=== tdm_demux_1_8 ===
tdm_demux_1_8/logic_types.png
The bar under the picture is 10 µm long.
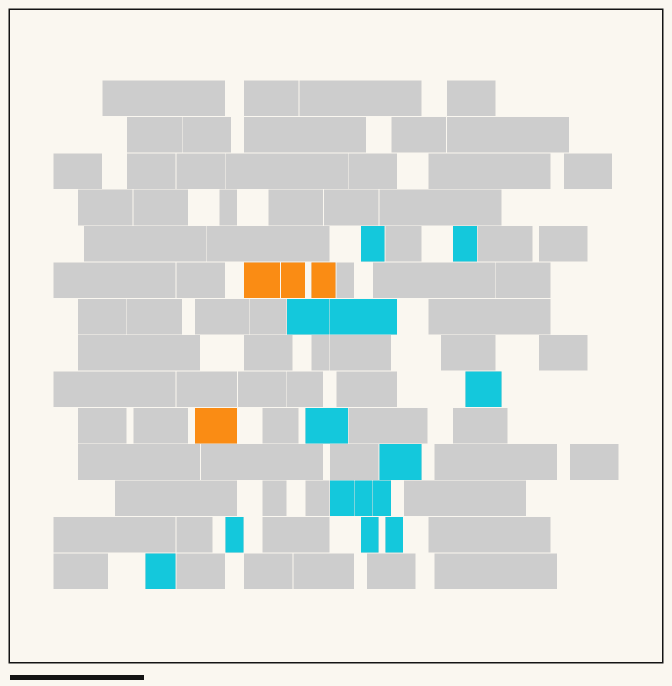
tdm_demux_1_8/cell_density.png
The die is cut into 10 by 10 equal tiles; dark blue is low, red is high, 0 to 100% covered.
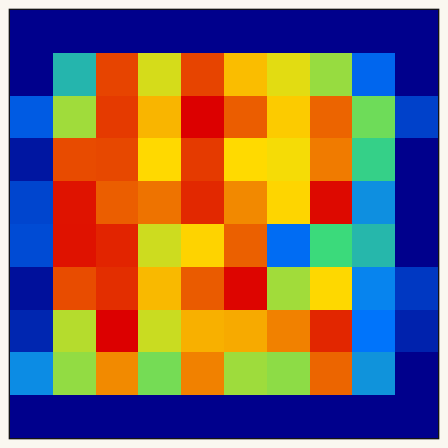
===== src/rtl/tdm_pkg.sv =====
// rtl/tdm_pkg.sv - shared constants and types for the 1-to-8 TDM demultiplexer
// Purpose: lane count, slot index width, FSM state enum and slot index type.
// Ports: none (package).
package tdm_pkg;

  localparam int N_LANES = 8;
  localparam int SEL_W   = 3;

  typedef enum logic {
    HUNT   = 1'b0,
    LOCKED = 1'b1
  } state_e;

  typedef logic [SEL_W-1:0] slot_t;

  localparam slot_t LAST_SLOT = slot_t'(N_LANES - 1);

endpackage


===== src/rtl/tdm_slot_ctr.sv =====
// rtl/tdm_slot_ctr.sv - wrapping slot counter with sync load-to-1 and terminal count
// Purpose: tracks the lane index the next accepted beat is written to.
// Ports:
//   clk_i    in   clock
//   rst_i    in   asynchronous active-high reset, clears slot to 0
//   en_i     in   advance by one, wrapping 7->0
//   load1_i  in   sync beat taken as lane 0, so the next lane is 1 (wins over en_i)
//   slot_o   out  current slot index
//   tc_o     out  high while slot is the last lane
module tdm_slot_ctr
  import tdm_pkg::*;
(
  input  logic  clk_i,
  input  logic  rst_i,
  input  logic  en_i,
  input  logic  load1_i,
  output slot_t slot_o,
  output logic  tc_o
);

  slot_t slot_q;
  slot_t slot_d;

  always_comb begin
    slot_d = slot_q;
    if (load1_i) begin
      slot_d = slot_t'(1);
    end else if (en_i) begin
      // Natural SEL_W-bit overflow provides the 7->0 wrap.
      slot_d = slot_q + slot_t'(1);
    end
  end

  always_ff @(posedge clk_i or posedge rst_i) begin
    if (rst_i) begin
      slot_q <= '0;
    end else begin
      slot_q <= slot_d;
    end
  end

  assign slot_o = slot_q;
  assign tc_o   = (slot_q == LAST_SLOT);

endmodule


===== src/rtl/tdm_demux_1_8.sv =====
// rtl/tdm_demux_1_8.sv - frame-synchronised 1-to-8 serial-to-parallel TDM demultiplexer
// Purpose: steers serial lane bits into a shadow register and publishes each
// complete frame as a registered word with a one-cycle valid pulse.
// Ports:
//   clk_i         in   clock
//   rst_i         in   asynchronous active-high reset
//   din_i         in   serial bit for the current slot
//   din_valid_i   in   beat qualifier
//   frame_sync_i  in   marks a valid beat as lane 0
//   q_o           out  last complete frame, bit i = lane i
//   q_valid_o     out  one-cycle pulse when q_o updates
//   slot_o        out  lane index for the next valid beat
//   locked_o      out  frame alignment acquired
//   sync_err_o    out  one-cycle pulse on a misaligned frame_sync
module tdm_demux_1_8
  import tdm_pkg::*;
(
  input  logic               clk_i,
  input  logic               rst_i,
  input  logic               din_i,
  input  logic               din_valid_i,
  input  logic               frame_sync_i,
  output logic [N_LANES-1:0] q_o,
  output logic               q_valid_o,
  output slot_t              slot_o,
  output logic               locked_o,
  output logic               sync_err_o
);

  state_e             state_q;
  logic [N_LANES-1:0] shadow_q;
  logic [N_LANES-1:0] q_q;
  logic               q_valid_q;
  logic               sync_err_q;
  logic               locked_q;

  slot_t              slot;
  logic               tc;
  logic               is_locked;
  logic               sync_beat;
  logic               accept;
  logic               misalign;
  logic               complete;
  slot_t              wr_idx;
  logic [N_LANES-1:0] lane_we;

  assign is_locked = (state_q == LOCKED);
  assign sync_beat = din_valid_i & frame_sync_i;
  // In HUNT only a sync beat is taken; in LOCKED every valid beat is.
  assign accept    = din_valid_i & (frame_sync_i | is_locked);
  assign misalign  = sync_beat & is_locked & (slot != '0);
  // A sync at slot 7 is misaligned, so it never completes a frame.
  assign complete  = accept & tc & ~misalign;

  tdm_slot_ctr u_slot_ctr (
    .clk_i   (clk_i),
    .rst_i   (rst_i),
    .en_i    (din_valid_i & is_locked),
    .load1_i (sync_beat),
    .slot_o  (slot),
    .tc_o    (tc)
  );

  // Any sync beat lands in lane 0 regardless of where the counter was.
  assign wr_idx = frame_sync_i ? slot_t'(0) : slot;

  always_comb begin
    lane_we = '0;
    if (accept) begin
      lane_we[wr_idx] = 1'b1;
    end
  end

  always_ff @(posedge clk_i or posedge rst_i) begin
    if (rst_i) begin
      state_q    <= HUNT;
      shadow_q   <= '0;
      q_q        <= '0;
      q_valid_q  <= 1'b0;
      sync_err_q <= 1'b0;
      locked_q   <= 1'b0;
    end else begin
      q_valid_q  <= 1'b0;
      sync_err_q <= 1'b0;
      shadow_q   <= (shadow_q & ~lane_we) | ({N_LANES{din_i}} & lane_we);
      case (state_q)
        HUNT: begin
          if (sync_beat) begin
            state_q  <= LOCKED;
            locked_q <= 1'b1;
          end
        end
        LOCKED: begin
          if (misalign) begin
            sync_err_q <= 1'b1;
          end else if (complete) begin
            // Lane 7 comes straight from din; lanes 0..6 are already in shadow.
            q_q       <= {din_i, shadow_q[N_LANES-2:0]};
            q_valid_q <= 1'b1;
          end
        end
        default: begin
          state_q  <= HUNT;
          locked_q <= 1'b0;
        end
      endcase
    end
  end

  assign q_o        = q_q;
  assign q_valid_o  = q_valid_q;
  assign slot_o     = slot;
  assign locked_o   = locked_q;
  assign sync_err_o = sync_err_q;

endmodule

===== config.mk =====
export PLATFORM = sky130hd
export DESIGN_NAME = tdm_demux_1_8
export DESIGN_NICKNAME = d
export VERILOG_FILES = /design/src/rtl/tdm_pkg.sv /design/src/rtl/tdm_slot_ctr.sv /design/src/rtl/tdm_demux_1_8.sv
export SDC_FILE = /design/constraint.sdc
export NUM_CORES = 1
export LEC_CHECK = 0
export CAP_MARGIN = 20
export CORE_MARGIN = 3
export CORE_UTILIZATION = 53
export DETAILED_ROUTE_END_ITERATION = 8
export HOLD_SLACK_MARGIN = 0.02
export PLACE_DENSITY = 0.9
export SLEW_MARGIN = 10
export SYNTH_ARGS = -nofsm -noshare
export SYNTH_HDL_FRONTEND = slang
export SYNTH_SLANG_ARGS = --single-unit

===== constraint.sdc =====
create_clock -name clk_i -period 4.2 [get_ports clk_i]
set_input_delay 1.26 -clock clk_i [delete_from_list [all_inputs] [get_ports clk_i]]
set_output_delay 1.26 -clock clk_i [all_outputs]
set_load 0.005 [all_outputs]

==> results.yml <==
# physical design summary
global_route:
  grt_pass1_vias: 621
  grt_antenna_before_repair: 0
  track_usage_pct: 15.9
  grt_overflow: 0
  top_usage_layer: "met2"
  met3_usage_pct: 5.20
layout:
  lay_top_count: "dfrtp_1"
  num-multi-input-gates: 43
  final_area_um2: 1190
  final_cell_mix: "dfrtp_1, clkdlybuf4s50_1, mux2_2, nand2_1"
  clock_area_share_pct: 3.04
  ff_count: 22
  nets: 99
  final.clkbuf_count: 4
  seq_share_pct: 46.2
  comb_share_pct: 32.2
  utilization_pct: 74.0
  area.combinational_um2: 384
  syn2layout_area_growth_pct: 23.0
routing:
  viasPerCell: 5.26
  drc_errors: 0
  met1_length_um: 720
  route.vias.total: 600
  wl_met2_um: 788
  avgRoutedWirePerCell_um: 13.9
clock_tree:
  clock_sinks: 22
  postCtsSetupBuffers: 0
  insertion_delay_ns: 0.29
  cts-hold-fix-buffers: 0
synth:
  top_area_share_pct: 56.8
  synth.most_common_cell: "dfrtp_1"
  syn-cell-area_um2: 970
  yosysWarnings: 0
  post-synth-top-area-cell: "dfrtp_1"
  synth.distinct_cells: 22
  ys_seq_share_pct: 56.8
setup_path:
  worstPathArrival_ns: 1.44
  crit_family: "flip-flops"
  crit_path_top_delay_cell: "dfrtp_1"
  crit_cells: 1
  cp_cell_sequence: "clkdlybuf4s50_1"
floorplan:
  die_area_um2: 2380
  die_h_um: 48.8
  die_x_um: 48.8
pwr:
  pwr-share-clk_pct: 20.4
  switching_share_pct: 25.0
  p_int_mw: 0.406
  total_power_mw: 0.541
  combPwrFrac_pct: 25.3
  peakVddDrop_mv: 0.277
  power_leakage_nw: 0.533
sta:
  fin_crit_sh_pct: 64.2
  fmax_ghz: 0.371
  rsz0062_at_grt: "no"
  tns_ns: 0
  setup_ws_ns: 1.50
  drv_slew: 0
job:
  cap_viol_max_count: 0
status:
  status: "complete, no violations"
worst_hold_path:
  min_path_cells: 1
placement:
  dp_cells: 110
  pre_cts_slack_ns: 1.31
  dpl-instance-area_um2: 1160
## Picture notes: tdm_demux_1_8/logic_types.png
legend:
  nor cells:
    colour: orange
    cells: 4
    most_used: nor3_1
    where: centre
  nand cells:
    colour: cyan
    cells: 14
    most_used: nand2_1

## Picture notes: tdm_demux_1_8/cell_density.png
mean over tiles: 49%
fullest tile: 100%
tiles over 75% full: 40%
nearly empty tiles: 26%
densest ninth of the die: centre

-- power by group through the flow --
stage	clock network, mW	logic, mW	registers [mW]
5_1_grt	0.124	0.150	0.304
3_3_place_gp	0	0.134	0.296
3_5_place_dp	0	0.137	0.299
4_1_cts	0.114	0.140	0.295
6_report	0.111	0.137	0.294
2_1_floorplan	0	0.0741	0.291
-- kinds of logic after synthesis --
kind of cell	count (synthesis)	share of synthesized area, %
buffers and inverters	6	3.61
and+or+nand+nor	20	14.1
DFF	22	56.8
AOI/OAI and AO/OA	5	4.26
muxes	15	17.4
adders and majority gates	3	3.87

=== div_issue_arbiter ===
### config.mk
export PLATFORM = sky130hd
export DESIGN_NAME = div_issue_arbiter
export DESIGN_NICKNAME = d
export VERILOG_FILES = /design/src/rtl/div_issue_arbiter.sv
export SDC_FILE = /design/constraint.sdc
export NUM_CORES = 1
export LEC_CHECK = 0
export ABC_AREA = 0
export CAP_MARGIN = 10
export CORE_AREA = 5 5 224 226
export CTS_CLUSTER_DIAMETER = 40
export CTS_CLUSTER_SIZE = 24
export DETAILED_ROUTE_END_ITERATION = 8
export DIE_AREA = 0 0 229 231
export GPL_TIMING_DRIVEN = 0
export PLACE_DENSITY = 0.45
export SYNTH_ARGS = -nofsm -noshare
export SYNTH_HDL_FRONTEND = slang
export SYNTH_SLANG_ARGS = --single-unit
### constraint.sdc
create_clock -name clk_i -period 4.4 [get_ports clk_i]
set_input_delay 0.44 -clock clk_i [delete_from_list [all_inputs] [get_ports clk_i]]
set_output_delay 0.44 -clock clk_i [all_outputs]
set_load 0.02 [all_outputs]
### src/rtl/div_issue_arbiter.sv
// Round-robin issue arbiter that shares one iterative 64-bit divider between
// NUM_REQ reservation stations and holds each result until writeback accepts it.
module div_issue_arbiter #(
   parameter int NUM_REQ    = 2,
   parameter int ROBsize    = 32,
   parameter int ROBsizeLog = $clog2(ROBsize + 1)
) (
   input  logic                          clk_i,
   input  logic                          reset_i,
   input  logic [NUM_REQ-1:0]            readyRS_i,
   input  logic [NUM_REQ*64-1:0]         reservationStationVal1_i,
   input  logic [NUM_REQ*64-1:0]         reservationStationVal2_i,
   input  logic [NUM_REQ*10-1:0]         reservationStationCommands_i,
   input  logic [NUM_REQ*ROBsizeLog-1:0] reservationStationTag_i,
   output logic [NUM_REQ-1:0]            grant_o,
   output logic                          divValidIn_o,
   output logic [63:0]                   divDividend_o,
   output logic [63:0]                   divDivisor_o,
   input  logic                          divValidOut_i,
   input  logic [63:0]                   divQuotient_i,
   input  logic                          flush_i,
   input  logic                          canGo_i,
   output logic                          valid_o,
   output logic [63:0]                   executeVal_o,
   output logic [9:0]                    executeCommands_o,
   output logic [ROBsizeLog-1:0]         executeTag_o,
   output logic [3:0]                    executeFlags_o,
   output logic                          busy_o
);

   localparam int PTR_W = (NUM_REQ > 1) ? $clog2(NUM_REQ) : 1;

   typedef enum logic [1:0] {
      IDLE = 2'd0,
      BUSY = 2'd1,
      DONE = 2'd2
   } state_t;

   state_t                 state_q, state_d;
   logic [PTR_W-1:0]       rr_q, rr_d;
   logic                   kill_q, kill_d;
   logic [9:0]             cmd_q, cmd_d;
   logic [ROBsizeLog-1:0]  tag_q, tag_d;
   logic                   zero_q, zero_d;
   logic [63:0]            val_q, val_d;
   logic [9:0]             ecmd_q, ecmd_d;
   logic [ROBsizeLog-1:0]  etag_q, etag_d;
   logic [3:0]             flag_q, flag_d;

   logic                   gnt_any;
   logic [PTR_W-1:0]       gnt_idx;
   int                     scan_idx;

   // Scan stations starting at rrPtr; the first ready one wins.
   always_comb begin
      gnt_any  = 1'b0;
      gnt_idx  = '0;
      scan_idx = 0;
      grant_o  = '0;
      if (state_q == IDLE && !flush_i) begin
         for (int k = 0; k < NUM_REQ; k++) begin
            scan_idx = int'(rr_q) + k;
            if (scan_idx >= NUM_REQ) scan_idx = scan_idx - NUM_REQ;
            if (!gnt_any && readyRS_i[scan_idx]) begin
               gnt_any = 1'b1;
               gnt_idx = PTR_W'(scan_idx);
            end
         end
      end
      if (gnt_any) grant_o[gnt_idx] = 1'b1;
   end

   assign divValidIn_o  = gnt_any;
   assign divDividend_o = gnt_any ? reservationStationVal1_i[int'(gnt_idx)*64 +: 64] : 64'd0;
   assign divDivisor_o  = gnt_any ? reservationStationVal2_i[int'(gnt_idx)*64 +: 64] : 64'd0;
   assign busy_o        = (state_q != IDLE);
   assign valid_o       = (state_q == DONE);

   assign executeVal_o      = val_q;
   assign executeCommands_o = ecmd_q;
   assign executeTag_o      = etag_q;
   assign executeFlags_o    = flag_q;

   always_comb begin
      state_d = state_q;
      rr_d    = rr_q;
      kill_d  = kill_q;
      cmd_d   = cmd_q;
      tag_d   = tag_q;
      zero_d  = zero_q;
      val_d   = val_q;
      ecmd_d  = ecmd_q;
      etag_d  = etag_q;
      flag_d  = flag_q;
      case (state_q)
         IDLE: begin
            if (gnt_any) begin
               cmd_d   = reservationStationCommands_i[int'(gnt_idx)*10 +: 10];
               tag_d   = reservationStationTag_i[int'(gnt_idx)*ROBsizeLog +: ROBsizeLog];
               zero_d  = (divDivisor_o == 64'd0);
               rr_d    = (int'(gnt_idx) == NUM_REQ - 1) ? '0 : gnt_idx + 1'b1;
               state_d = BUSY;
            end
         end
         BUSY: begin
            // The divider cannot be aborted, so a flushed op drains here.
            if (divValidOut_i) begin
               if (kill_q || flush_i) begin
                  kill_d  = 1'b0;
                  state_d = IDLE;
               end else begin
                  val_d   = divQuotient_i;
                  flag_d  = {3'b000, zero_q};
                  ecmd_d  = cmd_q;
                  etag_d  = tag_q;
                  state_d = DONE;
               end
            end else if (flush_i) begin
               kill_d = 1'b1;
            end
         end
         DONE: begin
            if (flush_i || canGo_i) state_d = IDLE;
         end
         default: state_d = IDLE;
      endcase
   end

   always_ff @(posedge clk_i or posedge reset_i) begin
      if (reset_i) begin
         state_q <= IDLE;
         rr_q    <= '0;
         kill_q  <= 1'b0;
         cmd_q   <= '0;
         tag_q   <= '0;
         zero_q  <= 1'b0;
         val_q   <= '0;
         ecmd_q  <= '0;
         etag_q  <= '0;
         flag_q  <= '0;
      end else begin
         state_q <= state_d;
         rr_q    <= rr_d;
         kill_q  <= kill_d;
         cmd_q   <= cmd_d;
         tag_q   <= tag_d;
         zero_q  <= zero_d;
         val_q   <= val_d;
         ecmd_q  <= ecmd_d;
         etag_q  <= etag_d;
         flag_q  <= flag_d;
      end
   end

endmodule

==> results.yml <==
# physical design summary
clock_tree:
  insertion_delay_ns: 0.37
  ctsResizeCount: 0
  postCtsSetupBuffers: 0
routing:
  route.vias.total: 6681
  ant_nets: 0
synth:
  ys_seq_share_pct: 46.2
sta:
  drv_slew: 0
  fin_crit_sh_pct: 91.5
  rsz0062_at_grt: "no"
  whs_ns: 0.371
  fin_worst_skew_ns: 0.0102
floorplan:
  taps: 622
setup_path:
  r2r_cells: 6
  cpPeakStageDelay_ns: 0.84
  crit_start: "flush_i"
  reg2reg_setup_slack_ns: 2.00
  startpoint_type: "input pin"
pwr:
  combinationalPower_mw: 3.18
  combPwrFrac_pct: 57.0
  powerClk_mw: 0.799
  power.density_nw_per_um2: 451
layout:
  final.clkbuf_count: 9
  area.combinational_um2: 2730
  finalNonFillerCells: 1698
status:
  status: "complete, no violations"
## flip-flops by register name, indices dropped and copies added (netlist names)
register / flops
executeTag_o: 6
cmd_q: 10
state_q: 2
executeVal_o: 64
executeCommands_o: 10
executeFlags_o: 1
rr_q: 1
kill_q: 1
zero_q: 1
tag_q: 6
## cell families after synthesis
kind of cell,synth area share [%]
flops,46.2
compound gates,23.9
simple gates,8.38
other cells,0.0679
buf+inv,4.60
mux,16.9
## routing by layer
metal	part of all wire [%]	vias up	track usage, %
li1	-	3055	-
met1	34	3219	16.0
met2	55	360	32.1
met3	9.2	37	7.15
met4	1.7	10	3.91
met5	0.14	-	0
div_issue_arbiter/clk_routes.png
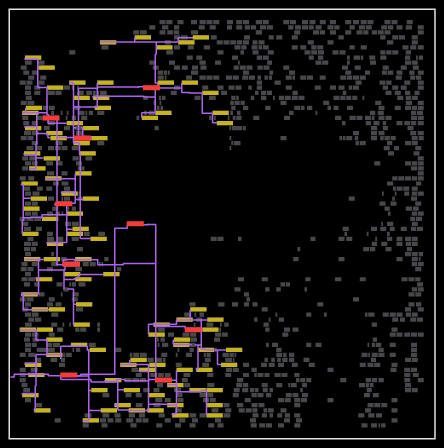
legend:
  clock drivers:
    colour: red
    count: 9
  clock wires:
    colour: purple
    length: 1750 µm
  flip-flops:
    colour: yellow
    count: 102
routed clock nets: 10

div_issue_arbiter/congestion.png
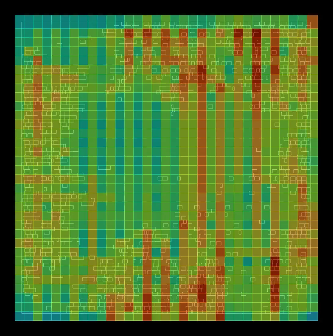
met2 global-route usage: 32.1%
Finished Core Util: 25.7%
GRT Resource Usage Total: 16.5%


=== usb4_logical_layer_core_flat ===
usb4_logical_layer_core_flat/logic_types.png
The bar under the picture is 20 µm long.
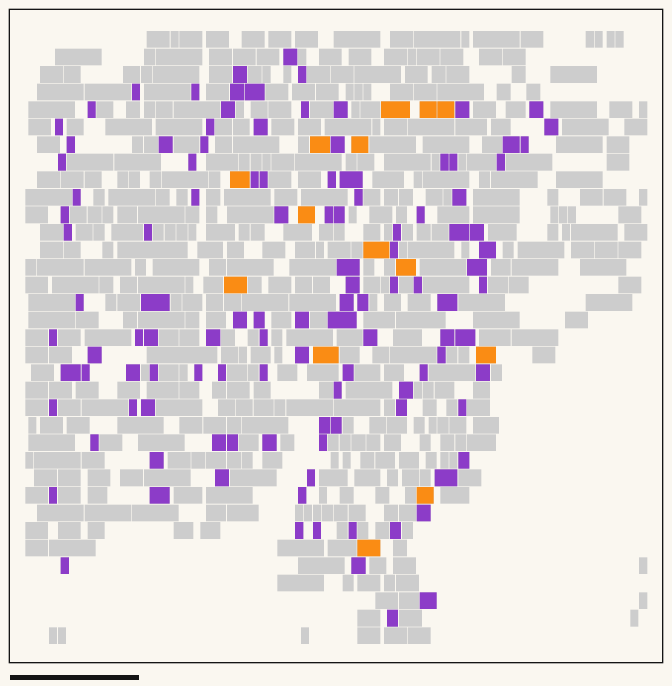
usb4_logical_layer_core_flat/wires.png
The bar under the picture is 20 µm long.
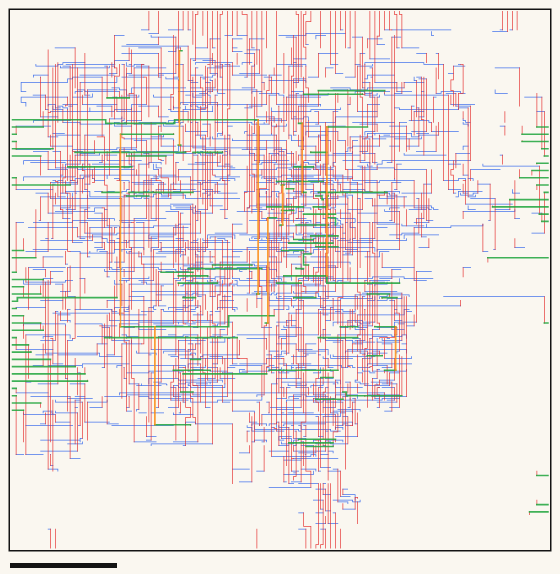
[src/rtl/usb4_ll_pkg.sv]
// Shared types and constants for the USB4 logical layer: FSM states, config
// register map, generation encodings and default ordered-set symbols.
package usb4_ll_pkg;

    typedef enum logic [2:0] {
        ST_CLD     = 3'd0,
        ST_SB_WAIT = 3'd1,
        ST_TS1     = 3'd2,
        ST_TS2     = 3'd3,
        ST_CL0     = 3'd4
    } ll_state_e;

    localparam logic [7:0] ADDR_CTRL       = 8'h00;
    localparam logic [7:0] ADDR_STATUS     = 8'h01;
    localparam logic [7:0] ADDR_GEN_ACTIVE = 8'h02;

    localparam logic [1:0] GEN2 = 2'd0;
    localparam logic [1:0] GEN3 = 2'd1;
    localparam logic [1:0] GEN4 = 2'd2;

    localparam logic [7:0]  TS1_SYM_DEF = 8'h4B;
    localparam logic [7:0]  TS2_SYM_DEF = 8'h45;
    localparam logic [31:0] CTRL_RST    = 32'h0000_0006;

    // The reserved encoding 3 is stored as gen4.
    function automatic logic [1:0] gen_clamp(input logic [1:0] g);
        return (g == 2'd3) ? GEN4 : g;
    endfunction

endpackage

[src/rtl/usb4_logical_layer_core_if.sv]
// Config-space bus between the config master and the logical layer core.
interface usb4_logical_layer_core_if;
    logic        c_read;
    logic        c_write;
    logic [7:0]  c_address;
    logic [31:0] c_data_in;
    logic [31:0] c_data_out;

    modport master (output c_read, c_write, c_address, c_data_in, input c_data_out);
    modport slave  (input c_read, c_write, c_address, c_data_in, output c_data_out);
endinterface

[src/rtl/usb4_ll_cfg_regs.sv]
// Config register file: CTRL (RW), STATUS (RO) and GEN_ACTIVE (RO) with a
// registered read port that holds its value between reads.
module usb4_ll_cfg_regs
    import usb4_ll_pkg::*;
(
    input  logic                     clk,
    input  logic                     rst,
    usb4_logical_layer_core_if.slave cfg,
    input  logic [2:0]               state,
    input  logic                     cl0,
    input  logic [7:0]               fail_cnt,
    input  logic                     ts1_entry,
    output logic                     link_en,
    output logic                     lane1_en
);
    logic [1:0]  gen_q;
    logic [1:0]  gen_active_q;
    logic [31:0] rd_mux;
    logic        unused_wdata;

    assign unused_wdata = ^cfg.c_data_in[31:4];

    always_comb begin
        rd_mux = '0;
        case (cfg.c_address)
            ADDR_CTRL:       rd_mux = {28'd0, link_en, lane1_en, gen_q};
            ADDR_STATUS:     rd_mux = {16'd0, fail_cnt, 4'd0, cl0, state};
            ADDR_GEN_ACTIVE: rd_mux = {30'd0, gen_active_q};
            default:         rd_mux = '0;
        endcase
    end

    // A write in the same cycle as a read suppresses the read update.
    always_ff @(posedge clk) begin
        if (rst) begin
            gen_q          <= CTRL_RST[1:0];
            lane1_en       <= CTRL_RST[2];
            link_en        <= CTRL_RST[3];
            gen_active_q   <= '0;
            cfg.c_data_out <= '0;
        end else begin
            if (cfg.c_write) begin
                if (cfg.c_address == ADDR_CTRL) begin
                    gen_q    <= gen_clamp(cfg.c_data_in[1:0]);
                    lane1_en <= cfg.c_data_in[2];
                    link_en  <= cfg.c_data_in[3];
                end
            end else if (cfg.c_read) begin
                cfg.c_data_out <= rd_mux;
            end
            if (ts1_entry) begin
                gen_active_q <= gen_q;
            end
        end
    end

endmodule

[src/rtl/usb4_logical_layer_core.sv]
// USB4 logical layer for one router port: sideband bring-up, two-lane TS1/TS2
// training and CL0 byte transfer, plus the config-space register file.
module usb4_logical_layer_core
    import usb4_ll_pkg::*;
#(
    parameter int unsigned SB_DEBOUNCE   = 8,
    parameter int unsigned TS_COUNT      = 16,
    parameter int unsigned TRAIN_TIMEOUT = 4096,
    parameter logic [7:0]  TS1_SYM       = TS1_SYM_DEF,
    parameter logic [7:0]  TS2_SYM       = TS2_SYM_DEF
) (
    input  logic                     local_clk,
    input  logic                     rst,
    input  logic                     lane_disable,
    usb4_logical_layer_core_if.slave cfg,
    input  logic [7:0]               transport_layer_data_in,
    output logic [7:0]               transport_layer_data_out,
    output logic                     transport_data_flag,
    input  logic [7:0]               lane_0_rx_i,
    input  logic [7:0]               lane_1_rx_i,
    input  logic                     enable_deser,
    output logic [7:0]               lane_0_tx_o,
    output logic [7:0]               lane_1_tx_o,
    output logic                     enable_scr,
    input  logic                     sbrx,
    output logic                     sbtx,
    output logic                     cl0_s
);
    localparam int SB_W = $clog2(SB_DEBOUNCE + 1);
    localparam int TS_W = $clog2(TS_COUNT + 1);
    localparam int TO_W = $clog2(TRAIN_TIMEOUT + 1);
    localparam logic [SB_W-1:0] SB_MAX = SB_W'(SB_DEBOUNCE);
    localparam logic [TS_W-1:0] TS_MAX = TS_W'(TS_COUNT);
    localparam logic [TO_W-1:0] TO_MAX = TO_W'(TRAIN_TIMEOUT);

    ll_state_e       state_q, state_d;
    logic [SB_W-1:0] sb_hi_q, sb_hi_d, sb_lo_q, sb_lo_d;
    logic [TS_W-1:0] ts0_q, ts0_d, ts1_q, ts1_d;
    logic [TO_W-1:0] tmr_q, tmr_d;
    logic            lane1_act_q, lane1_act_d;
    logic [7:0]      fail_cnt_q;
    logic            ctrl_link_en, ctrl_lane1_en;
    logic [7:0]      rx_sym, tx_sym;
    logic            in_training, sb_monitored, lane1_done, ts1_entry;

    function automatic logic [TS_W-1:0] ts_sat_inc(input logic [TS_W-1:0] c);
        return (c == TS_MAX) ? c : c + TS_W'(1);
    endfunction

    function automatic logic [7:0] fail_sat_inc(input logic [7:0] c);
        return (c == 8'hFF) ? c : c + 8'd1;
    endfunction

    always_comb begin
        in_training  = (state_q == ST_SB_WAIT) || (state_q == ST_TS1) || (state_q == ST_TS2);
        sb_monitored = (state_q == ST_TS1) || (state_q == ST_TS2) || (state_q == ST_CL0);
        rx_sym       = (state_q == ST_TS2) ? TS2_SYM : TS1_SYM;
        state_d      = state_q;
        ts0_d        = ts0_q;
        ts1_d        = ts1_q;
        sb_hi_d      = '0;
        sb_lo_d      = '0;
        tmr_d        = in_training ? tmr_q + TO_W'(1) : '0;

        if ((state_q == ST_SB_WAIT) && sbrx) sb_hi_d = sb_hi_q + SB_W'(1);
        // Low-level run spans TS1, TS2 and CL0 without restarting.
        if (sb_monitored && !sbrx) sb_lo_d = sb_lo_q + SB_W'(1);
        if (((state_q == ST_TS1) || (state_q == ST_TS2)) && enable_deser) begin
            ts0_d = (lane_0_rx_i == rx_sym) ? ts_sat_inc(ts0_q) : '0;
            ts1_d = (lane_1_rx_i == rx_sym) ? ts_sat_inc(ts1_q) : '0;
        end
        lane1_done = !lane1_act_q || (ts1_d == TS_MAX);

        unique case (state_q)
            ST_CLD:     if (!lane_disable && ctrl_link_en) state_d = ST_SB_WAIT;
            ST_SB_WAIT: if (sb_hi_d == SB_MAX) state_d = ST_TS1;
            ST_TS1:     if ((ts0_d == TS_MAX) && lane1_done) state_d = ST_TS2;
            ST_TS2:     if ((ts0_d == TS_MAX) && lane1_done) state_d = ST_CL0;
            ST_CL0:     state_d = ST_CL0;
            default:    state_d = ST_CLD;
        endcase

        if (state_q != ST_CLD) begin
            if (lane_disable || !ctrl_link_en || (sb_lo_d == SB_MAX) ||
                (in_training && (tmr_d == TO_MAX)))
                state_d = ST_CLD;
        end

        if (state_d != state_q) begin
            ts0_d   = '0;
            ts1_d   = '0;
            tmr_d   = '0;
            sb_hi_d = '0;
        end

        // Lane 1 enable is sampled once per training attempt.
        ts1_entry   = (state_q != ST_TS1) && (state_d == ST_TS1);
        lane1_act_d = ts1_entry ? ctrl_lane1_en : lane1_act_q;
        tx_sym      = (state_d == ST_TS2) ? TS2_SYM : TS1_SYM;
    end

    always_ff @(posedge local_clk) begin
        if (rst) begin
            state_q     <= ST_CLD;
            sb_hi_q     <= '0;
            sb_lo_q     <= '0;
            ts0_q       <= '0;
            ts1_q       <= '0;
            tmr_q       <= '0;
            lane1_act_q <= 1'b0;
            fail_cnt_q  <= '0;
        end else begin
            state_q     <= state_d;
            sb_hi_q     <= sb_hi_d;
            sb_lo_q     <= sb_lo_d;
            ts0_q       <= ts0_d;
            ts1_q       <= ts1_d;
            tmr_q       <= tmr_d;
            lane1_act_q <= lane1_act_d;
            if ((state_q != ST_CLD) && (state_d == ST_CLD))
                fail_cnt_q <= fail_sat_inc(fail_cnt_q);
        end
    end

    // Outputs follow the next state so they change on the same edge as the FSM.
    always_ff @(posedge local_clk) begin
        if (rst) begin
            sbtx                     <= 1'b0;
            cl0_s                    <= 1'b0;
            enable_scr               <= 1'b0;
            lane_0_tx_o              <= '0;
            lane_1_tx_o              <= '0;
            transport_layer_data_out <= '0;
            transport_data_flag      <= 1'b0;
        end else begin
            sbtx                <= (state_d != ST_CLD);
            cl0_s               <= (state_d == ST_CL0);
            enable_scr          <= (state_d == ST_CL0);
            transport_data_flag <= 1'b0;
            unique case (state_d)
                ST_TS1, ST_TS2: begin
                    lane_0_tx_o <= tx_sym;
                    lane_1_tx_o <= lane1_act_d ? tx_sym : 8'h00;
                end
                ST_CL0: begin
                    lane_0_tx_o <= transport_layer_data_in;
                    lane_1_tx_o <= lane1_act_d ? transport_layer_data_in : 8'h00;
                    if (enable_deser) begin
                        transport_layer_data_out <= lane_0_rx_i;
                        transport_data_flag      <= 1'b1;
                    end
                end
                default: begin
                    lane_0_tx_o <= '0;
                    lane_1_tx_o <= '0;
                end
            endcase
        end
    end

    usb4_ll_cfg_regs u_cfg_regs (
        .clk       (local_clk),
        .rst       (rst),
        .cfg       (cfg),
        .state     (state_q),
        .cl0       (cl0_s),
        .fail_cnt  (fail_cnt_q),
        .ts1_entry (ts1_entry),
        .link_en   (ctrl_link_en),
        .lane1_en  (ctrl_lane1_en)
    );

endmodule

[src/flat_wrapper.sv]
// flat-port wrapper written by rule: the top's interface ports become plain ports
module usb4_logical_layer_core_flat import usb4_ll_pkg::*;
#(
    parameter int unsigned SB_DEBOUNCE   = 8,
    parameter int unsigned TS_COUNT      = 16,
    parameter int unsigned TRAIN_TIMEOUT = 4096,
    parameter logic [7:0]  TS1_SYM       = TS1_SYM_DEF,
    parameter logic [7:0]  TS2_SYM       = TS2_SYM_DEF
)
  (local_clk, rst, lane_disable, transport_layer_data_in, transport_layer_data_out, transport_data_flag, lane_0_rx_i, lane_1_rx_i, enable_deser, lane_0_tx_o, lane_1_tx_o, enable_scr, sbrx, sbtx, cl0_s, cfg_c_read, cfg_c_write, cfg_c_address, cfg_c_data_in, cfg_c_data_out);
  usb4_logical_layer_core_if cfg_i ();
  input  logic local_clk;
  input  logic rst;
  input  logic lane_disable;
  input  logic [7:0] transport_layer_data_in;
  output logic [7:0] transport_layer_data_out;
  output logic transport_data_flag;
  input  logic [7:0] lane_0_rx_i;
  input  logic [7:0] lane_1_rx_i;
  input  logic enable_deser;
  output logic [7:0] lane_0_tx_o;
  output logic [7:0] lane_1_tx_o;
  output logic enable_scr;
  input  logic sbrx;
  output logic sbtx;
  output logic cl0_s;
  input wire logic [$bits(cfg_i.c_read)-1:0] cfg_c_read;
  input wire logic [$bits(cfg_i.c_write)-1:0] cfg_c_write;
  input wire logic [$bits(cfg_i.c_address)-1:0] cfg_c_address;
  input wire logic [$bits(cfg_i.c_data_in)-1:0] cfg_c_data_in;
  output wire logic [$bits(cfg_i.c_data_out)-1:0] cfg_c_data_out;
  assign cfg_i.c_read = cfg_c_read;
  assign cfg_i.c_write = cfg_c_write;
  assign cfg_i.c_address = cfg_c_address;
  assign cfg_i.c_data_in = cfg_c_data_in;
  assign cfg_c_data_out = cfg_i.c_data_out;
  usb4_logical_layer_core #(.SB_DEBOUNCE(SB_DEBOUNCE), .TS_COUNT(TS_COUNT), .TRAIN_TIMEOUT(TRAIN_TIMEOUT), .TS1_SYM(TS1_SYM), .TS2_SYM(TS2_SYM)) u_core (.local_clk(local_clk), .rst(rst), .lane_disable(lane_disable), .cfg(cfg_i), .transport_layer_data_in(transport_layer_data_in), .transport_layer_data_out(transport_layer_data_out), .transport_data_flag(transport_data_flag), .lane_0_rx_i(lane_0_rx_i), .lane_1_rx_i(lane_1_rx_i), .enable_deser(enable_deser), .lane_0_tx_o(lane_0_tx_o), .lane_1_tx_o(lane_1_tx_o), .enable_scr(enable_scr), .sbrx(sbrx), .sbtx(sbtx), .cl0_s(cl0_s));
endmodule
[config.mk]
export PLATFORM = sky130hd
export DESIGN_NAME = usb4_logical_layer_core_flat
export DESIGN_NICKNAME = d
export VERILOG_FILES = /design/src/rtl/usb4_ll_pkg.sv /design/src/rtl/usb4_logical_layer_core_if.sv /design/src/rtl/usb4_ll_cfg_regs.sv /design/src/rtl/usb4_logical_layer_core.sv /design/src/flat_wrapper.sv
export SDC_FILE = /design/constraint.sdc
export NUM_CORES = 1
export LEC_CHECK = 0
export CORE_MARGIN = 2
export CORE_UTILIZATION = 48
export DETAILED_ROUTE_END_ITERATION = 8
export HOLD_SLACK_MARGIN = 0.12
export PLACE_DENSITY = 0.93
export SYNTH_ARGS = -nofsm -noshare
export SYNTH_HDL_FRONTEND = slang
export SYNTH_SLANG_ARGS = --single-unit
[constraint.sdc]
create_clock -name local_clk -period 3.79 [get_ports local_clk]
set_input_delay 0.379 -clock local_clk [delete_from_list [all_inputs] [get_ports local_clk]]
set_output_delay 0.379 -clock local_clk [all_outputs]
set_load 0.01 [all_outputs]
==> results.yml <==
# physical design summary
status:
  status: "complete, no violations"
synth:
  syn-cell-area_um2: 4530
  synth-edff-count: 0
  post-synth-top-area-cell: "dfxtp_1"
  synth_cells: 514
  ys_sh_aoi_pct: 15.1
  mux_share_pct: 4.89
pwr:
  power_leakage_nw: 1.97
  combinationalPower_mw: 0.0836
  p_seq_share_pct: 52.3
  seq-power_mw: 0.924
  switching_share_pct: 22.6
  powerClk_mw: 0.761
placement:
  dp_cells: 687
  dp_hpwl_mm: 7.69
sta:
  hold_viol_final: 0
  setup_ws_ns: 0.346
  fin_worst_skew_ns: 0.0166
  fmax_ghz: 0.290
clock_tree:
  clk_pin_slew_ns: 0.09
  clock-root-buffer: "clkbuf_8"
  ctsResizeCount: 0
  postCtsSetupBuffers: 0
  cts-hold-fix-buffers: 0
  cts_tree: "done"
setup_path:
  crit_family: "AND-OR/OR-AND gates"
  crit_path_top_delay_cell: "o32ai_1"
  worstPathMaxFanout: 19
  r2r_cells: 8
  cpPeakStageDelay_ns: 0.66
  startpoint_type: "register"
routing:
  route.met3.wl_um: 709
  met1_length_mm: 4.47
  route.vias.total: 4078
  drc_errors: 0
  viasPerCell: 5.80
layout:
  comb_share_pct: 44.8
  largest-register: "u_core.tmr_q"
  n_fill_cell: 734
  n_antenna_cell: 0
  seq_share_pct: 31.8
  clock_area_share_pct: 4.25
global_route:
  grt_antenna_before_repair: 0
floorplan:
  fp_util_pct: 49.2
Notes on usb4_logical_layer_core_flat/logic_types.png above:
legend:
  nor cells:
    colour: purple
    cells: 115
    most_used: nor2_1
  non-inverting ao/oa cells:
    colour: orange
    cells: 14
    most_used: a21o_1

Notes on usb4_logical_layer_core_flat/wires.png above:
legend:
  metal 4:
    colour: orange
    wire_length: 181 µm
  metal 2:
    colour: red
    wire_length: 5390 µm
  metal 1:
    colour: blue
    wire_length: 4470 µm
  metal 3:
    colour: green
    wire_length: 709 µm

[routing by layer]
layer	GRT usage (%)	vias to the layer above
met5	0	-
met4	8.21	0
li1	-	1967
met3	5.06	20
met2	36.4	182
met1	26.2	1909
[per-stage QoR]
stage	instance area, µm²	power (mW)	hold slack [ns]
2_1_floorplan	4600	0.994	0.430
3_3_place_gp	5300	1.03	0.441
3_5_place_dp	5300	1.03	0.455
4_1_cts	5540	1.77	0.381
5_1_grt	5540	1.82	0.393
6_report	5540	1.77	0.405

=== count_arbiter ===
count_arbiter/congestion.png
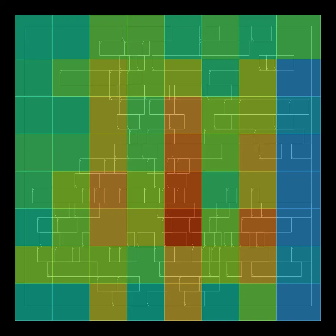
count_arbiter/wires.png
The bar under the picture is 20 µm long.
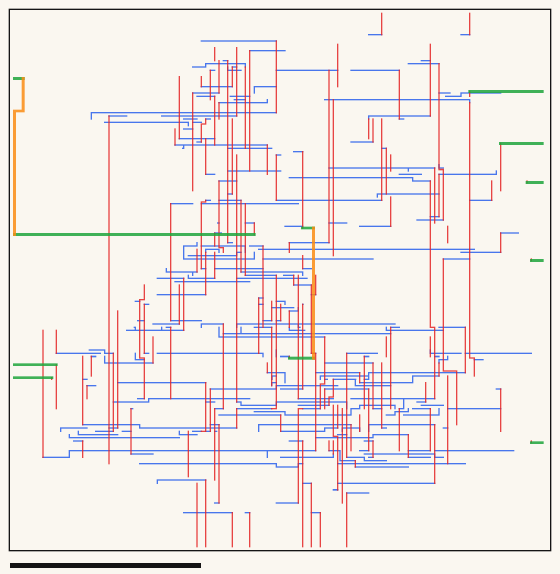
count_arbiter/cell_density.png
The die is cut into 11 by 11 equal tiles; dark blue is low, red is high, 0 to 100% covered.
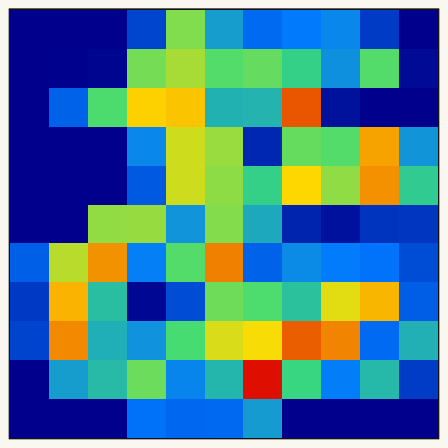
File: config.mk
export PLATFORM = sky130hd
export DESIGN_NAME = count_arbiter
export DESIGN_NICKNAME = d
export VERILOG_FILES = /design/src/rtl/count_arb_pkg.sv /design/src/rtl/count_arbiter_counter.sv /design/src/rtl/count_arbiter.sv
export SDC_FILE = /design/constraint.sdc
export NUM_CORES = 1
export LEC_CHECK = 0
export CORE_MARGIN = 1.5
export CORE_UTILIZATION = 31
export CTS_BUF_LIST = sky130_fd_sc_hd__clkbuf_8
export DETAILED_ROUTE_END_ITERATION = 10
export GPL_TIMING_DRIVEN = 0
export PLACE_DENSITY_LB_ADDON = 0.1
export SLEW_MARGIN = 15
export SYNTH_ARGS = -nofsm -noshare
export SYNTH_HDL_FRONTEND = slang
export SYNTH_HIERARCHICAL = 1
export SYNTH_SLANG_ARGS = --single-unit
File: constraint.sdc
create_clock -name clk -period 2.6 [get_ports clk]
set_clock_uncertainty 0.05 [all_clocks]
set_input_delay 0.65 -clock clk [delete_from_list [all_inputs] [get_ports clk]]
set_output_delay 0.65 -clock clk [all_outputs]
set_load 0.03 [all_outputs]
File: src/rtl/count_arb_pkg.sv
// rtl/count_arb_pkg.sv - shared types and helpers for count_arbiter
// Contents: FSM state enum, index-width helpers, round-robin pick and one-hot encoder.
package count_arb_pkg;

  typedef enum logic [1:0] {
    ST_IDLE  = 2'd0,
    ST_GRANT = 2'd1,
    ST_RUN   = 2'd2,
    ST_DONE  = 2'd3
  } state_t;

  // Helpers are sized for the largest supported requester count so that
  // one function body serves every NREQ.
  localparam int unsigned MAX_NREQ  = 8;
  localparam int unsigned MAX_IDX_W = $clog2(MAX_NREQ);
  localparam int unsigned NREQ_W    = MAX_IDX_W + 1;

  // Requester index width ($clog2(NREQ)), kept at least 1 bit wide.
  function automatic int unsigned idx_w(input int unsigned nreq);
    return (nreq > 1) ? $clog2(nreq) : 1;
  endfunction

  // One-hot pick of the first requester at or after ptr, wrapping at nreq.
  // Scanning from the farthest offset down lets the nearest one win.
  function automatic logic [MAX_NREQ-1:0] rr_pick(
    input logic [MAX_NREQ-1:0]  req_v,
    input logic [MAX_IDX_W-1:0] ptr,
    input logic [NREQ_W-1:0]    nreq
  );
    logic [MAX_NREQ-1:0] pick;
    logic [NREQ_W-1:0]   idx;
    pick = '0;
    for (int k = MAX_NREQ - 1; k >= 0; k--) begin
      idx = {1'b0, ptr} + NREQ_W'(k);
      if (idx >= nreq) idx = idx - nreq;
      if ((k < int'(nreq)) && req_v[idx[MAX_IDX_W-1:0]]) begin
        pick = '0;
        pick[idx[MAX_IDX_W-1:0]] = 1'b1;
      end
    end
    return pick;
  endfunction

  function automatic logic [MAX_IDX_W-1:0] oh2idx(input logic [MAX_NREQ-1:0] oh);
    logic [MAX_IDX_W-1:0] idx;
    idx = '0;
    for (int k = 0; k < MAX_NREQ; k++) begin
      if (oh[k]) idx = MAX_IDX_W'(k);
    end
    return idx;
  endfunction

endpackage

File: src/rtl/count_arbiter_counter.sv
// rtl/count_arbiter_counter.sv - modulo-2^CNT_W event counter with wrap pulse
// Ports: clk, reset (async, active-high), inc (advance by one),
//        cnt (current value), wrap (pulse in the cycle cnt becomes 0 by wrapping).
module mod_counter #(
  parameter int CNT_W = 2
) (
  input  logic             clk,
  input  logic             reset,
  input  logic             inc,
  output logic [CNT_W-1:0] cnt,
  output logic             wrap
);

  logic [CNT_W-1:0] cnt_q;
  logic             wrap_q;

  always_ff @(posedge clk or posedge reset) begin
    if (reset) begin
      cnt_q  <= '0;
      wrap_q <= 1'b0;
    end else begin
      wrap_q <= inc && (cnt_q == '1);
      if (inc) cnt_q <= cnt_q + CNT_W'(1);
    end
  end

  assign cnt  = cnt_q;
  assign wrap = wrap_q;

endmodule

File: src/rtl/count_arbiter.sv
// rtl/count_arbiter.sv - round-robin arbiter sequencing bursts on a shared counter
// Optional macro: COUNT_ARB_PAUSE_EN adds input hold (freezes a burst in RUN).
// Ports: clk, reset (async, active-high), req[NREQ], len[NREQ*LEN_W],
//        gnt[NREQ] (one-hot), busy, done (pulse), done_id, cnt_out, wrap (pulse).
module count_arbiter
  import count_arb_pkg::*;
#(
  parameter  int NREQ  = 2,
  parameter  int CNT_W = 2,
  parameter  int LEN_W = 3,
  localparam int IDX_W = idx_w(NREQ)
) (
  input  logic                  clk,
  input  logic                  reset,
`ifdef COUNT_ARB_PAUSE_EN
  input  logic                  hold,
`endif
  input  logic [NREQ-1:0]       req,
  input  logic [NREQ*LEN_W-1:0] len,
  output logic [NREQ-1:0]       gnt,
  output logic                  busy,
  output logic                  done,
  output logic [IDX_W-1:0]      done_id,
  output logic [CNT_W-1:0]      cnt_out,
  output logic                  wrap
);

  state_t              state_q, state_d;
  logic [IDX_W-1:0]    ptr_q, ptr_d;
  logic [IDX_W-1:0]    win_q, win_d;
  logic [IDX_W-1:0]    done_id_q, done_id_d;
  logic [LEN_W-1:0]    rem_q, rem_d;
  logic [NREQ-1:0]     gnt_q, gnt_d;
  logic                busy_q, busy_d;
  logic                done_q, done_d;
  logic                run_adv;
  logic                inc;
  logic [MAX_NREQ-1:0] pick_oh;
  logic [IDX_W-1:0]    pick_idx;

`ifdef COUNT_ARB_PAUSE_EN
  assign run_adv = ~hold;
`else
  assign run_adv = 1'b1;
`endif

  assign pick_oh  = rr_pick(MAX_NREQ'(req), MAX_IDX_W'(ptr_q), NREQ_W'(NREQ));
  assign pick_idx = IDX_W'(oh2idx(pick_oh));

  // The counter advances exactly on the cycles RUN consumes one unit of rem_q.
  assign inc = (state_q == ST_RUN) && run_adv;

  always_comb begin
    state_d   = state_q;
    ptr_d     = ptr_q;
    win_d     = win_q;
    rem_d     = rem_q;
    done_id_d = done_id_q;
    gnt_d     = gnt_q;
    busy_d    = busy_q;
    done_d    = 1'b0;
    unique case (state_q)
      ST_IDLE: begin
        if (|req) begin
          win_d   = pick_idx;
          rem_d   = len[int'(pick_idx)*LEN_W +: LEN_W];
          gnt_d   = pick_oh[NREQ-1:0];
          busy_d  = 1'b1;
          state_d = ST_GRANT;
        end
      end
      ST_GRANT: begin
        if (rem_q == '0) begin
          // Zero-length burst: no increment, straight to completion.
          state_d   = ST_DONE;
          done_d    = 1'b1;
          done_id_d = win_q;
        end else begin
          state_d = ST_RUN;
        end
      end
      ST_RUN: begin
        if (run_adv) begin
          rem_d = rem_q - LEN_W'(1);
          if (rem_q == LEN_W'(1)) begin
            state_d   = ST_DONE;
            done_d    = 1'b1;
            done_id_d = win_q;
          end
        end
      end
      ST_DONE: begin
        gnt_d   = '0;
        busy_d  = 1'b0;
        ptr_d   = (win_q == IDX_W'(NREQ - 1)) ? '0 : win_q + IDX_W'(1);
        state_d = ST_IDLE;
      end
      default: state_d = ST_IDLE;
    endcase
  end

  always_ff @(posedge clk or posedge reset) begin
    if (reset) begin
      state_q   <= ST_IDLE;
      ptr_q     <= '0;
      win_q     <= '0;
      rem_q     <= '0;
      done_id_q <= '0;
      gnt_q     <= '0;
      busy_q    <= 1'b0;
      done_q    <= 1'b0;
    end else begin
      state_q   <= state_d;
      ptr_q     <= ptr_d;
      win_q     <= win_d;
      rem_q     <= rem_d;
      done_id_q <= done_id_d;
      gnt_q     <= gnt_d;
      busy_q    <= busy_d;
      done_q    <= done_d;
    end
  end

  mod_counter #(
    .CNT_W (CNT_W)
  ) u_counter (
    .clk   (clk),
    .reset (reset),
    .inc   (inc),
    .cnt   (cnt_out),
    .wrap  (wrap)
  );

  assign gnt     = gnt_q;
  assign busy    = busy_q;
  assign done    = done_q;
  assign done_id = done_id_q;

endmodule

==> results.yml <==
# physical design summary
clock_tree:
  cts-hold-fix-buffers: 0
  ctsResizeCount: 0
  insertion_delay_ns: 0.25
global_route:
  track_usage_pct: 12.9
  grt_pass1_vias: 691
  grt_pass1_wl_mm: 3.16
routing:
  route.met3.wl_um: 53
  ant_nets: 0
  wl_met2_um: 839
worst_hold_path:
  min_to: "ptr_q$_DFFE_PP0P_"
setup_path:
  crit_cells: 1
  reg2reg_setup_slack_ns: 0.69
  cp-end-kind: "output port"
  crit_type: "reg -> out"
  crit_start: "u_counter/cnt[0]$_DFFE_PP0P_"
  crit_family: "buffers and inverters"
floorplan:
  taps: 31
synth:
  mux_share_pct: 4.10
  top_area_share_pct: 42.4
  syn-cell-area_um2: 886
  synth.distinct_cells: 36
  syn_avg_cell_area_um2: 9.95
  synth_cells: 89
layout:
  seqCellArea_um2: 375
  num-multi-input-gates: 63
  comb_share_pct: 40.5
  syn2layout_area_growth_pct: 27.5
  biggestCellCategory: "multi-input combinational cells"
  clock_area_share_pct: 3.99
  utilization_pct: 41.3
pwr:
  p_seq_share_pct: 30.4
sta:
  hold_viol_final: 0
  max_slew_margin_pct: 65.1
status:
  status: "complete, no violations"
Notes on count_arbiter/congestion.png above:
GR peak layer: met2
DR WL/cell: 13.0 µm
met1 usage: 17.1%

Notes on count_arbiter/wires.png above:
legend:
  metal 4:
    colour: orange
    wire_length: 30.8 µm
  metal 2:
    colour: red
    wire_length: 840 µm
  metal 1:
    colour: blue
    wire_length: 894 µm
  metal 3:
    colour: green
    wire_length: 53.8 µm

Notes on count_arbiter/cell_density.png above:
emptiest ninth of the die: upper left
fullest tile: 98%
nearly empty tiles: 22%
tiles over 75% full: 12%
mean over tiles: 34%

[flip-flops by register name (all words and copies together) (netlist names), 2 cells and up]
name and flops:
gnt 2, rem_q 3, state_q 2, u_counter/cnt 2
[power by group through the flow]
stage	registers (mW)	logic [mW]	clock network [mW]
final	0.430	0.793	0.193
after global routing	0.448	0.893	0.208
after CTS	0.432	0.806	0.196
after detailed placement	0.435	0.805	0
after global placement	0.432	0.795	0
after floorplan	0.518	0.489	0

=== logic_op_sequencer_flat ===
## src/rtl/logic_op_sequencer_if.sv

```systemverilog
// -----------------------------------------------------------------------------
// logic_op_sequencer_if
//
// Purpose
//   Bundles the three signal groups of the logic-op sequencer into one
//   interface: the command stream in, the operand/select drive to the
//   registered logic unit and its result back, and the result stream out,
//   plus the status outputs (busy, fifo_count).
//
// Modports
//   slave  : the sequencer itself (accepts commands, drives the logic unit,
//            presents results and status).
//   master : the environment around it (command producer, logic unit,
//            result consumer).
//
// Parameters must match those of the attached logic_op_sequencer instance.
// -----------------------------------------------------------------------------
interface logic_op_sequencer_if #(
    parameter int SEL_LENGTH  = 2,
    parameter int DATA_LENGTH = 8,
    parameter int FIFO_DEPTH  = 4
);
    localparam int COUNT_LENGTH = $clog2(FIFO_DEPTH) + 1;

    // Command stream
    logic                    cmd_valid;
    logic                    cmd_ready;
    logic [DATA_LENGTH-1:0]  cmd_a;
    logic [DATA_LENGTH-1:0]  cmd_b;
    logic [SEL_LENGTH-1:0]   cmd_sel;

    // Logic unit drive and registered result
    logic [DATA_LENGTH-1:0]  lu_a;
    logic [DATA_LENGTH-1:0]  lu_b;
    logic [SEL_LENGTH-1:0]   lu_sel;
    logic [DATA_LENGTH-1:0]  lu_result;

    // Result stream
    logic                    res_valid;
    logic                    res_ready;
    logic [DATA_LENGTH-1:0]  res_data;

    // Status
    logic                    busy;
    logic [COUNT_LENGTH-1:0] fifo_count;

    modport slave (
        input  cmd_valid,
        input  cmd_a,
        input  cmd_b,
        input  cmd_sel,
        input  lu_result,
        input  res_ready,
        output cmd_ready,
        output lu_a,
        output lu_b,
        output lu_sel,
        output res_valid,
        output res_data,
        output busy,
        output fifo_count
    );

    modport master (
        output cmd_valid,
        output cmd_a,
        output cmd_b,
        output cmd_sel,
        output lu_result,
        output res_ready,
        input  cmd_ready,
        input  lu_a,
        input  lu_b,
        input  lu_sel,
        input  res_valid,
        input  res_data,
        input  busy,
        input  fifo_count
    );
endinterface

```

## src/rtl/logic_op_sequencer.sv

```systemverilog
// -----------------------------------------------------------------------------
// logic_op_sequencer
//
// Purpose
//   Command-side initiator for a registered logic unit (AND/OR/XOR/NOT A on a
//   2-bit select, result registered on the clock edge). Commands are queued in
//   a small FIFO, issued one at a time to the unit, and the unit's result is
//   captured and returned on a valid/ready result stream in command order.
//
// Ports
//   clk    : single clock, rising edge.
//   rst_n  : asynchronous active-low reset.
//   bus    : logic_op_sequencer_if.slave
//              cmd_valid/cmd_ready/cmd_a/cmd_b/cmd_sel  command stream in
//              lu_a/lu_b/lu_sel -> unit, lu_result <- unit
//              res_valid/res_ready/res_data             result stream out
//              busy, fifo_count                         status
//
// Timing
//   push edge -> (next edge) pop into ISSUE -> WAIT -> capture into HOLD.
//   res_valid rises two edges after the pop edge; with res_ready held high a
//   new command is issued every third cycle.
// -----------------------------------------------------------------------------
module logic_op_sequencer #(
    parameter int SEL_LENGTH  = 2,
    parameter int DATA_LENGTH = 8,
    parameter int FIFO_DEPTH  = 4
) (
    input  logic                 clk,
    input  logic                 rst_n,
    logic_op_sequencer_if.slave  bus
);
    localparam int PTR_LENGTH   = $clog2(FIFO_DEPTH);
    localparam int COUNT_LENGTH = PTR_LENGTH + 1;
    localparam int ENTRY_LENGTH = SEL_LENGTH + 2 * DATA_LENGTH;
    localparam logic [COUNT_LENGTH-1:0] COUNT_FULL = COUNT_LENGTH'(FIFO_DEPTH);

    typedef enum logic [1:0] {
        IDLE  = 2'd0,
        ISSUE = 2'd1,
        WAIT  = 2'd2,
        HOLD  = 2'd3
    } state_t;

    // -------------------------------------------------------------------------
    // State
    // -------------------------------------------------------------------------
    state_t                  state_reg;
    logic [PTR_LENGTH-1:0]   wr_ptr_reg;
    logic [PTR_LENGTH-1:0]   rd_ptr_reg;
    logic [COUNT_LENGTH-1:0] count_reg;
    logic [COUNT_LENGTH-1:0] count_next;

    logic [DATA_LENGTH-1:0]  lu_a_reg;
    logic [DATA_LENGTH-1:0]  lu_b_reg;
    logic [SEL_LENGTH-1:0]   lu_sel_reg;
    logic [DATA_LENGTH-1:0]  res_data_reg;
    logic                    res_valid_reg;

    // FIFO storage, one packed entry {sel, b, a} per slot
    logic [ENTRY_LENGTH-1:0] entries [FIFO_DEPTH];
    logic [ENTRY_LENGTH-1:0] head_entry;
    logic [DATA_LENGTH-1:0]  head_a;
    logic [DATA_LENGTH-1:0]  head_b;
    logic [SEL_LENGTH-1:0]   head_sel;

    logic                    fifo_nonempty;
    logic                    cmd_ready_int;
    logic                    push;
    logic                    pop;
    logic                    res_accept;

    // -------------------------------------------------------------------------
    // Handshake decode
    // -------------------------------------------------------------------------
    // cmd_ready depends on the registered count only, so a pop never opens a
    // slot for a push on the same edge; the freed slot is offered next cycle.
    assign fifo_nonempty = (count_reg != '0);
    assign cmd_ready_int = (count_reg != COUNT_FULL);
    assign push          = bus.cmd_valid && cmd_ready_int;
    assign res_accept    = res_valid_reg && bus.res_ready;

    // Pop decisions use the registered count: a command pushed this cycle into
    // an empty FIFO is not visible to the FSM until the following cycle.
    always_comb begin
        pop = 1'b0;
        case (state_reg)
            IDLE:    pop = fifo_nonempty;
            HOLD:    pop = res_accept && fifo_nonempty;
            default: pop = 1'b0;
        endcase
    end

    // -------------------------------------------------------------------------
    // FIFO storage: one register per slot, written when the write pointer
    // selects it. Contents need no reset; a slot is only read once written.
    // -------------------------------------------------------------------------
    genvar gi;
    generate
        for (gi = 0; gi < FIFO_DEPTH; gi++) begin : g_entry
            logic [ENTRY_LENGTH-1:0] entry_reg;

            always_ff @(posedge clk) begin
                if (push && (wr_ptr_reg == PTR_LENGTH'(gi))) begin
                    entry_reg <= {bus.cmd_sel, bus.cmd_b, bus.cmd_a};
                end
            end

            assign entries[gi] = entry_reg;
        end
    endgenerate

    assign head_entry = entries[rd_ptr_reg];
    assign head_a     = head_entry[DATA_LENGTH-1:0];
    assign head_b     = head_entry[2*DATA_LENGTH-1:DATA_LENGTH];
    assign head_sel   = head_entry[ENTRY_LENGTH-1:2*DATA_LENGTH];

    // -------------------------------------------------------------------------
    // FIFO pointers and occupancy
    // -------------------------------------------------------------------------
    always_comb begin
        count_next = count_reg;
        case ({push, pop})
            2'b10:   count_next = count_reg + COUNT_LENGTH'(1);
            2'b01:   count_next = count_reg - COUNT_LENGTH'(1);
            default: count_next = count_reg;   // idle, or push and pop cancel
        endcase
    end

    // Pointers are exactly log2(depth) bits wide, so wrap is natural overflow.
    always_ff @(posedge clk or negedge rst_n) begin
        if (!rst_n) begin
            wr_ptr_reg <= '0;
            rd_ptr_reg <= '0;
            count_reg  <= '0;
        end else begin
            if (push) begin
                wr_ptr_reg <= wr_ptr_reg + PTR_LENGTH'(1);
            end
            if (pop) begin
                rd_ptr_reg <= rd_ptr_reg + PTR_LENGTH'(1);
            end
            count_reg <= count_next;
        end
    end

    // -------------------------------------------------------------------------
    // Sequencing FSM with registered outputs
    //   IDLE  : wait for a queued command; pop loads the unit's operands.
    //   ISSUE : operands held at the unit for one full cycle; the unit
    //           registers its result on the closing edge.
    //   WAIT  : lu_result now reflects the issued command; capture it.
    //   HOLD  : result offered until accepted; on acceptance, chain straight
    //           into the next command if one is queued.
    // lu_* only change on a pop and otherwise keep the last issued values.
    // -------------------------------------------------------------------------
    always_ff @(posedge clk or negedge rst_n) begin
        if (!rst_n) begin
            state_reg     <= IDLE;
            lu_a_reg      <= '0;
            lu_b_reg      <= '0;
            lu_sel_reg    <= '0;
            res_data_reg  <= '0;
            res_valid_reg <= 1'b0;
        end else begin
            case (state_reg)
                IDLE: begin
                    if (pop) begin
                        lu_a_reg   <= head_a;
                        lu_b_reg   <= head_b;
                        lu_sel_reg <= head_sel;
                        state_reg  <= ISSUE;
                    end
                end

                ISSUE: begin
                    state_reg <= WAIT;
                end

                WAIT: begin
                    res_data_reg  <= bus.lu_result;
                    res_valid_reg <= 1'b1;
                    state_reg     <= HOLD;
                end

                HOLD: begin
                    if (res_accept) begin
                        res_valid_reg <= 1'b0;
                        if (pop) begin
                            lu_a_reg   <= head_a;
                            lu_b_reg   <= head_b;
                            lu_sel_reg <= head_sel;
                            state_reg  <= ISSUE;
                        end else begin
                            state_reg <= IDLE;
                        end
                    end
                end

                default: begin
                    state_reg <= IDLE;
                end
            endcase
        end
    end

    // -------------------------------------------------------------------------
    // Outputs
    // -------------------------------------------------------------------------
    assign bus.cmd_ready  = cmd_ready_int;
    assign bus.lu_a       = lu_a_reg;
    assign bus.lu_b       = lu_b_reg;
    assign bus.lu_sel     = lu_sel_reg;
    assign bus.res_valid  = res_valid_reg;
    assign bus.res_data   = res_data_reg;
    assign bus.busy       = (state_reg != IDLE) || fifo_nonempty;
    assign bus.fifo_count = count_reg;

endmodule

```

## src/flat_wrapper.sv

```systemverilog
// flat-port wrapper written by rule: the top's interface ports become plain ports
module logic_op_sequencer_flat 
#(
    parameter int SEL_LENGTH  = 2,
    parameter int DATA_LENGTH = 8,
    parameter int FIFO_DEPTH  = 4
)
  (clk, rst_n, bus_cmd_valid, bus_cmd_a, bus_cmd_b, bus_cmd_sel, bus_lu_result, bus_res_ready, bus_cmd_ready, bus_lu_a, bus_lu_b, bus_lu_sel, bus_res_valid, bus_res_data, bus_busy, bus_fifo_count);
  logic_op_sequencer_if #(.SEL_LENGTH(SEL_LENGTH), .DATA_LENGTH(DATA_LENGTH), .FIFO_DEPTH(FIFO_DEPTH)) bus_i ();
  input  logic clk;
  input  logic rst_n;
  input wire logic [$bits(bus_i.cmd_valid)-1:0] bus_cmd_valid;
  input wire logic [$bits(bus_i.cmd_a)-1:0] bus_cmd_a;
  input wire logic [$bits(bus_i.cmd_b)-1:0] bus_cmd_b;
  input wire logic [$bits(bus_i.cmd_sel)-1:0] bus_cmd_sel;
  input wire logic [$bits(bus_i.lu_result)-1:0] bus_lu_result;
  input wire logic [$bits(bus_i.res_ready)-1:0] bus_res_ready;
  output wire logic [$bits(bus_i.cmd_ready)-1:0] bus_cmd_ready;
  output wire logic [$bits(bus_i.lu_a)-1:0] bus_lu_a;
  output wire logic [$bits(bus_i.lu_b)-1:0] bus_lu_b;
  output wire logic [$bits(bus_i.lu_sel)-1:0] bus_lu_sel;
  output wire logic [$bits(bus_i.res_valid)-1:0] bus_res_valid;
  output wire logic [$bits(bus_i.res_data)-1:0] bus_res_data;
  output wire logic [$bits(bus_i.busy)-1:0] bus_busy;
  output wire logic [$bits(bus_i.fifo_count)-1:0] bus_fifo_count;
  assign bus_i.cmd_valid = bus_cmd_valid;
  assign bus_i.cmd_a = bus_cmd_a;
  assign bus_i.cmd_b = bus_cmd_b;
  assign bus_i.cmd_sel = bus_cmd_sel;
  assign bus_i.lu_result = bus_lu_result;
  assign bus_i.res_ready = bus_res_ready;
  assign bus_cmd_ready = bus_i.cmd_ready;
  assign bus_lu_a = bus_i.lu_a;
  assign bus_lu_b = bus_i.lu_b;
  assign bus_lu_sel = bus_i.lu_sel;
  assign bus_res_valid = bus_i.res_valid;
  assign bus_res_data = bus_i.res_data;
  assign bus_busy = bus_i.busy;
  assign bus_fifo_count = bus_i.fifo_count;
  logic_op_sequencer #(.SEL_LENGTH(SEL_LENGTH), .DATA_LENGTH(DATA_LENGTH), .FIFO_DEPTH(FIFO_DEPTH)) u_core (.clk(clk), .rst_n(rst_n), .bus(bus_i));
endmodule
```

## config.mk

```make
export PLATFORM = sky130hd
export DESIGN_NAME = logic_op_sequencer_flat
export DESIGN_NICKNAME = d
export VERILOG_FILES = /design/src/rtl/logic_op_sequencer_if.sv /design/src/rtl/logic_op_sequencer.sv /design/src/flat_wrapper.sv
export SDC_FILE = /design/constraint.sdc
export NUM_CORES = 1
export LEC_CHECK = 0
export ABC_AREA = 1
export ABC_CLOCK_PERIOD_IN_PS = 2400
export CAP_MARGIN = 20
export CELL_PAD_IN_SITES_DETAIL_PLACEMENT = 2
export CELL_PAD_IN_SITES_GLOBAL_PLACEMENT = 2
export CORE_MARGIN = 4
export CORE_UTILIZATION = 35
export CTS_CLUSTER_SIZE = 25
export DETAILED_ROUTE_END_ITERATION = 16
export GPL_ROUTABILITY_DRIVEN = 0
export PLACE_DENSITY_LB_ADDON = 0.1
export SYNTH_ARGS = -nofsm -noshare
export SYNTH_HDL_FRONTEND = slang
export SYNTH_SLANG_ARGS = --single-unit
```

## constraint.sdc

```tcl
create_clock -name clk -period 2.4 [get_ports clk]
set_input_delay 0.72 -clock clk [delete_from_list [all_inputs] [get_ports clk]]
set_output_delay 0.72 -clock clk [all_outputs]
set_load 0.01 [all_outputs]
```

logic_op_sequencer_flat/cell_density.png
The die is cut into 12 by 12 equal tiles; dark blue is low, red is high, 0 to 100% covered.
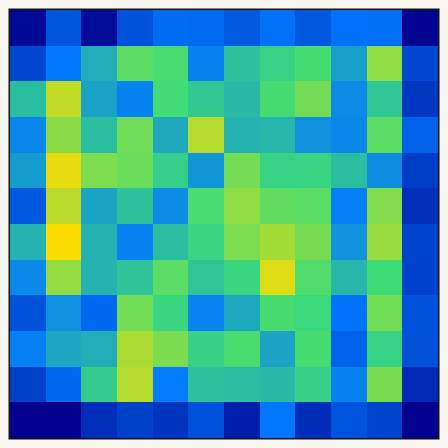
nearly empty tiles: 3.5%
densest ninth of the die: centre
fullest tile: 74%
mean over tiles: 37%

==> results.yml <==
# physical design summary
status:
  status: "complete, no violations"
clock_tree:
  cts_buffers: 9
global_route:
  grt_overflow: 0
  top_usage_layer: "met2"
  grt_pass1_wl_mm: 18.8
sta:
  drv_slew: 0
  fin_worst_skew_ns: 0.00802
  setup_ws_ns: 0.133
routing:
  routed_wl_mm: 11.6
  top_layer_used: "met4"
  drtPass1Iterations: 4
job:
  warnings: 32
  cap_viol_max_count: 0
setup_path:
  r2r_start: "u_core.state_reg[1]$_DFFE_PN0P_"
  endpoint: "bus_cmd_ready"
  startpoint_type: "register"
  cp_cell_sequence: "nor2_4 > nand2_1 > clkdlybuf4s50_1"
  crit_start: "u_core.bus.fifo_count[1]$_DFFE_PN0P_"
  worstPathArrival_ns: 1.55
layout:
  biggestCellCategory: "flip-flops and latches"
  lay_top_count: "nand2_1"
  final_cell_mix: "nand2_1, edfxtp_1, clkdlybuf4s50_1, inv_1, nand3_1"
  comb_share_pct: 21.6
synth:
  ys_seq_elements: 108
  mux_share_pct: 0.245
pwr:
  switching_power_mw: 2.83
  maxPowerGroup: "combinational logic"
  peakVddDrop_mv: 0.512
placement:
  port-buffer-count: 61
  dpl-instance-area_um2: 5510
floorplan:
  io_pins: 62
==> cell usage after synthesis, drive strengths merged <==
library cell  number
xnor2              1
ha                 9
nor2               8
edfxtp            72
o211ai             1
buf               16
dfrtp             36
mux2               1
clkinv             2
nand3             41
o21ai              3
xor2               3
nand2            202
a21oi              2
inv               49
fa                 1
==> worst register-to-register path, cell delays in order, from the launching register on <==
cell and delay, ns:
dfrtp_1 0.41, inv_1 0.10, ha_1 0.28, inv_1 0.06
nand2_2 0.13, nor2_8 0.05, ha_1 0.23, fa_1 0.39
a21oi_1 0.15, o21ai_0 0.11, xor2_1 0.15

=== udma_lsu_host ===
udma_lsu_host/cell_density.png
The die is cut into 8 by 16 equal tiles; dark blue is low, red is high, 0 to 100% covered.
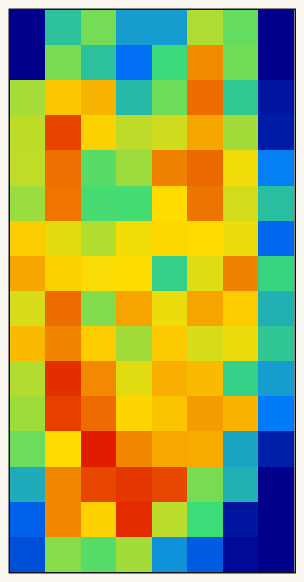
udma_lsu_host/clk_routes.png
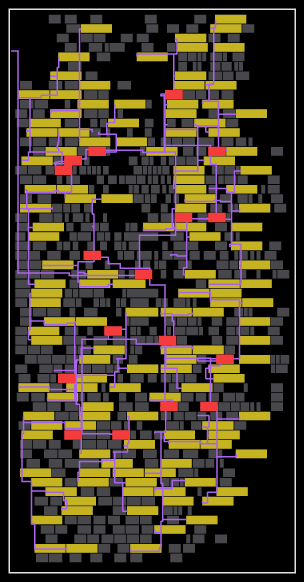
udma_lsu_host/wires.png
The bar under the picture is 20 µm long.
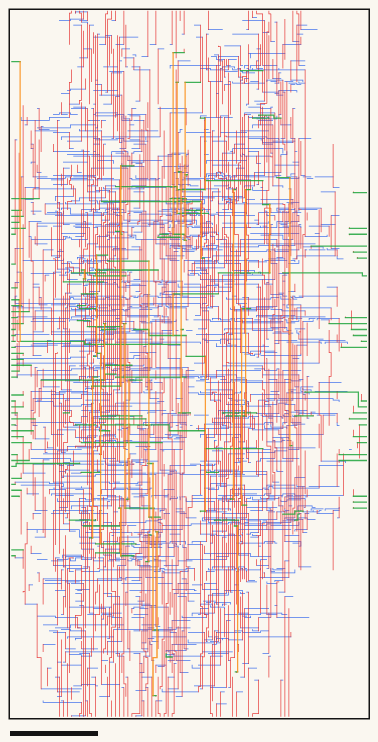
<file path="src/rtl/udma_lsu_pkg.sv">
// Shared constants, state encoding and request payload for the UART load/store host.
// Byte streams are LSB first; req_byte() maps a byte index to the outgoing command byte.
package udma_lsu_pkg;

  localparam logic [7:0] CMD_WRITE = 8'h00;
  localparam logic [7:0] CMD_READ  = 8'h01;

  localparam int unsigned WR_REQ_BYTES = 9;
  localparam int unsigned RD_REQ_BYTES = 5;
  localparam int unsigned WR_RSP_BYTES = 1;
  localparam int unsigned RD_RSP_BYTES = 4;

  localparam int unsigned IDX_W  = 4;
  localparam int unsigned ADDR_W = 32;
  localparam int unsigned DATA_W = 32;

  typedef enum logic [2:0] {
    ST_IDLE,
    ST_SEND,
    ST_GAP,
    ST_RESP,
    ST_DONE
  } host_state_e;

  typedef struct packed {
    logic              we;
    logic [ADDR_W-1:0] addr;
    logic [DATA_W-1:0] wdata;
  } host_req_t;

  // Command byte at position idx: opcode, then addr, then wdata (writes only).
  function automatic logic [7:0] req_byte(input host_req_t req, input logic [IDX_W-1:0] idx);
    logic [7:0] b;
    b = 8'h00;
    case (idx)
      4'd0:    b = req.we ? CMD_WRITE : CMD_READ;
      4'd1:    b = req.addr[7:0];
      4'd2:    b = req.addr[15:8];
      4'd3:    b = req.addr[23:16];
      4'd4:    b = req.addr[31:24];
      4'd5:    b = req.wdata[7:0];
      4'd6:    b = req.wdata[15:8];
      4'd7:    b = req.wdata[23:16];
      4'd8:    b = req.wdata[31:24];
      default: b = 8'h00;
    endcase
    return b;
  endfunction

endpackage

</file>
<file path="src/rtl/udma_lsu_host.sv">
// Host-side UART load/store initiator: serializes one bus request into command bytes and
// gathers the response. Define UDMA_LSU_HOST_TIMEOUT_EN to bound the response wait.
import udma_lsu_pkg::*;

module udma_lsu_host #(
  parameter int unsigned TIMEOUT_CYCLES = 4096
) (
  input  logic              clk_i,
  input  logic              rstn_i,
  input  logic              en_i,
  input  logic              req_i,
  input  logic              we_i,
  input  logic [ADDR_W-1:0] addr_i,
  input  logic [DATA_W-1:0] wdata_i,
  output logic              gnt_o,
  output logic              rvalid_o,
  output logic [DATA_W-1:0] rdata_o,
  output logic              err_o,
  input  logic              tx_busy_i,
  output logic              tx_valid_o,
  output logic [7:0]        tx_data_o,
  input  logic              rx_valid_i,
  input  logic [7:0]        rx_data_i
);

  host_state_e       state;
  logic [IDX_W-1:0]  idx;
  host_req_t         req_q;
  logic [DATA_W-1:0] rbuf;
  logic [DATA_W-1:0] rx_merge;
  logic [IDX_W-1:0]  last_req_idx;
  logic [IDX_W-1:0]  last_rsp_idx;
  logic              tmo_hit;

  assign gnt_o        = (state == ST_IDLE) && en_i && req_i;
  assign last_req_idx = req_q.we ? IDX_W'(WR_REQ_BYTES - 1) : IDX_W'(RD_REQ_BYTES - 1);
  assign last_rsp_idx = req_q.we ? IDX_W'(WR_RSP_BYTES - 1) : IDX_W'(RD_RSP_BYTES - 1);
  assign tx_data_o    = ((state == ST_SEND) || (state == ST_GAP)) ? req_byte(req_q, idx) : 8'h00;

  // Response buffer with the incoming byte placed; writes return a single status byte on top.
  always_comb begin
    rx_merge = rbuf;
    if (req_q.we) begin
      rx_merge = {rx_data_i, 24'h000000};
    end else begin
      case (idx[1:0])
        2'd0: rx_merge[7:0]   = rx_data_i;
        2'd1: rx_merge[15:8]  = rx_data_i;
        2'd2: rx_merge[23:16] = rx_data_i;
        2'd3: rx_merge[31:24] = rx_data_i;
        default: rx_merge = rbuf;
      endcase
    end
  end

`ifdef UDMA_LSU_HOST_TIMEOUT_EN
  logic [31:0] tmo_cnt;

  // Idle time since RESP entry or the last received byte.
  always_ff @(posedge clk_i or negedge rstn_i) begin
    if (!rstn_i) begin
      tmo_cnt <= 32'd0;
    end else if ((state != ST_RESP) || rx_valid_i) begin
      tmo_cnt <= 32'd0;
    end else begin
      tmo_cnt <= tmo_cnt + 32'd1;
    end
  end

  assign tmo_hit = (tmo_cnt == 32'(TIMEOUT_CYCLES - 1));
`else
  assign tmo_hit = 1'b0;

  // TIMEOUT_CYCLES shapes no hardware when the response wait is unbounded.
  if (TIMEOUT_CYCLES == 0) begin : g_tmo_unused
  end
`endif

  always_ff @(posedge clk_i or negedge rstn_i) begin
    if (!rstn_i) begin
      state      <= ST_IDLE;
      idx        <= '0;
      req_q      <= '0;
      rbuf       <= '0;
      rdata_o    <= '0;
      rvalid_o   <= 1'b0;
      err_o      <= 1'b0;
      tx_valid_o <= 1'b0;
    end else begin
      tx_valid_o <= 1'b0;
      rvalid_o   <= 1'b0;
      err_o      <= 1'b0;
      if (!en_i) begin
        state <= ST_IDLE;
        idx   <= '0;
      end else begin
        case (state)
          ST_IDLE: begin
            if (gnt_o) begin
              req_q <= '{we: we_i, addr: addr_i, wdata: wdata_i};
              idx   <= '0;
              state <= ST_SEND;
            end
          end
          ST_SEND: begin
            if (!tx_busy_i) begin
              tx_valid_o <= 1'b1;
              state      <= ST_GAP;
            end
          end
          // One dead cycle lets the UART raise busy before it is sampled again.
          ST_GAP: begin
            if (idx == last_req_idx) begin
              idx   <= '0;
              rbuf  <= '0;
              state <= ST_RESP;
            end else begin
              idx   <= idx + 4'd1;
              state <= ST_SEND;
            end
          end
          ST_RESP: begin
            if (rx_valid_i) begin
              rbuf <= rx_merge;
              if (idx == last_rsp_idx) begin
                rdata_o  <= rx_merge;
                rvalid_o <= 1'b1;
                state    <= ST_DONE;
              end else begin
                idx <= idx + 4'd1;
              end
            end else if (tmo_hit) begin
              rdata_o  <= rbuf;
              rvalid_o <= 1'b1;
              err_o    <= 1'b1;
              state    <= ST_DONE;
            end
          end
          ST_DONE: begin
            state <= ST_IDLE;
          end
          default: begin
            state <= ST_IDLE;
          end
        endcase
      end
    end
  end

endmodule

</file>
<file path="config.mk">
export PLATFORM = sky130hd
export DESIGN_NAME = udma_lsu_host
export DESIGN_NICKNAME = d
export VERILOG_FILES = /design/src/rtl/udma_lsu_pkg.sv /design/src/rtl/udma_lsu_host.sv
export SDC_FILE = /design/constraint.sdc
export NUM_CORES = 1
export LEC_CHECK = 0
export CAP_MARGIN = 20
export CORE_ASPECT_RATIO = 2
export CORE_UTILIZATION = 50
export CTS_BUF_LIST = sky130_fd_sc_hd__clkbuf_8
export DETAILED_ROUTE_END_ITERATION = 12
export GPL_TIMING_DRIVEN = 0
export PLACE_DENSITY = 0.87
export SYNTH_ARGS = -nofsm -noshare
export SYNTH_HDL_FRONTEND = slang
export SYNTH_SLANG_ARGS = --single-unit
</file>
<file path="constraint.sdc">
create_clock -name clk_i -period 4 [get_ports clk_i]
set_clock_uncertainty 0.15 [all_clocks]
set_input_delay 0.8 -clock clk_i [delete_from_list [all_inputs] [get_ports clk_i]]
set_output_delay 0.8 -clock clk_i [all_outputs]
set_load 0.03 [all_outputs]
</file>
==> results.yml <==
# physical design summary
status:
  status: "complete, no violations"
synth:
  mux_share_pct: 18.1
  synthSimpleGateAreaFrac_pct: 7.14
  syn-cell-area_um2: 6380
  yosysWarnings: 0
  post-synth-top-area-cell: "dfrtp_1"
  top_area_share_pct: 54.1
  ys_chip_area_um2: 6380
  ys_seq_elements: 138
  synthTopLogicFamily: "multiplexers"
layout:
  final_cell_mix: "dfrtp_1, clkdlybuf4s50_1, mux2_2, nand2_1, a22o_1"
  ff_count: 138
  clock_area_share_pct: 4.47
  finalNonFillerCells: 815
  comb_share_pct: 32.8
  n_antenna_cell: 0
  final-nonclk-buf-share_pct: 17.5
  num-multi-input-gates: 329
floorplan:
  taps: 150
  io_pins: 123
  die_x_um: 81.9
placement:
  dpl-instance-area_um2: 7730
  gp_congestion: 0.929
pwr:
  power_leakage_nw: 3.55
  switching_power_mw: 1.07
  combPwrFrac_pct: 20.5
  powerClk_mw: 1.04
  switching_share_pct: 30.3
  pwr-share-clk_pct: 29.4
  p_int_mw: 2.47
routing:
  met1_length_mm: 5.69
  wl_met2_mm: 9.51
  viasPerCell: 5.96
  drtPass1Iterations: 5
  route.met3.wl_um: 727
  ant_nets: 0
  top_layer_used: "met4"
setup_path:
  worstPathRequired_ns: 3.05
  crit_type: "reg -> out"
  crit_path_top_delay_cell: "clkdlybuf4s50_1"
  startpoint_type: "register"
  cp_cell_sequence: "inv_1 > ha_1 > buf_2 > buf_4 > a21oi_1 > o22ai_1 > and2_1 > clkdlybuf4s50_1"
  endpoint: "tx_data_o[1]"
  crit_family: "buffers and inverters"
global_route:
  grt_overflow: 0
sta:
  drv_slew: 0
  setup_violations: 0
  fmax_ghz: 0.258
clock_tree:
  cts_tree: "done"
  insertion_delay_ns: 0.45
  clock-root-buffer: "clkbuf_8"
  clock_sinks: 138
About udma_lsu_host/cell_density.png:
mean over tiles: 60%
fullest tile: 97%
tiles over 75% full: 38%
nearly empty tiles: 5.5%

About udma_lsu_host/clk_routes.png:
legend:
  clock drivers:
    colour: red
    count: 17
  flip-flops:
    colour: yellow
    count: 138
  clock wires:
    colour: purple
    length: 1580 µm
flops lie: widely spread

About udma_lsu_host/wires.png:
legend:
  metal 3:
    colour: green
    wire_length: 727 µm
  metal 1:
    colour: blue
    wire_length: 5690 µm
  metal 2:
    colour: red
    wire_length: 9510 µm
  metal 4:
    colour: orange
    wire_length: 966 µm

==> metrics by stage <==
| stage | utilization [%] | setup WS [ns] | TNS [ns] | power [mW] | hold slack, ns |
|---|---|---|---|---|---|
| final | 65.1 | 0.120 | 0 | 3.54 | 0.193 |
| after global routing | 65.1 | 0.0130 | 0 | 3.68 | 0.236 |
| after CTS | 64.8 | -0.00190 | -0.00190 | 3.55 | 0.210 |
| after detailed placement | 61.9 | 0.0453 | 0 | 2.51 | 0.318 |
| after global placement | 61.7 | -3.04 | -417.62 | 2.47 | 0.309 |
| after floorplan | - | 1.21 | 0 | 2.21 | 0.315 |

=== id_issue_ctrl ===
==> src/rtl/id_issue_ctrl.sv <==
// ID-stage issue controller: register scoreboard interlock plus a branch-hold FSM.
// Optional FWD_EN: EX/MEM forwarding exists, so only loads are tracked in the scoreboard.
module id_issue_ctrl #(
    parameter int INST_W     = 32,
    parameter int REG_ADDR_W = 5,
    parameter int NUM_REGS   = 32
) (
    input  logic                  clk,
    input  logic                  rst,
    input  logic                  if_valid,
    input  logic [INST_W-1:0]     id_inst,
    input  logic                  ex_ready,
    output logic                  ex_valid,
    output logic                  id_ready,
    output logic                  stall,
    output logic                  flush,
    input  logic                  wb_valid,
    input  logic [REG_ADDR_W-1:0] wb_rd,
    input  logic                  br_resolve,
    input  logic                  br_taken,
    output logic [NUM_REGS-1:0]   sb_busy,
    output logic [1:0]            dbg_state
);

    // Handshake: an instruction moves IF/ID -> ID/EX in a cycle where
    // ex_valid and id_ready are both high; they are always equal and both
    // mean "issued this cycle". stall marks a valid instruction that was held.

    typedef enum logic [1:0] {
        S_RUN     = 2'd0,
        S_BR_WAIT = 2'd1,
        S_FLUSH   = 2'd2
    } state_t;

    localparam logic [6:0] OP_R    = 7'b0110011;
    localparam logic [6:0] OP_IMM  = 7'b0010011;
    localparam logic [6:0] OP_LOAD = 7'b0000011;
    localparam logic [6:0] OP_S    = 7'b0100011;
    localparam logic [6:0] OP_B    = 7'b1100011;
    localparam logic [6:0] OP_J    = 7'b1101111;

`ifdef FWD_EN
    localparam bit FWD = 1'b1;
`else
    localparam bit FWD = 1'b0;
`endif

    state_t                state_q, state_d;
    logic [NUM_REGS-1:0]   sb_q, sb_d;

    logic [6:0]            opcode;
    logic [REG_ADDR_W-1:0] rs1, rs2, rd;
    logic                  use_rs1, use_rs2, use_rd, is_load, is_ctrl;
    logic                  track_rd, hazard, issue;
    logic                  unused_inst_bits;

    assign opcode = id_inst[6:0];
    assign rd     = id_inst[11:7];
    assign rs1    = id_inst[19:15];
    assign rs2    = id_inst[24:20];
    assign unused_inst_bits = ^{id_inst[INST_W-1:25], id_inst[14:12]};

    always_comb begin
        use_rs1 = 1'b0;
        use_rs2 = 1'b0;
        use_rd  = 1'b0;
        is_load = 1'b0;
        is_ctrl = 1'b0;
        case (opcode)
            OP_R:    begin use_rs1 = 1'b1; use_rs2 = 1'b1; use_rd = 1'b1; end
            OP_IMM:  begin use_rs1 = 1'b1; use_rd = 1'b1; end
            OP_LOAD: begin use_rs1 = 1'b1; use_rd = 1'b1; is_load = 1'b1; end
            OP_S:    begin use_rs1 = 1'b1; use_rs2 = 1'b1; end
            OP_B:    begin use_rs1 = 1'b1; use_rs2 = 1'b1; is_ctrl = 1'b1; end
            OP_J:    begin use_rd = 1'b1; is_ctrl = 1'b1; end
            default: ;
        endcase
    end

    // With forwarding only loads leave a result the next instruction cannot see.
    assign track_rd = use_rd && (is_load || !FWD) && (rd != '0);

    // Hazards read only the registered scoreboard; a same-cycle writeback does not bypass.
    assign hazard = (use_rs1 && (rs1 != '0) && sb_q[rs1])
                 || (use_rs2 && (rs2 != '0) && sb_q[rs2])
                 || (use_rd  && (rd  != '0) && sb_q[rd]);

    assign issue    = !rst && if_valid && ex_ready && (state_q == S_RUN) && !hazard;
    assign ex_valid = issue;
    assign id_ready = issue;
    assign stall    = !rst && if_valid && !issue;
    assign flush    = (state_q == S_FLUSH);
    assign sb_busy  = sb_q;
    assign dbg_state = state_q;

    // Set is applied after clear so a same-register collision leaves the bit set.
    always_comb begin
        sb_d = sb_q;
        if (wb_valid) begin
            sb_d[wb_rd] = 1'b0;
        end
        if (issue && track_rd) begin
            sb_d[rd] = 1'b1;
        end
        sb_d[0] = 1'b0;
    end

    always_comb begin
        state_d = state_q;
        case (state_q)
            S_RUN: begin
                if (issue && is_ctrl) begin
                    state_d = S_BR_WAIT;
                end
            end
            S_BR_WAIT: begin
                if (br_resolve) begin
                    state_d = br_taken ? S_FLUSH : S_RUN;
                end
            end
            S_FLUSH: state_d = S_RUN;
            default: state_d = S_RUN;
        endcase
    end

    always_ff @(posedge clk or posedge rst) begin
        if (rst) begin
            state_q <= S_RUN;
            sb_q    <= '0;
        end else begin
            state_q <= state_d;
            sb_q    <= sb_d;
        end
    end

endmodule

==> config.mk <==
export PLATFORM = sky130hd
export DESIGN_NAME = id_issue_ctrl
export DESIGN_NICKNAME = d
export VERILOG_FILES = /design/src/rtl/id_issue_ctrl.sv
export SDC_FILE = /design/constraint.sdc
export NUM_CORES = 1
export LEC_CHECK = 0
export CAP_MARGIN = 20
export CORE_ASPECT_RATIO = 1.4
export CORE_MARGIN = 8
export CORE_UTILIZATION = 52
export CTS_CLUSTER_DIAMETER = 30
export DETAILED_ROUTE_END_ITERATION = 8
export PLACE_DENSITY = 0.93
export SLEW_MARGIN = 5
export SYNTH_ARGS = -nofsm -noshare
export SYNTH_HDL_FRONTEND = slang
export SYNTH_SLANG_ARGS = --single-unit
==> constraint.sdc <==
create_clock -name clk -period 7.7 [get_ports clk]
set_input_delay 1.155 -clock clk [delete_from_list [all_inputs] [get_ports clk]]
set_output_delay 1.155 -clock clk [all_outputs]
set_load 0.005 [all_outputs]
id_issue_ctrl/congestion.png
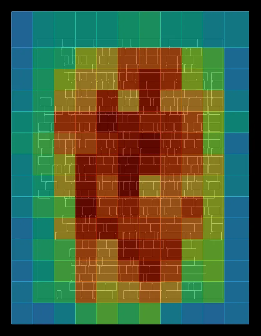
met3 Resource Use GR: 4.62%
met2 global-route usage: 40.9%
DR WL/cell: 23.0 µm
GRT Resource Usage Total: 23.5%
Finished Core Util: 68.3%

==> results.yml <==
# physical design summary
sta:
  max_slew_margin_pct: 35.0
  tns_ns: 0
  rsz0062_at_grt: "no"
  fin_worst_skew_ns: 0.00487
  fmax_ghz: 0.170
  fin_crit_sh_pct: 76.2
synth:
  ys_seq_elements: 33
  synth.distinct_cells: 47
  ys.flop_type: "dfrtp_1"
  async_flop_share_pct: 100
  ys_cells: 290
  synthSimpleGateAreaFrac_pct: 19.8
  yosysWarnings: 0
  fa_ha_area_share_pct: 0
  mux_share_pct: 18.0
  syn-cell-area_um2: 2710
  synthTopLogicFamily: "AND-OR/OR-AND gates"
global_route:
  grt_antenna_before_repair: 0
  grt_pass1_vias: 2962
  met1_usage_pct: 25.7
job:
  cap_viol_max_count: 0
placement:
  pre_cts_slack_ns: 1.93
  port-buffer-count: 70
  dpl-instance-area_um2: 3380
setup_path:
  cpPeakStageDelay_ns: 0.91
  cp-end-kind: "output port"
  worstPathArrival_ns: 4.72
  path_common_cell: "clkdlybuf4s50_1"
  crit_path_top_delay_cell: "clkdlybuf4s50_1"
  crit_family: "simple AND/OR/NAND/NOR gates"
  crit_type: "in -> out"
layout:
  nonClockBufferCount: 71
  seq_share_pct: 23.8
  finalNonFillerCells: 411
  syn2layout_area_growth_pct: 28.1
  ff_count: 33
routing:
  top_layer_used: "met4"
  met1_length_mm: 3.37
  viasPerCell: 6.99
  routed_wl_mm: 9.46
clock_tree:
  cts_buffers: 5
  clk_pin_slew_ns: 0.07
  cts_tree: "done"
  insertion_delay_ns: 0.29
  cts-hold-fix-buffers: 0
worst_hold_path:
  worstHoldStart: "dbg_state[1]$_DFFE_PP0P_"
pwr:
  total_power_mw: 0.390
  combinationalPower_mw: 0.0805
  power_leakage_nw: 1.32
  p_int_mw: 0.280
  seq-power_mw: 0.176
status:
  status: "complete, no violations"
floorplan:
  die_area_um2: 7800
  fp_util_pct: 53.3
  die_h_um: 101
id_issue_ctrl/clk_routes.png
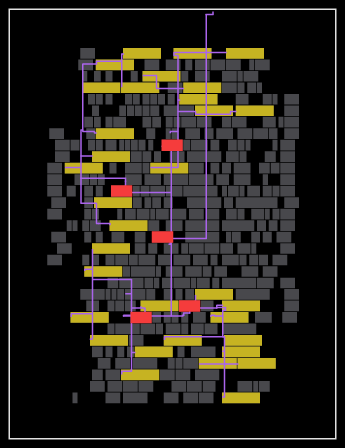
legend:
  flip-flops:
    colour: yellow
    count: 33
  clock wires:
    colour: purple
    length: 448 µm
  clock drivers:
    colour: red
    count: 5
routed clock nets: 6

## cell usage in the layout (no fill, tap or decap), types with 7 or more instances in the layout
cell / synthesis / final
nand4_1: 10 / 10
o21ai_0: 54 / 54
o41ai_2: 8 / 8
mux2i_1: 7 / 7
clkdlybuf4s50_1: 0 / 70
nand3_1: 13 / 13
mux2_2: 21 / 21
mux4_2: 8 / 8
nand3b_1: 9 / 9
dfrtp_1: 33 / 33
nor2b_1: 7 / 7
nand2_1: 14 / 14
inv_1: 7 / 7
o22ai_1: 10 / 10
## registers in the layout (all words and copies together) (netlist names)
signal,cells
sb_busy,31
dbg_state,2

=== ram_port_arbiter ===
ram_port_arbiter/cell_density.png
The die is cut into 11 by 14 equal tiles; dark blue is low, red is high, 0 to 100% covered.
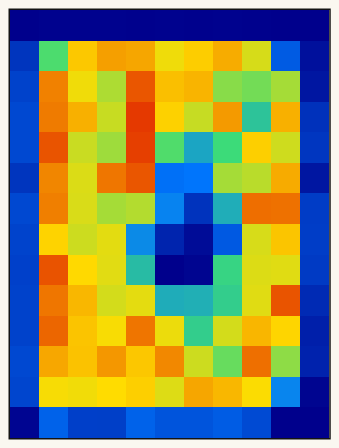
ram_port_arbiter/logic_types.png
The bar under the picture is 20 µm long.
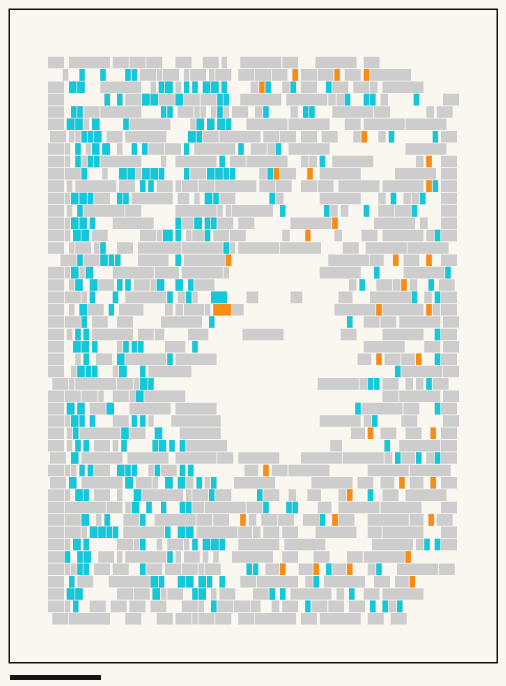
**src/rtl/ram_port_arbiter.sv**
```systemverilog
// rtl/ram_port_arbiter.sv - two-requester round-robin arbiter onto four openRam byte lanes
module ram_port_arbiter #(
    parameter int ADDR_W     = 8,
    parameter int RAM_ADDR_W = 5,
    parameter int DATA_W     = 32
) (
    input  logic                                wb_clk_i,
    input  logic                                wb_rst_i,
    input  logic                                CTRL_CSb1,
    input  logic                                CTRL_WEb1,
    input  logic [ADDR_W-1:0]                   CTRL_ADDR1,
    input  logic [DATA_W-1:0]                   CTRL_DATA_IN1,
    output logic [DATA_W-1:0]                   CTRL_DATA_OUT1,
    output logic                                CTRL_ACK1,
    input  logic                                CTRL_CSb2,
    input  logic                                CTRL_WEb2,
    input  logic [ADDR_W-1:0]                   CTRL_ADDR2,
    input  logic [DATA_W-1:0]                   CTRL_DATA_IN2,
    output logic [DATA_W-1:0]                   CTRL_DATA_OUT2,
    output logic                                CTRL_ACK2,
    output logic [DATA_W/8-1:0]                 RAM_CSb,
    output logic [DATA_W/8-1:0]                 RAM_WEb,
    output logic [(DATA_W/8)*RAM_ADDR_W-1:0]    RAM_ADDR,
    output logic [DATA_W-1:0]                   RAM_DATA_IN,
    input  logic [DATA_W-1:0]                   RAM_DATA_OUT
);

    localparam int LANES = DATA_W / 8;

    typedef enum logic [1:0] {
        S_IDLE    = 2'd0,
        S_ACCESS  = 2'd1,
        S_CAPTURE = 2'd2,
        S_DONE    = 2'd3
    } state_t;

    state_t state;
    state_t state_nxt;

    logic                  req1;
    logic                  req2;
    logic                  grant_nxt;
    logic                  take_req;
    logic [ADDR_W-1:0]     sel_addr;
    logic                  unused_addr_lsbs;

    logic                  grant_q;
    logic                  last_grant2_q;
    logic                  web_q;
    logic                  oor_q;
    logic [RAM_ADDR_W-1:0] idx_q;
    logic [DATA_W-1:0]     wdata_q;

    assign req1 = !CTRL_CSb1;
    assign req2 = !CTRL_CSb2;

    // grant_nxt = 1 selects requester 2; on a tie the one not served last wins
    assign grant_nxt = (req1 && req2) ? !last_grant2_q : req2;
    assign take_req  = (state == S_IDLE) && (req1 || req2);
    assign sel_addr  = grant_nxt ? CTRL_ADDR2 : CTRL_ADDR1;

    // byte offset within the word has no meaning for whole-word accesses
    assign unused_addr_lsbs = ^sel_addr[1:0];

    always_ff @(posedge wb_clk_i or posedge wb_rst_i) begin
        if (wb_rst_i) begin
            state <= S_IDLE;
        end else begin
            state <= state_nxt;
        end
    end

    always_comb begin
        state_nxt = state;
        case (state)
            S_IDLE:    if (req1 || req2) state_nxt = S_ACCESS;
            S_ACCESS:  state_nxt = S_CAPTURE;
            S_CAPTURE: state_nxt = S_DONE;
            S_DONE:    state_nxt = S_IDLE;
            default:   state_nxt = S_IDLE;
        endcase
    end

    always_ff @(posedge wb_clk_i or posedge wb_rst_i) begin
        if (wb_rst_i) begin
            grant_q       <= 1'b0;
            last_grant2_q <= 1'b1;
            web_q         <= 1'b1;
            oor_q         <= 1'b0;
            idx_q         <= '0;
            wdata_q       <= '0;
        end else if (take_req) begin
            grant_q       <= grant_nxt;
            last_grant2_q <= grant_nxt;
            web_q         <= grant_nxt ? CTRL_WEb2 : CTRL_WEb1;
            oor_q         <= |sel_addr[ADDR_W-1:RAM_ADDR_W+2];
            idx_q         <= sel_addr[RAM_ADDR_W+1:2];
            wdata_q       <= grant_nxt ? CTRL_DATA_IN2 : CTRL_DATA_IN1;
        end
    end

    // RAM output is valid during CAPTURE, one cycle after the lanes sampled
    always_ff @(posedge wb_clk_i or posedge wb_rst_i) begin
        if (wb_rst_i) begin
            CTRL_DATA_OUT1 <= '0;
            CTRL_DATA_OUT2 <= '0;
        end else if (state == S_CAPTURE && web_q) begin
            if (grant_q) begin
                CTRL_DATA_OUT2 <= oor_q ? '0 : RAM_DATA_OUT;
            end else begin
                CTRL_DATA_OUT1 <= oor_q ? '0 : RAM_DATA_OUT;
            end
        end
    end

    always_comb begin
        RAM_CSb   = '1;
        RAM_WEb   = '1;
        CTRL_ACK1 = 1'b0;
        CTRL_ACK2 = 1'b0;
        case (state)
            S_ACCESS: begin
                if (!oor_q) begin
                    RAM_CSb = '0;
                    RAM_WEb = {LANES{web_q}};
                end
            end
            S_DONE: begin
                CTRL_ACK1 = !grant_q;
                CTRL_ACK2 = grant_q;
            end
            default: begin
                RAM_CSb = '1;
            end
        endcase
    end

    assign RAM_ADDR    = {LANES{idx_q}};
    assign RAM_DATA_IN = wdata_q;

endmodule
```
**config.mk**
```make
export PLATFORM = sky130hd
export DESIGN_NAME = ram_port_arbiter
export DESIGN_NICKNAME = d
export VERILOG_FILES = /design/src/rtl/ram_port_arbiter.sv
export SDC_FILE = /design/constraint.sdc
export NUM_CORES = 1
export LEC_CHECK = 0
export ABC_AREA = 1
export CAP_MARGIN = 20
export CORE_ASPECT_RATIO = 1.4
export CORE_MARGIN = 8
export CORE_UTILIZATION = 44
export CTS_CLUSTER_SIZE = 16
export DETAILED_ROUTE_END_ITERATION = 7
export GPL_TIMING_DRIVEN = 1
export PLACE_DENSITY = 0.86
export SLEW_MARGIN = 30
export SYNTH_ARGS = -nofsm -noshare
export SYNTH_HDL_FRONTEND = slang
export SYNTH_SLANG_ARGS = --single-unit
```
**constraint.sdc**
```tcl
create_clock -name wb_clk_i -period 7.2 [get_ports wb_clk_i]
set_input_delay 1.44 -clock wb_clk_i [delete_from_list [all_inputs] [get_ports wb_clk_i]]
set_output_delay 1.44 -clock wb_clk_i [all_outputs]
set_load 0.02 [all_outputs]
```
==> results.yml <==
# physical design summary
status:
  status: "complete, no violations"
routing:
  ant_nets: 0
  viasPerCell: 4.75
  avgRoutedWirePerCell_um: 15.1
  wl_met2_mm: 7.31
  drc_errors: 0
  route.vias.total: 4655
sta:
  worstMarginPinSlew_ns: 0.785
  whs_ns: 0.478
  setup_violations: 0
  hold_viol_final: 0
  max_slew_margin_pct: 47.5
  rsz0062_at_grt: "no"
global_route:
  grt_antenna_before_repair: 0
  track_usage_pct: 19.1
  grt_max_degree: 65
  grt_overflow: 0
  grt_pass1_wl_mm: 23.5
synth:
  syn-num-nets: 751
  fa_ha_area_share_pct: 0.980
  xor_share_pct: 0
  ys_seq_elements: 107
  ys_top_cells_by_count: "nand2_1, dfrtp_1, inv_1"
  syn_avg_cell_area_um2: 8.12
  top_area_share_pct: 51.4
  syn-cell-area_um2: 5110
  synth-edff-count: 0
  mux_share_pct: 0
clock_tree:
  clockBufferDepth: 2
  clock-root-buffer: "clkbuf_16"
  insertion_delay_ns: 0.34
pwr:
  peakVddDrop_mv: 0.240
  power_leakage_nw: 3.73
  p_seq_share_pct: 31.0
  total_power_mw: 3.46
  seq-power_mw: 1.07
  switching_power_mw: 1.44
layout:
  final_cell_mix: "clkdlybuf4s50_1, nand2_1, dfrtp_1, inv_1, nand3_1"
  biggestCellCategory: "flip-flops and latches"
  area.combinational_um2: 1740
  final-nonclk-buf-share_pct: 32.1
  seqCellArea_um2: 2680
  final_area_um2: 7680
  syn2layout_area_growth_pct: 50.4
placement:
  dp_cells: 964
  gp_congestion: 0.781
  dpl-instance-area_um2: 7400
setup_path:
  crit_start: "oor_q$_DFFE_PP0P_"
  worstPathMaxFanout: 33
  r2r-end: "RAM_DATA_IN[11]$_DFFE_PP0P_"
  endpoint: "RAM_WEb[1]"
floorplan:
  io_pins: 244
  fp_util_pct: 45.0
  coreArea_um2: 11300
  die_x_um: 107
## Picture notes: ram_port_arbiter/cell_density.png
tiles over 75% full: 31%
fullest tile: 94%
mean over tiles: 49%
nearly empty tiles: 11%

## Picture notes: ram_port_arbiter/logic_types.png
legend:
  nand cells:
    colour: cyan
    cells: 272
    most_used: nand2_1
    where: widely spread
  nor cells:
    colour: orange
    cells: 34
    most_used: nor2_1

state kept, by name, summed over array words and instances (netlist names):
name,cells
grant_q,1
CTRL_DATA_OUT1,32
RAM_DATA_IN,32
web_q,1
idx_q,5
CTRL_DATA_OUT2,32
oor_q,1
state,2
last_grant2_q,1
critical path, cell delays in order (launching register included):
cell and delay (ns):
dfrtp_1 0.38, inv_1 0.05, buf_4 0.34, nand2_1 0.25
or2_2 0.38, clkdlybuf4s50_1 0.58

=== lcd_cmd_issuer ===
lcd_cmd_issuer/wires.png
The bar under the picture is 20 µm long.
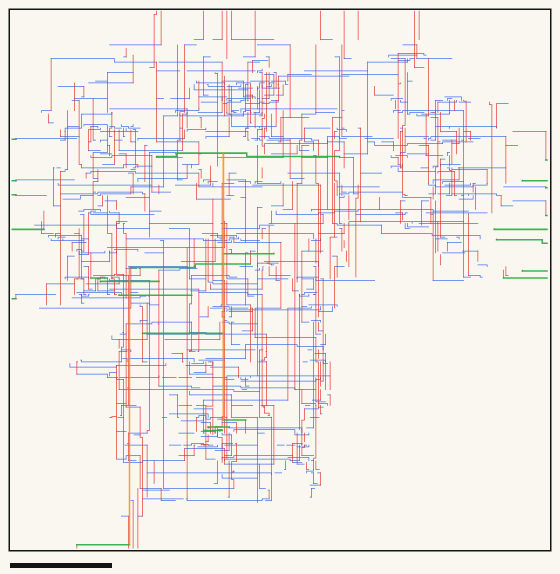
lcd_cmd_issuer/cell_density.png
The die is cut into 11 by 11 equal tiles; dark blue is low, red is high, 0 to 100% covered.
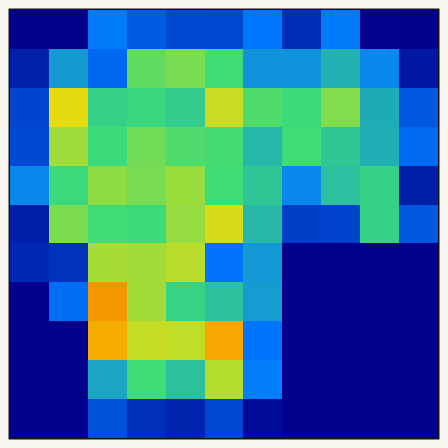
--- src/rtl/lcd_cmd_issuer.sv ---
// Command-side initiator for the LCD image controller: FIFO-buffered opcodes, one strobe per busy window.
// Optional build macro CMD_TIMEOUT_EN re-strobes a command the controller never acknowledged.
module lcd_cmd_issuer #(
    parameter int FIFO_DEPTH  = 8,
    parameter int CNT_W       = 8,
    parameter int TIMEOUT_CYC = 16
) (
    input  logic                          clk,
    input  logic                          reset,
    input  logic                          push_valid,
    input  logic [3:0]                    push_cmd,
    output logic                          push_ready,
    input  logic                          busy,
    input  logic                          done,
    output logic [3:0]                    cmd,
    output logic                          cmd_valid,
    output logic [$clog2(FIFO_DEPTH):0]   fifo_level,
    output logic [CNT_W-1:0]              issued_cnt,
    output logic                          err_illegal,
    output logic                          finished
);
    localparam int AW = $clog2(FIFO_DEPTH);

    typedef enum logic [2:0] {IDLE, ISSUE, WAIT_ACK, WAIT_IDLE, WAIT_DONE, FINISH} state_t;
    state_t state, state_nx;

    logic [3:0]    mem [FIFO_DEPTH];
    logic [AW-1:0] wr_ptr, rd_ptr;
    logic [AW:0]   level;
    logic [3:0]    head;
    logic          busy_q;
    logic          full, empty, push, pop, head_legal;
    logic          strobe_new, restrobe, drop, set_fin, to_expire;

    assign full       = (level == (AW+1)'(FIFO_DEPTH));
    assign empty      = (level == '0);
    assign push_ready = !full && (state != FINISH);
    assign push       = push_valid && push_ready;
    assign head       = mem[rd_ptr];
    assign head_legal = (head < 4'd12);
    assign fifo_level = level;

    // busy comes from the controller's clock domain logic; register it once so every
    // decision sees the same sampled value (this is the extra cycle of issue latency).
    always_ff @(posedge clk or posedge reset)
        if (reset) busy_q <= 1'b1;
        else       busy_q <= busy;

`ifdef CMD_TIMEOUT_EN
    localparam int TW = $clog2(TIMEOUT_CYC + 1);
    logic [TW-1:0] to_cnt;

    always_ff @(posedge clk or posedge reset)
        if (reset)                  to_cnt <= '0;
        else if (state != WAIT_ACK) to_cnt <= '0;
        else if (!busy_q)           to_cnt <= to_cnt + 1'b1;

    assign to_expire = (state == WAIT_ACK) && !busy_q && (to_cnt == TW'(TIMEOUT_CYC - 1));
`else
    assign to_expire = 1'b0;
`endif

    always_ff @(posedge clk or posedge reset)
        if (reset) state <= IDLE;
        else       state <= state_nx;

    always_comb begin
        state_nx = state;
        case (state)
            IDLE:      if (!busy_q && !empty && head_legal) state_nx = ISSUE;
            ISSUE:     state_nx = (cmd == 4'd0) ? WAIT_DONE : WAIT_ACK;
            WAIT_ACK:  if (busy_q)         state_nx = WAIT_IDLE;
                       else if (to_expire) state_nx = ISSUE;
            WAIT_IDLE: if (!busy_q) state_nx = IDLE;
            WAIT_DONE: if (done)    state_nx = FINISH;
            FINISH:    state_nx = FINISH;
            default:   state_nx = IDLE;
        endcase
    end

    always_comb begin
        pop        = (state == IDLE) && !busy_q && !empty;
        strobe_new = pop && head_legal;
        drop       = pop && !head_legal;
        restrobe   = to_expire;
        set_fin    = (state == WAIT_DONE) && done;
    end

    always_ff @(posedge clk)
        if (push) mem[wr_ptr] <= push_cmd;

    always_ff @(posedge clk or posedge reset)
        if (reset) begin
            wr_ptr <= '0;
            rd_ptr <= '0;
            level  <= '0;
        end else begin
            if (push) wr_ptr <= wr_ptr + 1'b1;
            if (pop)  rd_ptr <= rd_ptr + 1'b1;
            case ({push, pop})
                2'b10:   level <= level + 1'b1;
                2'b01:   level <= level - 1'b1;
                default: level <= level;
            endcase
        end

    always_ff @(posedge clk or posedge reset)
        if (reset) begin
            cmd         <= 4'd0;
            cmd_valid   <= 1'b0;
            issued_cnt  <= '0;
            err_illegal <= 1'b0;
            finished    <= 1'b0;
        end else begin
            if (strobe_new) cmd <= head;
            cmd_valid <= strobe_new || restrobe;
            if (strobe_new) issued_cnt <= issued_cnt + 1'b1;
            if (drop)       err_illegal <= 1'b1;
            if (set_fin)    finished <= 1'b1;
        end
endmodule

--- config.mk ---
export PLATFORM = sky130hd
export DESIGN_NAME = lcd_cmd_issuer
export DESIGN_NICKNAME = d
export VERILOG_FILES = /design/src/rtl/lcd_cmd_issuer.sv
export SDC_FILE = /design/constraint.sdc
export NUM_CORES = 1
export LEC_CHECK = 0
export ABC_AREA = 1
export CORE_MARGIN = 4
export CORE_UTILIZATION = 30
export DETAILED_ROUTE_END_ITERATION = 8
export HOLD_SLACK_MARGIN = 0.03
export PLACE_DENSITY = 0.49
export REMOVE_ABC_BUFFERS = 1
export SLEW_MARGIN = 20
export SYNTH_ARGS = -nofsm -noshare
export SYNTH_HDL_FRONTEND = slang
export SYNTH_SLANG_ARGS = --single-unit
export TNS_END_PERCENT = 100
--- constraint.sdc ---
create_clock -name clk -period 2.48 [get_ports clk]
set_input_delay 0.496 -clock clk [delete_from_list [all_inputs] [get_ports clk]]
set_output_delay 0.496 -clock clk [all_outputs]
set_load 0.02 [all_outputs]
==> results.yml <==
# physical design summary
floorplan:
  taps: 129
  die_x_um: 106
  die_h_um: 106
  coreArea_um2: 9280
layout:
  seqCellArea_um2: 1690
  syn2layout_area_growth_pct: 20.3
  utilization_pct: 37.3
  seq_share_pct: 48.8
  drive_gt1_share_pct: 10.6
pwr:
  total_power_mw: 4.15
  peakVddDrop_mv: 0.473
  p_int_mw: 2.50
  maxPowerGroup: "combinational logic"
worst_hold_path:
  min_path_type: "reg -> reg"
  min_path_cells: 1
synth:
  xor_share_pct: 3.65
  fa_ha_area_share_pct: 2.61
  yosysWarnings: 0
  syn-cell-area_um2: 2880
  ys.flop_type: "edfxtp_1"
  synth.distinct_cells: 34
  ys_seq_elements: 61
sta:
  rsz0062_at_grt: "no"
  fin_crit_ns: 2.32
  fin_worst_skew_ns: 0.0120
job:
  warnings: 26
placement:
  dp_cells: 444
  dpl-instance-area_um2: 3280
setup_path:
  startpoint_type: "register"
  cp_cell_sequence: "nor2_1 > a32oi_1 > clkdlybuf4s50_1"
  cp-end-kind: "output port"
  r2r-end: "fifo_level[3]$_DFFE_PP0P_"
  reg2reg_setup_slack_ns: 0.27
routing:
  drc_errors: 0
  route.met3.wl_um: 187
  met1_length_mm: 2.67
global_route:
  grt_pass1_vias: 1884
  grt_pass1_wl_mm: 9.28
status:
  status: "complete, no violations"
clock_tree:
  ctsResizeCount: 0
## Picture notes: lcd_cmd_issuer/wires.png
legend:
  metal 4:
    colour: orange
    wire_length: 107 µm
  metal 3:
    colour: green
    wire_length: 188 µm
  metal 1:
    colour: blue
    wire_length: 2670 µm
  metal 2:
    colour: red
    wire_length: 2600 µm

## Picture notes: lcd_cmd_issuer/cell_density.png
fullest tile: 83%
tiles over 75% full: 2.5%
nearly empty tiles: 26%
emptiest ninth of the die: lower right
mean over tiles: 29%
densest ninth of the die: centre

## synth_stat cells (all sizes together), types with 2 or more instances
master / count / area, µm²
ha: 6 / 75.1
nor4: 2 / 12.5
nand2: 84 / 352
dfrtp: 28 / 701
o21ai: 16 / 87.6
xnor2: 2 / 17.5
nand3: 18 / 105
o22ai: 5 / 31.3
nor2: 26 / 108
inv: 41 / 164
a21oi: 3 / 15.0
nor3: 3 / 15.0
buf: 5 / 68.8
xor2: 10 / 87.6
edfxtp: 32 / 961

=== comb_sweep_ctrl ===
<file path="src/rtl/comb_sweep_ctrl.sv">
// Exhaustive 64-vector sweep sequencer for the six-input function unit.
// Optional MISR signature on sig is built only when COMB_SWEEP_SIGNATURE_EN is defined.
`timescale 1ns/1ps
module comb_sweep_ctrl #(
   parameter int unsigned SETTLE_CYCLES = 1
) (
   input  logic       clk,
   input  logic       rst_n,
   input  logic       start,
   input  logic       abort,
   input  logic [2:0] sel,
   input  logic [4:0] y,
   input  logic       ref_in,
   output logic [5:0] vec,
   output logic       busy,
   output logic       done,
   output logic [6:0] ones_cnt,
   output logic [6:0] err_cnt,
   output logic       err_flag,
   output logic [5:0] first_err_vec,
   output logic [15:0] sig
);

   localparam int unsigned VEC_W = 6;
   localparam int unsigned CNT_W = 7;
   localparam int unsigned SET_W = 4;
   localparam int unsigned SEL_W = 3;

   typedef enum logic [1:0] {
      IDLE = 2'd0,
      RUN  = 2'd1,
      DONE = 2'd2
   } state_t;

   state_t             state_q, state_d;
   logic [VEC_W-1:0]   vec_q, vec_d;
   logic [SET_W-1:0]   set_q, set_d;
   logic [SEL_W-1:0]   sel_q, sel_d;
   logic [CNT_W-1:0]   ones_q, ones_d;
   logic [CNT_W-1:0]   err_q, err_d;
   logic               flag_q, flag_d;
   logic [VEC_W-1:0]   first_q, first_d;
   logic               busy_q, busy_d;
   logic               done_q, done_d;
   logic               s_c;
`ifdef COMB_SWEEP_SIGNATURE_EN
   logic [15:0]        sig_q, sig_d;
`endif

   // State and result registers
   always_ff @(posedge clk) begin
      if (!rst_n) begin
         state_q <= IDLE;
         vec_q   <= '0;
         set_q   <= '0;
         sel_q   <= '0;
         ones_q  <= '0;
         err_q   <= '0;
         flag_q  <= 1'b0;
         first_q <= '0;
         busy_q  <= 1'b0;
         done_q  <= 1'b0;
`ifdef COMB_SWEEP_SIGNATURE_EN
         sig_q   <= '0;
`endif
      end else begin
         state_q <= state_d;
         vec_q   <= vec_d;
         set_q   <= set_d;
         sel_q   <= sel_d;
         ones_q  <= ones_d;
         err_q   <= err_d;
         flag_q  <= flag_d;
         first_q <= first_d;
         busy_q  <= busy_d;
         done_q  <= done_d;
`ifdef COMB_SWEEP_SIGNATURE_EN
         sig_q   <= sig_d;
`endif
      end
   end

   // Next-state and sampling logic
   always_comb begin
      state_d = state_q;
      vec_d   = vec_q;
      set_d   = set_q;
      sel_d   = sel_q;
      ones_d  = ones_q;
      err_d   = err_q;
      flag_d  = flag_q;
      first_d = first_q;
      busy_d  = 1'b0;
      done_d  = 1'b0;
      s_c     = y[sel_q];
`ifdef COMB_SWEEP_SIGNATURE_EN
      sig_d   = sig_q;
`endif
      case (state_q)
         IDLE: begin
            if (start && !abort) begin
               sel_d   = (sel > 3'd4) ? 3'd0 : sel;
               vec_d   = '0;
               set_d   = '0;
               ones_d  = '0;
               err_d   = '0;
               flag_d  = 1'b0;
               first_d = '0;
`ifdef COMB_SWEEP_SIGNATURE_EN
               sig_d   = 16'hFFFF;
`endif
               state_d = RUN;
            end
         end
         RUN: begin
            if (abort) begin
               state_d = IDLE;
            end else if (set_q != SET_W'(SETTLE_CYCLES)) begin
               set_d = set_q + SET_W'(1);
            end else begin
               ones_d = ones_q + CNT_W'(s_c);
               if (s_c != ref_in) begin
                  err_d = err_q + CNT_W'(1);
                  if (!flag_q) begin
                     flag_d  = 1'b1;
                     first_d = vec_q;
                  end
               end
`ifdef COMB_SWEEP_SIGNATURE_EN
               sig_d = {sig_q[14:0], 1'b0} ^ (sig_q[15] ? 16'h1021 : 16'h0000)
                     ^ {10'b0, y, ref_in};
`endif
               set_d = '0;
               if (vec_q == VEC_W'(63)) begin
                  state_d = DONE;
               end else begin
                  vec_d = vec_q + VEC_W'(1);
               end
            end
         end
         DONE: begin
            state_d = IDLE;
         end
         default: begin
            state_d = IDLE;
         end
      endcase
      busy_d = (state_d == RUN);
      done_d = (state_d == DONE);
   end

   assign vec           = vec_q;
   assign busy          = busy_q;
   assign done          = done_q;
   assign ones_cnt      = ones_q;
   assign err_cnt       = err_q;
   assign err_flag      = flag_q;
   assign first_err_vec = first_q;
`ifdef COMB_SWEEP_SIGNATURE_EN
   assign sig           = sig_q;
`else
   assign sig           = 16'h0000;
`endif

endmodule

</file>
<file path="config.mk">
export PLATFORM = sky130hd
export DESIGN_NAME = comb_sweep_ctrl
export DESIGN_NICKNAME = d
export VERILOG_FILES = /design/src/rtl/comb_sweep_ctrl.sv
export SDC_FILE = /design/constraint.sdc
export NUM_CORES = 1
export LEC_CHECK = 0
export CORE_MARGIN = 2
export CORE_UTILIZATION = 35
export CTS_BUF_LIST = sky130_fd_sc_hd__clkbuf_16
export DETAILED_ROUTE_END_ITERATION = 6
export SLEW_MARGIN = 15
export SYNTH_ARGS = -nofsm -noshare
export SYNTH_HDL_FRONTEND = slang
export SYNTH_SLANG_ARGS = --single-unit
</file>
<file path="constraint.sdc">
create_clock -name clk -period 5.6 [get_ports clk]
set_input_delay 1.12 -clock clk [delete_from_list [all_inputs] [get_ports clk]]
set_output_delay 1.12 -clock clk [all_outputs]
set_load 0.005 [all_outputs]
</file>
comb_sweep_ctrl/congestion.png
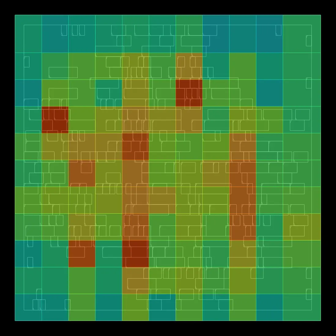
Finished Core Util: 45.8%
met2 global-route usage: 23.6%
GR peak layer: met2
met1 usage: 17.7%
met3 Resource Use GR: 3.75%

comb_sweep_ctrl/logic_types.png
The bar under the picture is 20 µm long.
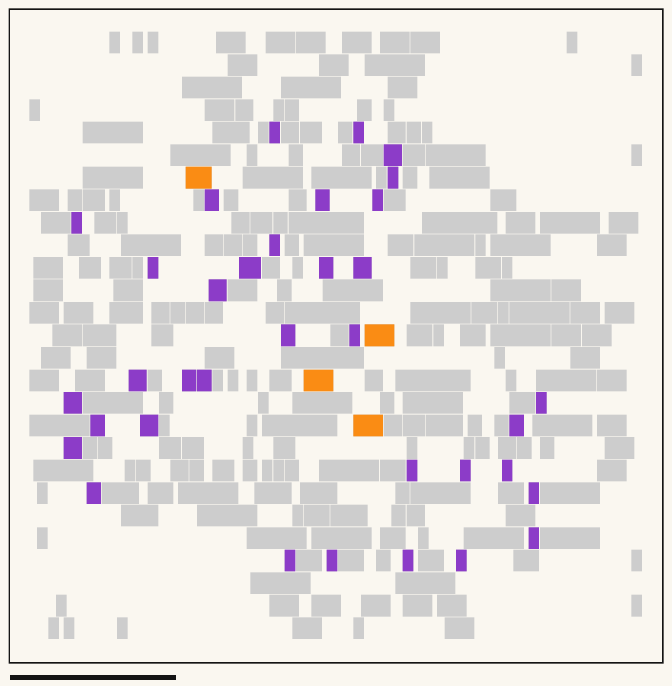
legend:
  non-inverting ao/oa cells:
    colour: orange
    cells: 4
    most_used: o211a_1
    where: centre
  nor cells:
    colour: purple
    cells: 35
    most_used: nor2_1

comb_sweep_ctrl/cell_density.png
The die is cut into 8 by 8 equal tiles; dark blue is low, red is high, 0 to 100% covered.
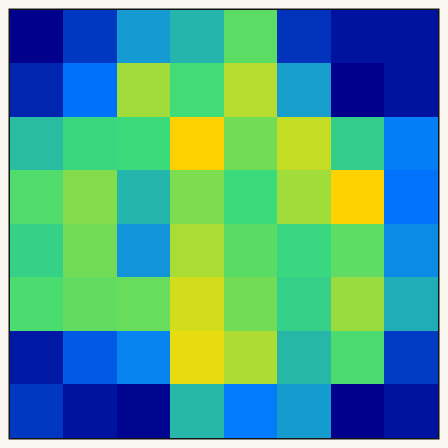
fullest tile: 76%
tiles over 75% full: 3.1%
nearly empty tiles: 6.2%
emptiest ninth of the die: upper right
mean over tiles: 39%

==> results.yml <==
# physical design summary
status:
  status: "complete, no violations"
placement:
  port-buffer-count: 41
  gp_congestion: 0.753
  dpl-instance-area_um2: 2360
  dp_hpwl_mm: 3.12
worst_hold_path:
  worstHoldStart: "first_err_vec[0]$_SDFFE_PN0P_"
synth:
  synthSimpleGateAreaFrac_pct: 25.9
  ys_sh_aoi_pct: 15.7
  ys_chip_area_um2: 1950
  synth.distinct_cells: 43
  area_leaders: "dfxtp_1, buf_4, nand2_1"
  mux_share_pct: 2.11
  fa_ha_area_share_pct: 3.84
routing:
  route.met3.wl_um: 222
  drt-initial-drc-count: 69
  ant_nets: 0
global_route:
  track_usage_pct: 14.0
  grt_pass1_vias: 1507
  grt_max_degree: 28
setup_path:
  cpPeakStageDelay_ns: 1.05
  path_buffers: 1
  reg2reg_setup_slack_ns: 3.23
  worstPathMaxFanout: 27
  endpoint: "first_err_vec[2]$_SDFFE_PN0P_"
  crit_cells: 5
  r2r_start: "set_q[0]$_SDFFE_PN0P_"
floorplan:
  fp_util_pct: 35.9
  die_x_um: 78.7
pwr:
  switching_power_mw: 0.126
  combPwrFrac_pct: 8.1
  maxPowerGroup: "sequential cells"
sta:
  tns_ns: 0
  max_slew_margin_pct: 40.3
  fmax_ghz: 0.322
layout:
  n_antenna_cell: 0
  nets: 287
job:
  warnings: 27
  cap_viol_max_count: 0
clock_tree:
  clockBufferDepth: 2
  postCtsSetupBuffers: 0
  cts_buffers: 5
[tightest hold or removal path: cells and delay by family (launching register included)]
| kind | cells | cell delay, ns |
|---|---|---|
| AND-OR/OR-AND | 1 | 0.05 |
| AND/OR/NAND/NOR | 1 | 0.05 |
| flip-flops | 1 | 0.30 |
[layout make-up]
type                    count  area, µm²  share of cell area (%)
well taps                  72       90.1                    3.61
clock inverters             2       7.51                   0.301
repair buffers             42        418                    16.8
inverters                   8       30.0                    1.20
clock buffers               5        125                    5.02
multi-input cells         173       1060                    42.6
flip-flops and latches     38        761                    30.5


==> layout pictures side by side <==
Clock wires, drivers and flops.
(a)
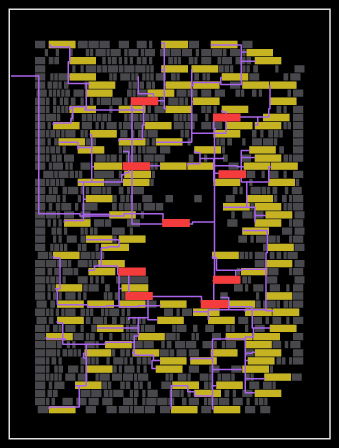
(b)
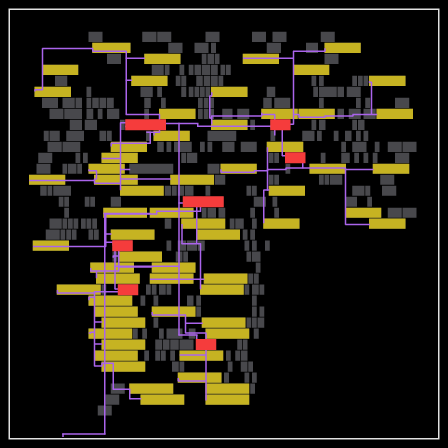
(c)
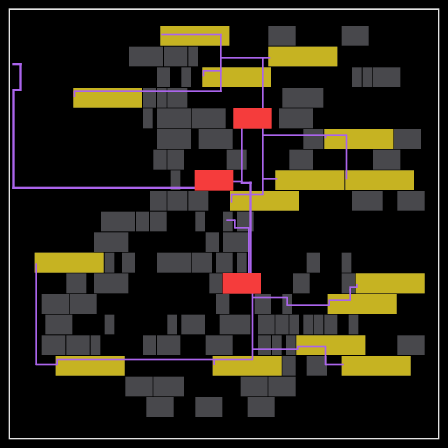
(d)
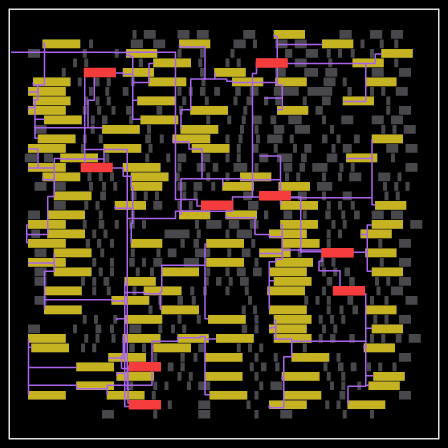
(e)
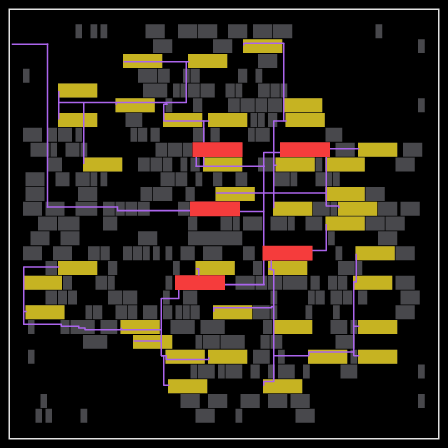
(f)
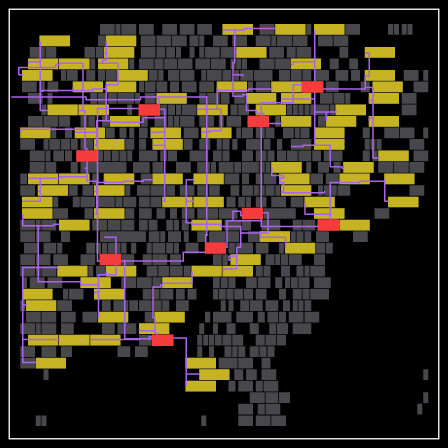
The one with the fewest sequential cells is (c).
- (c) = count_arbiter
- (d) = logic_op_sequencer_flat
- (f) = usb4_logical_layer_core_flat
- (e) = comb_sweep_ctrl
- (a) = ram_port_arbiter
- (b) = lcd_cmd_issuer


==> layout pictures side by side <==
Placement density heat map.
shot_01.png
The die is cut into 8 by 10 equal tiles; dark blue is low, red is high, 0 to 100% covered.
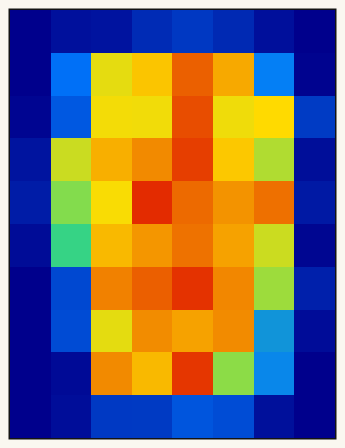
shot_02.png
The die is cut into 23 by 23 equal tiles; dark blue is low, red is high, 0 to 100% covered.
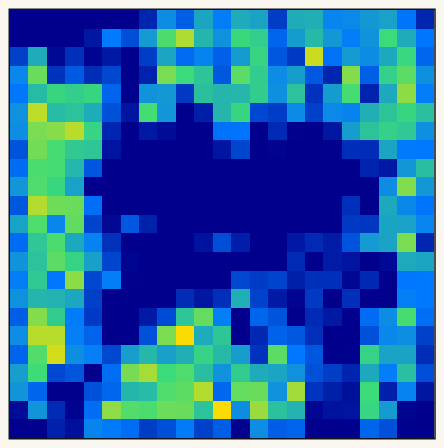
shot_03.png
The die is cut into 10 by 10 equal tiles; dark blue is low, red is high, 0 to 100% covered.
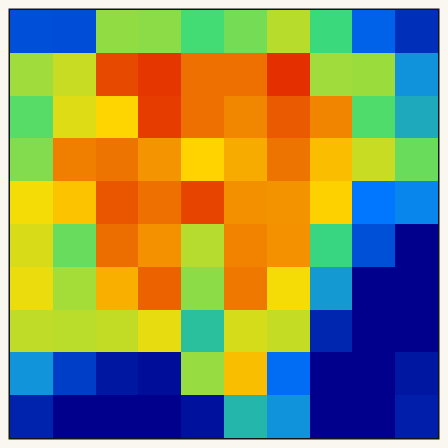
shot_03.png is usb4_logical_layer_core_flat.
shot_01.png is id_issue_ctrl.
shot_02.png is div_issue_arbiter.
Of these, lowest utilization: shot_02.png

Key to shot_01.png:
fullest tile: 95%
densest ninth of the die: centre
emptiest ninth of the die: lower left

Power figures rest on the tool's default switching activity, not on a simulated workload.
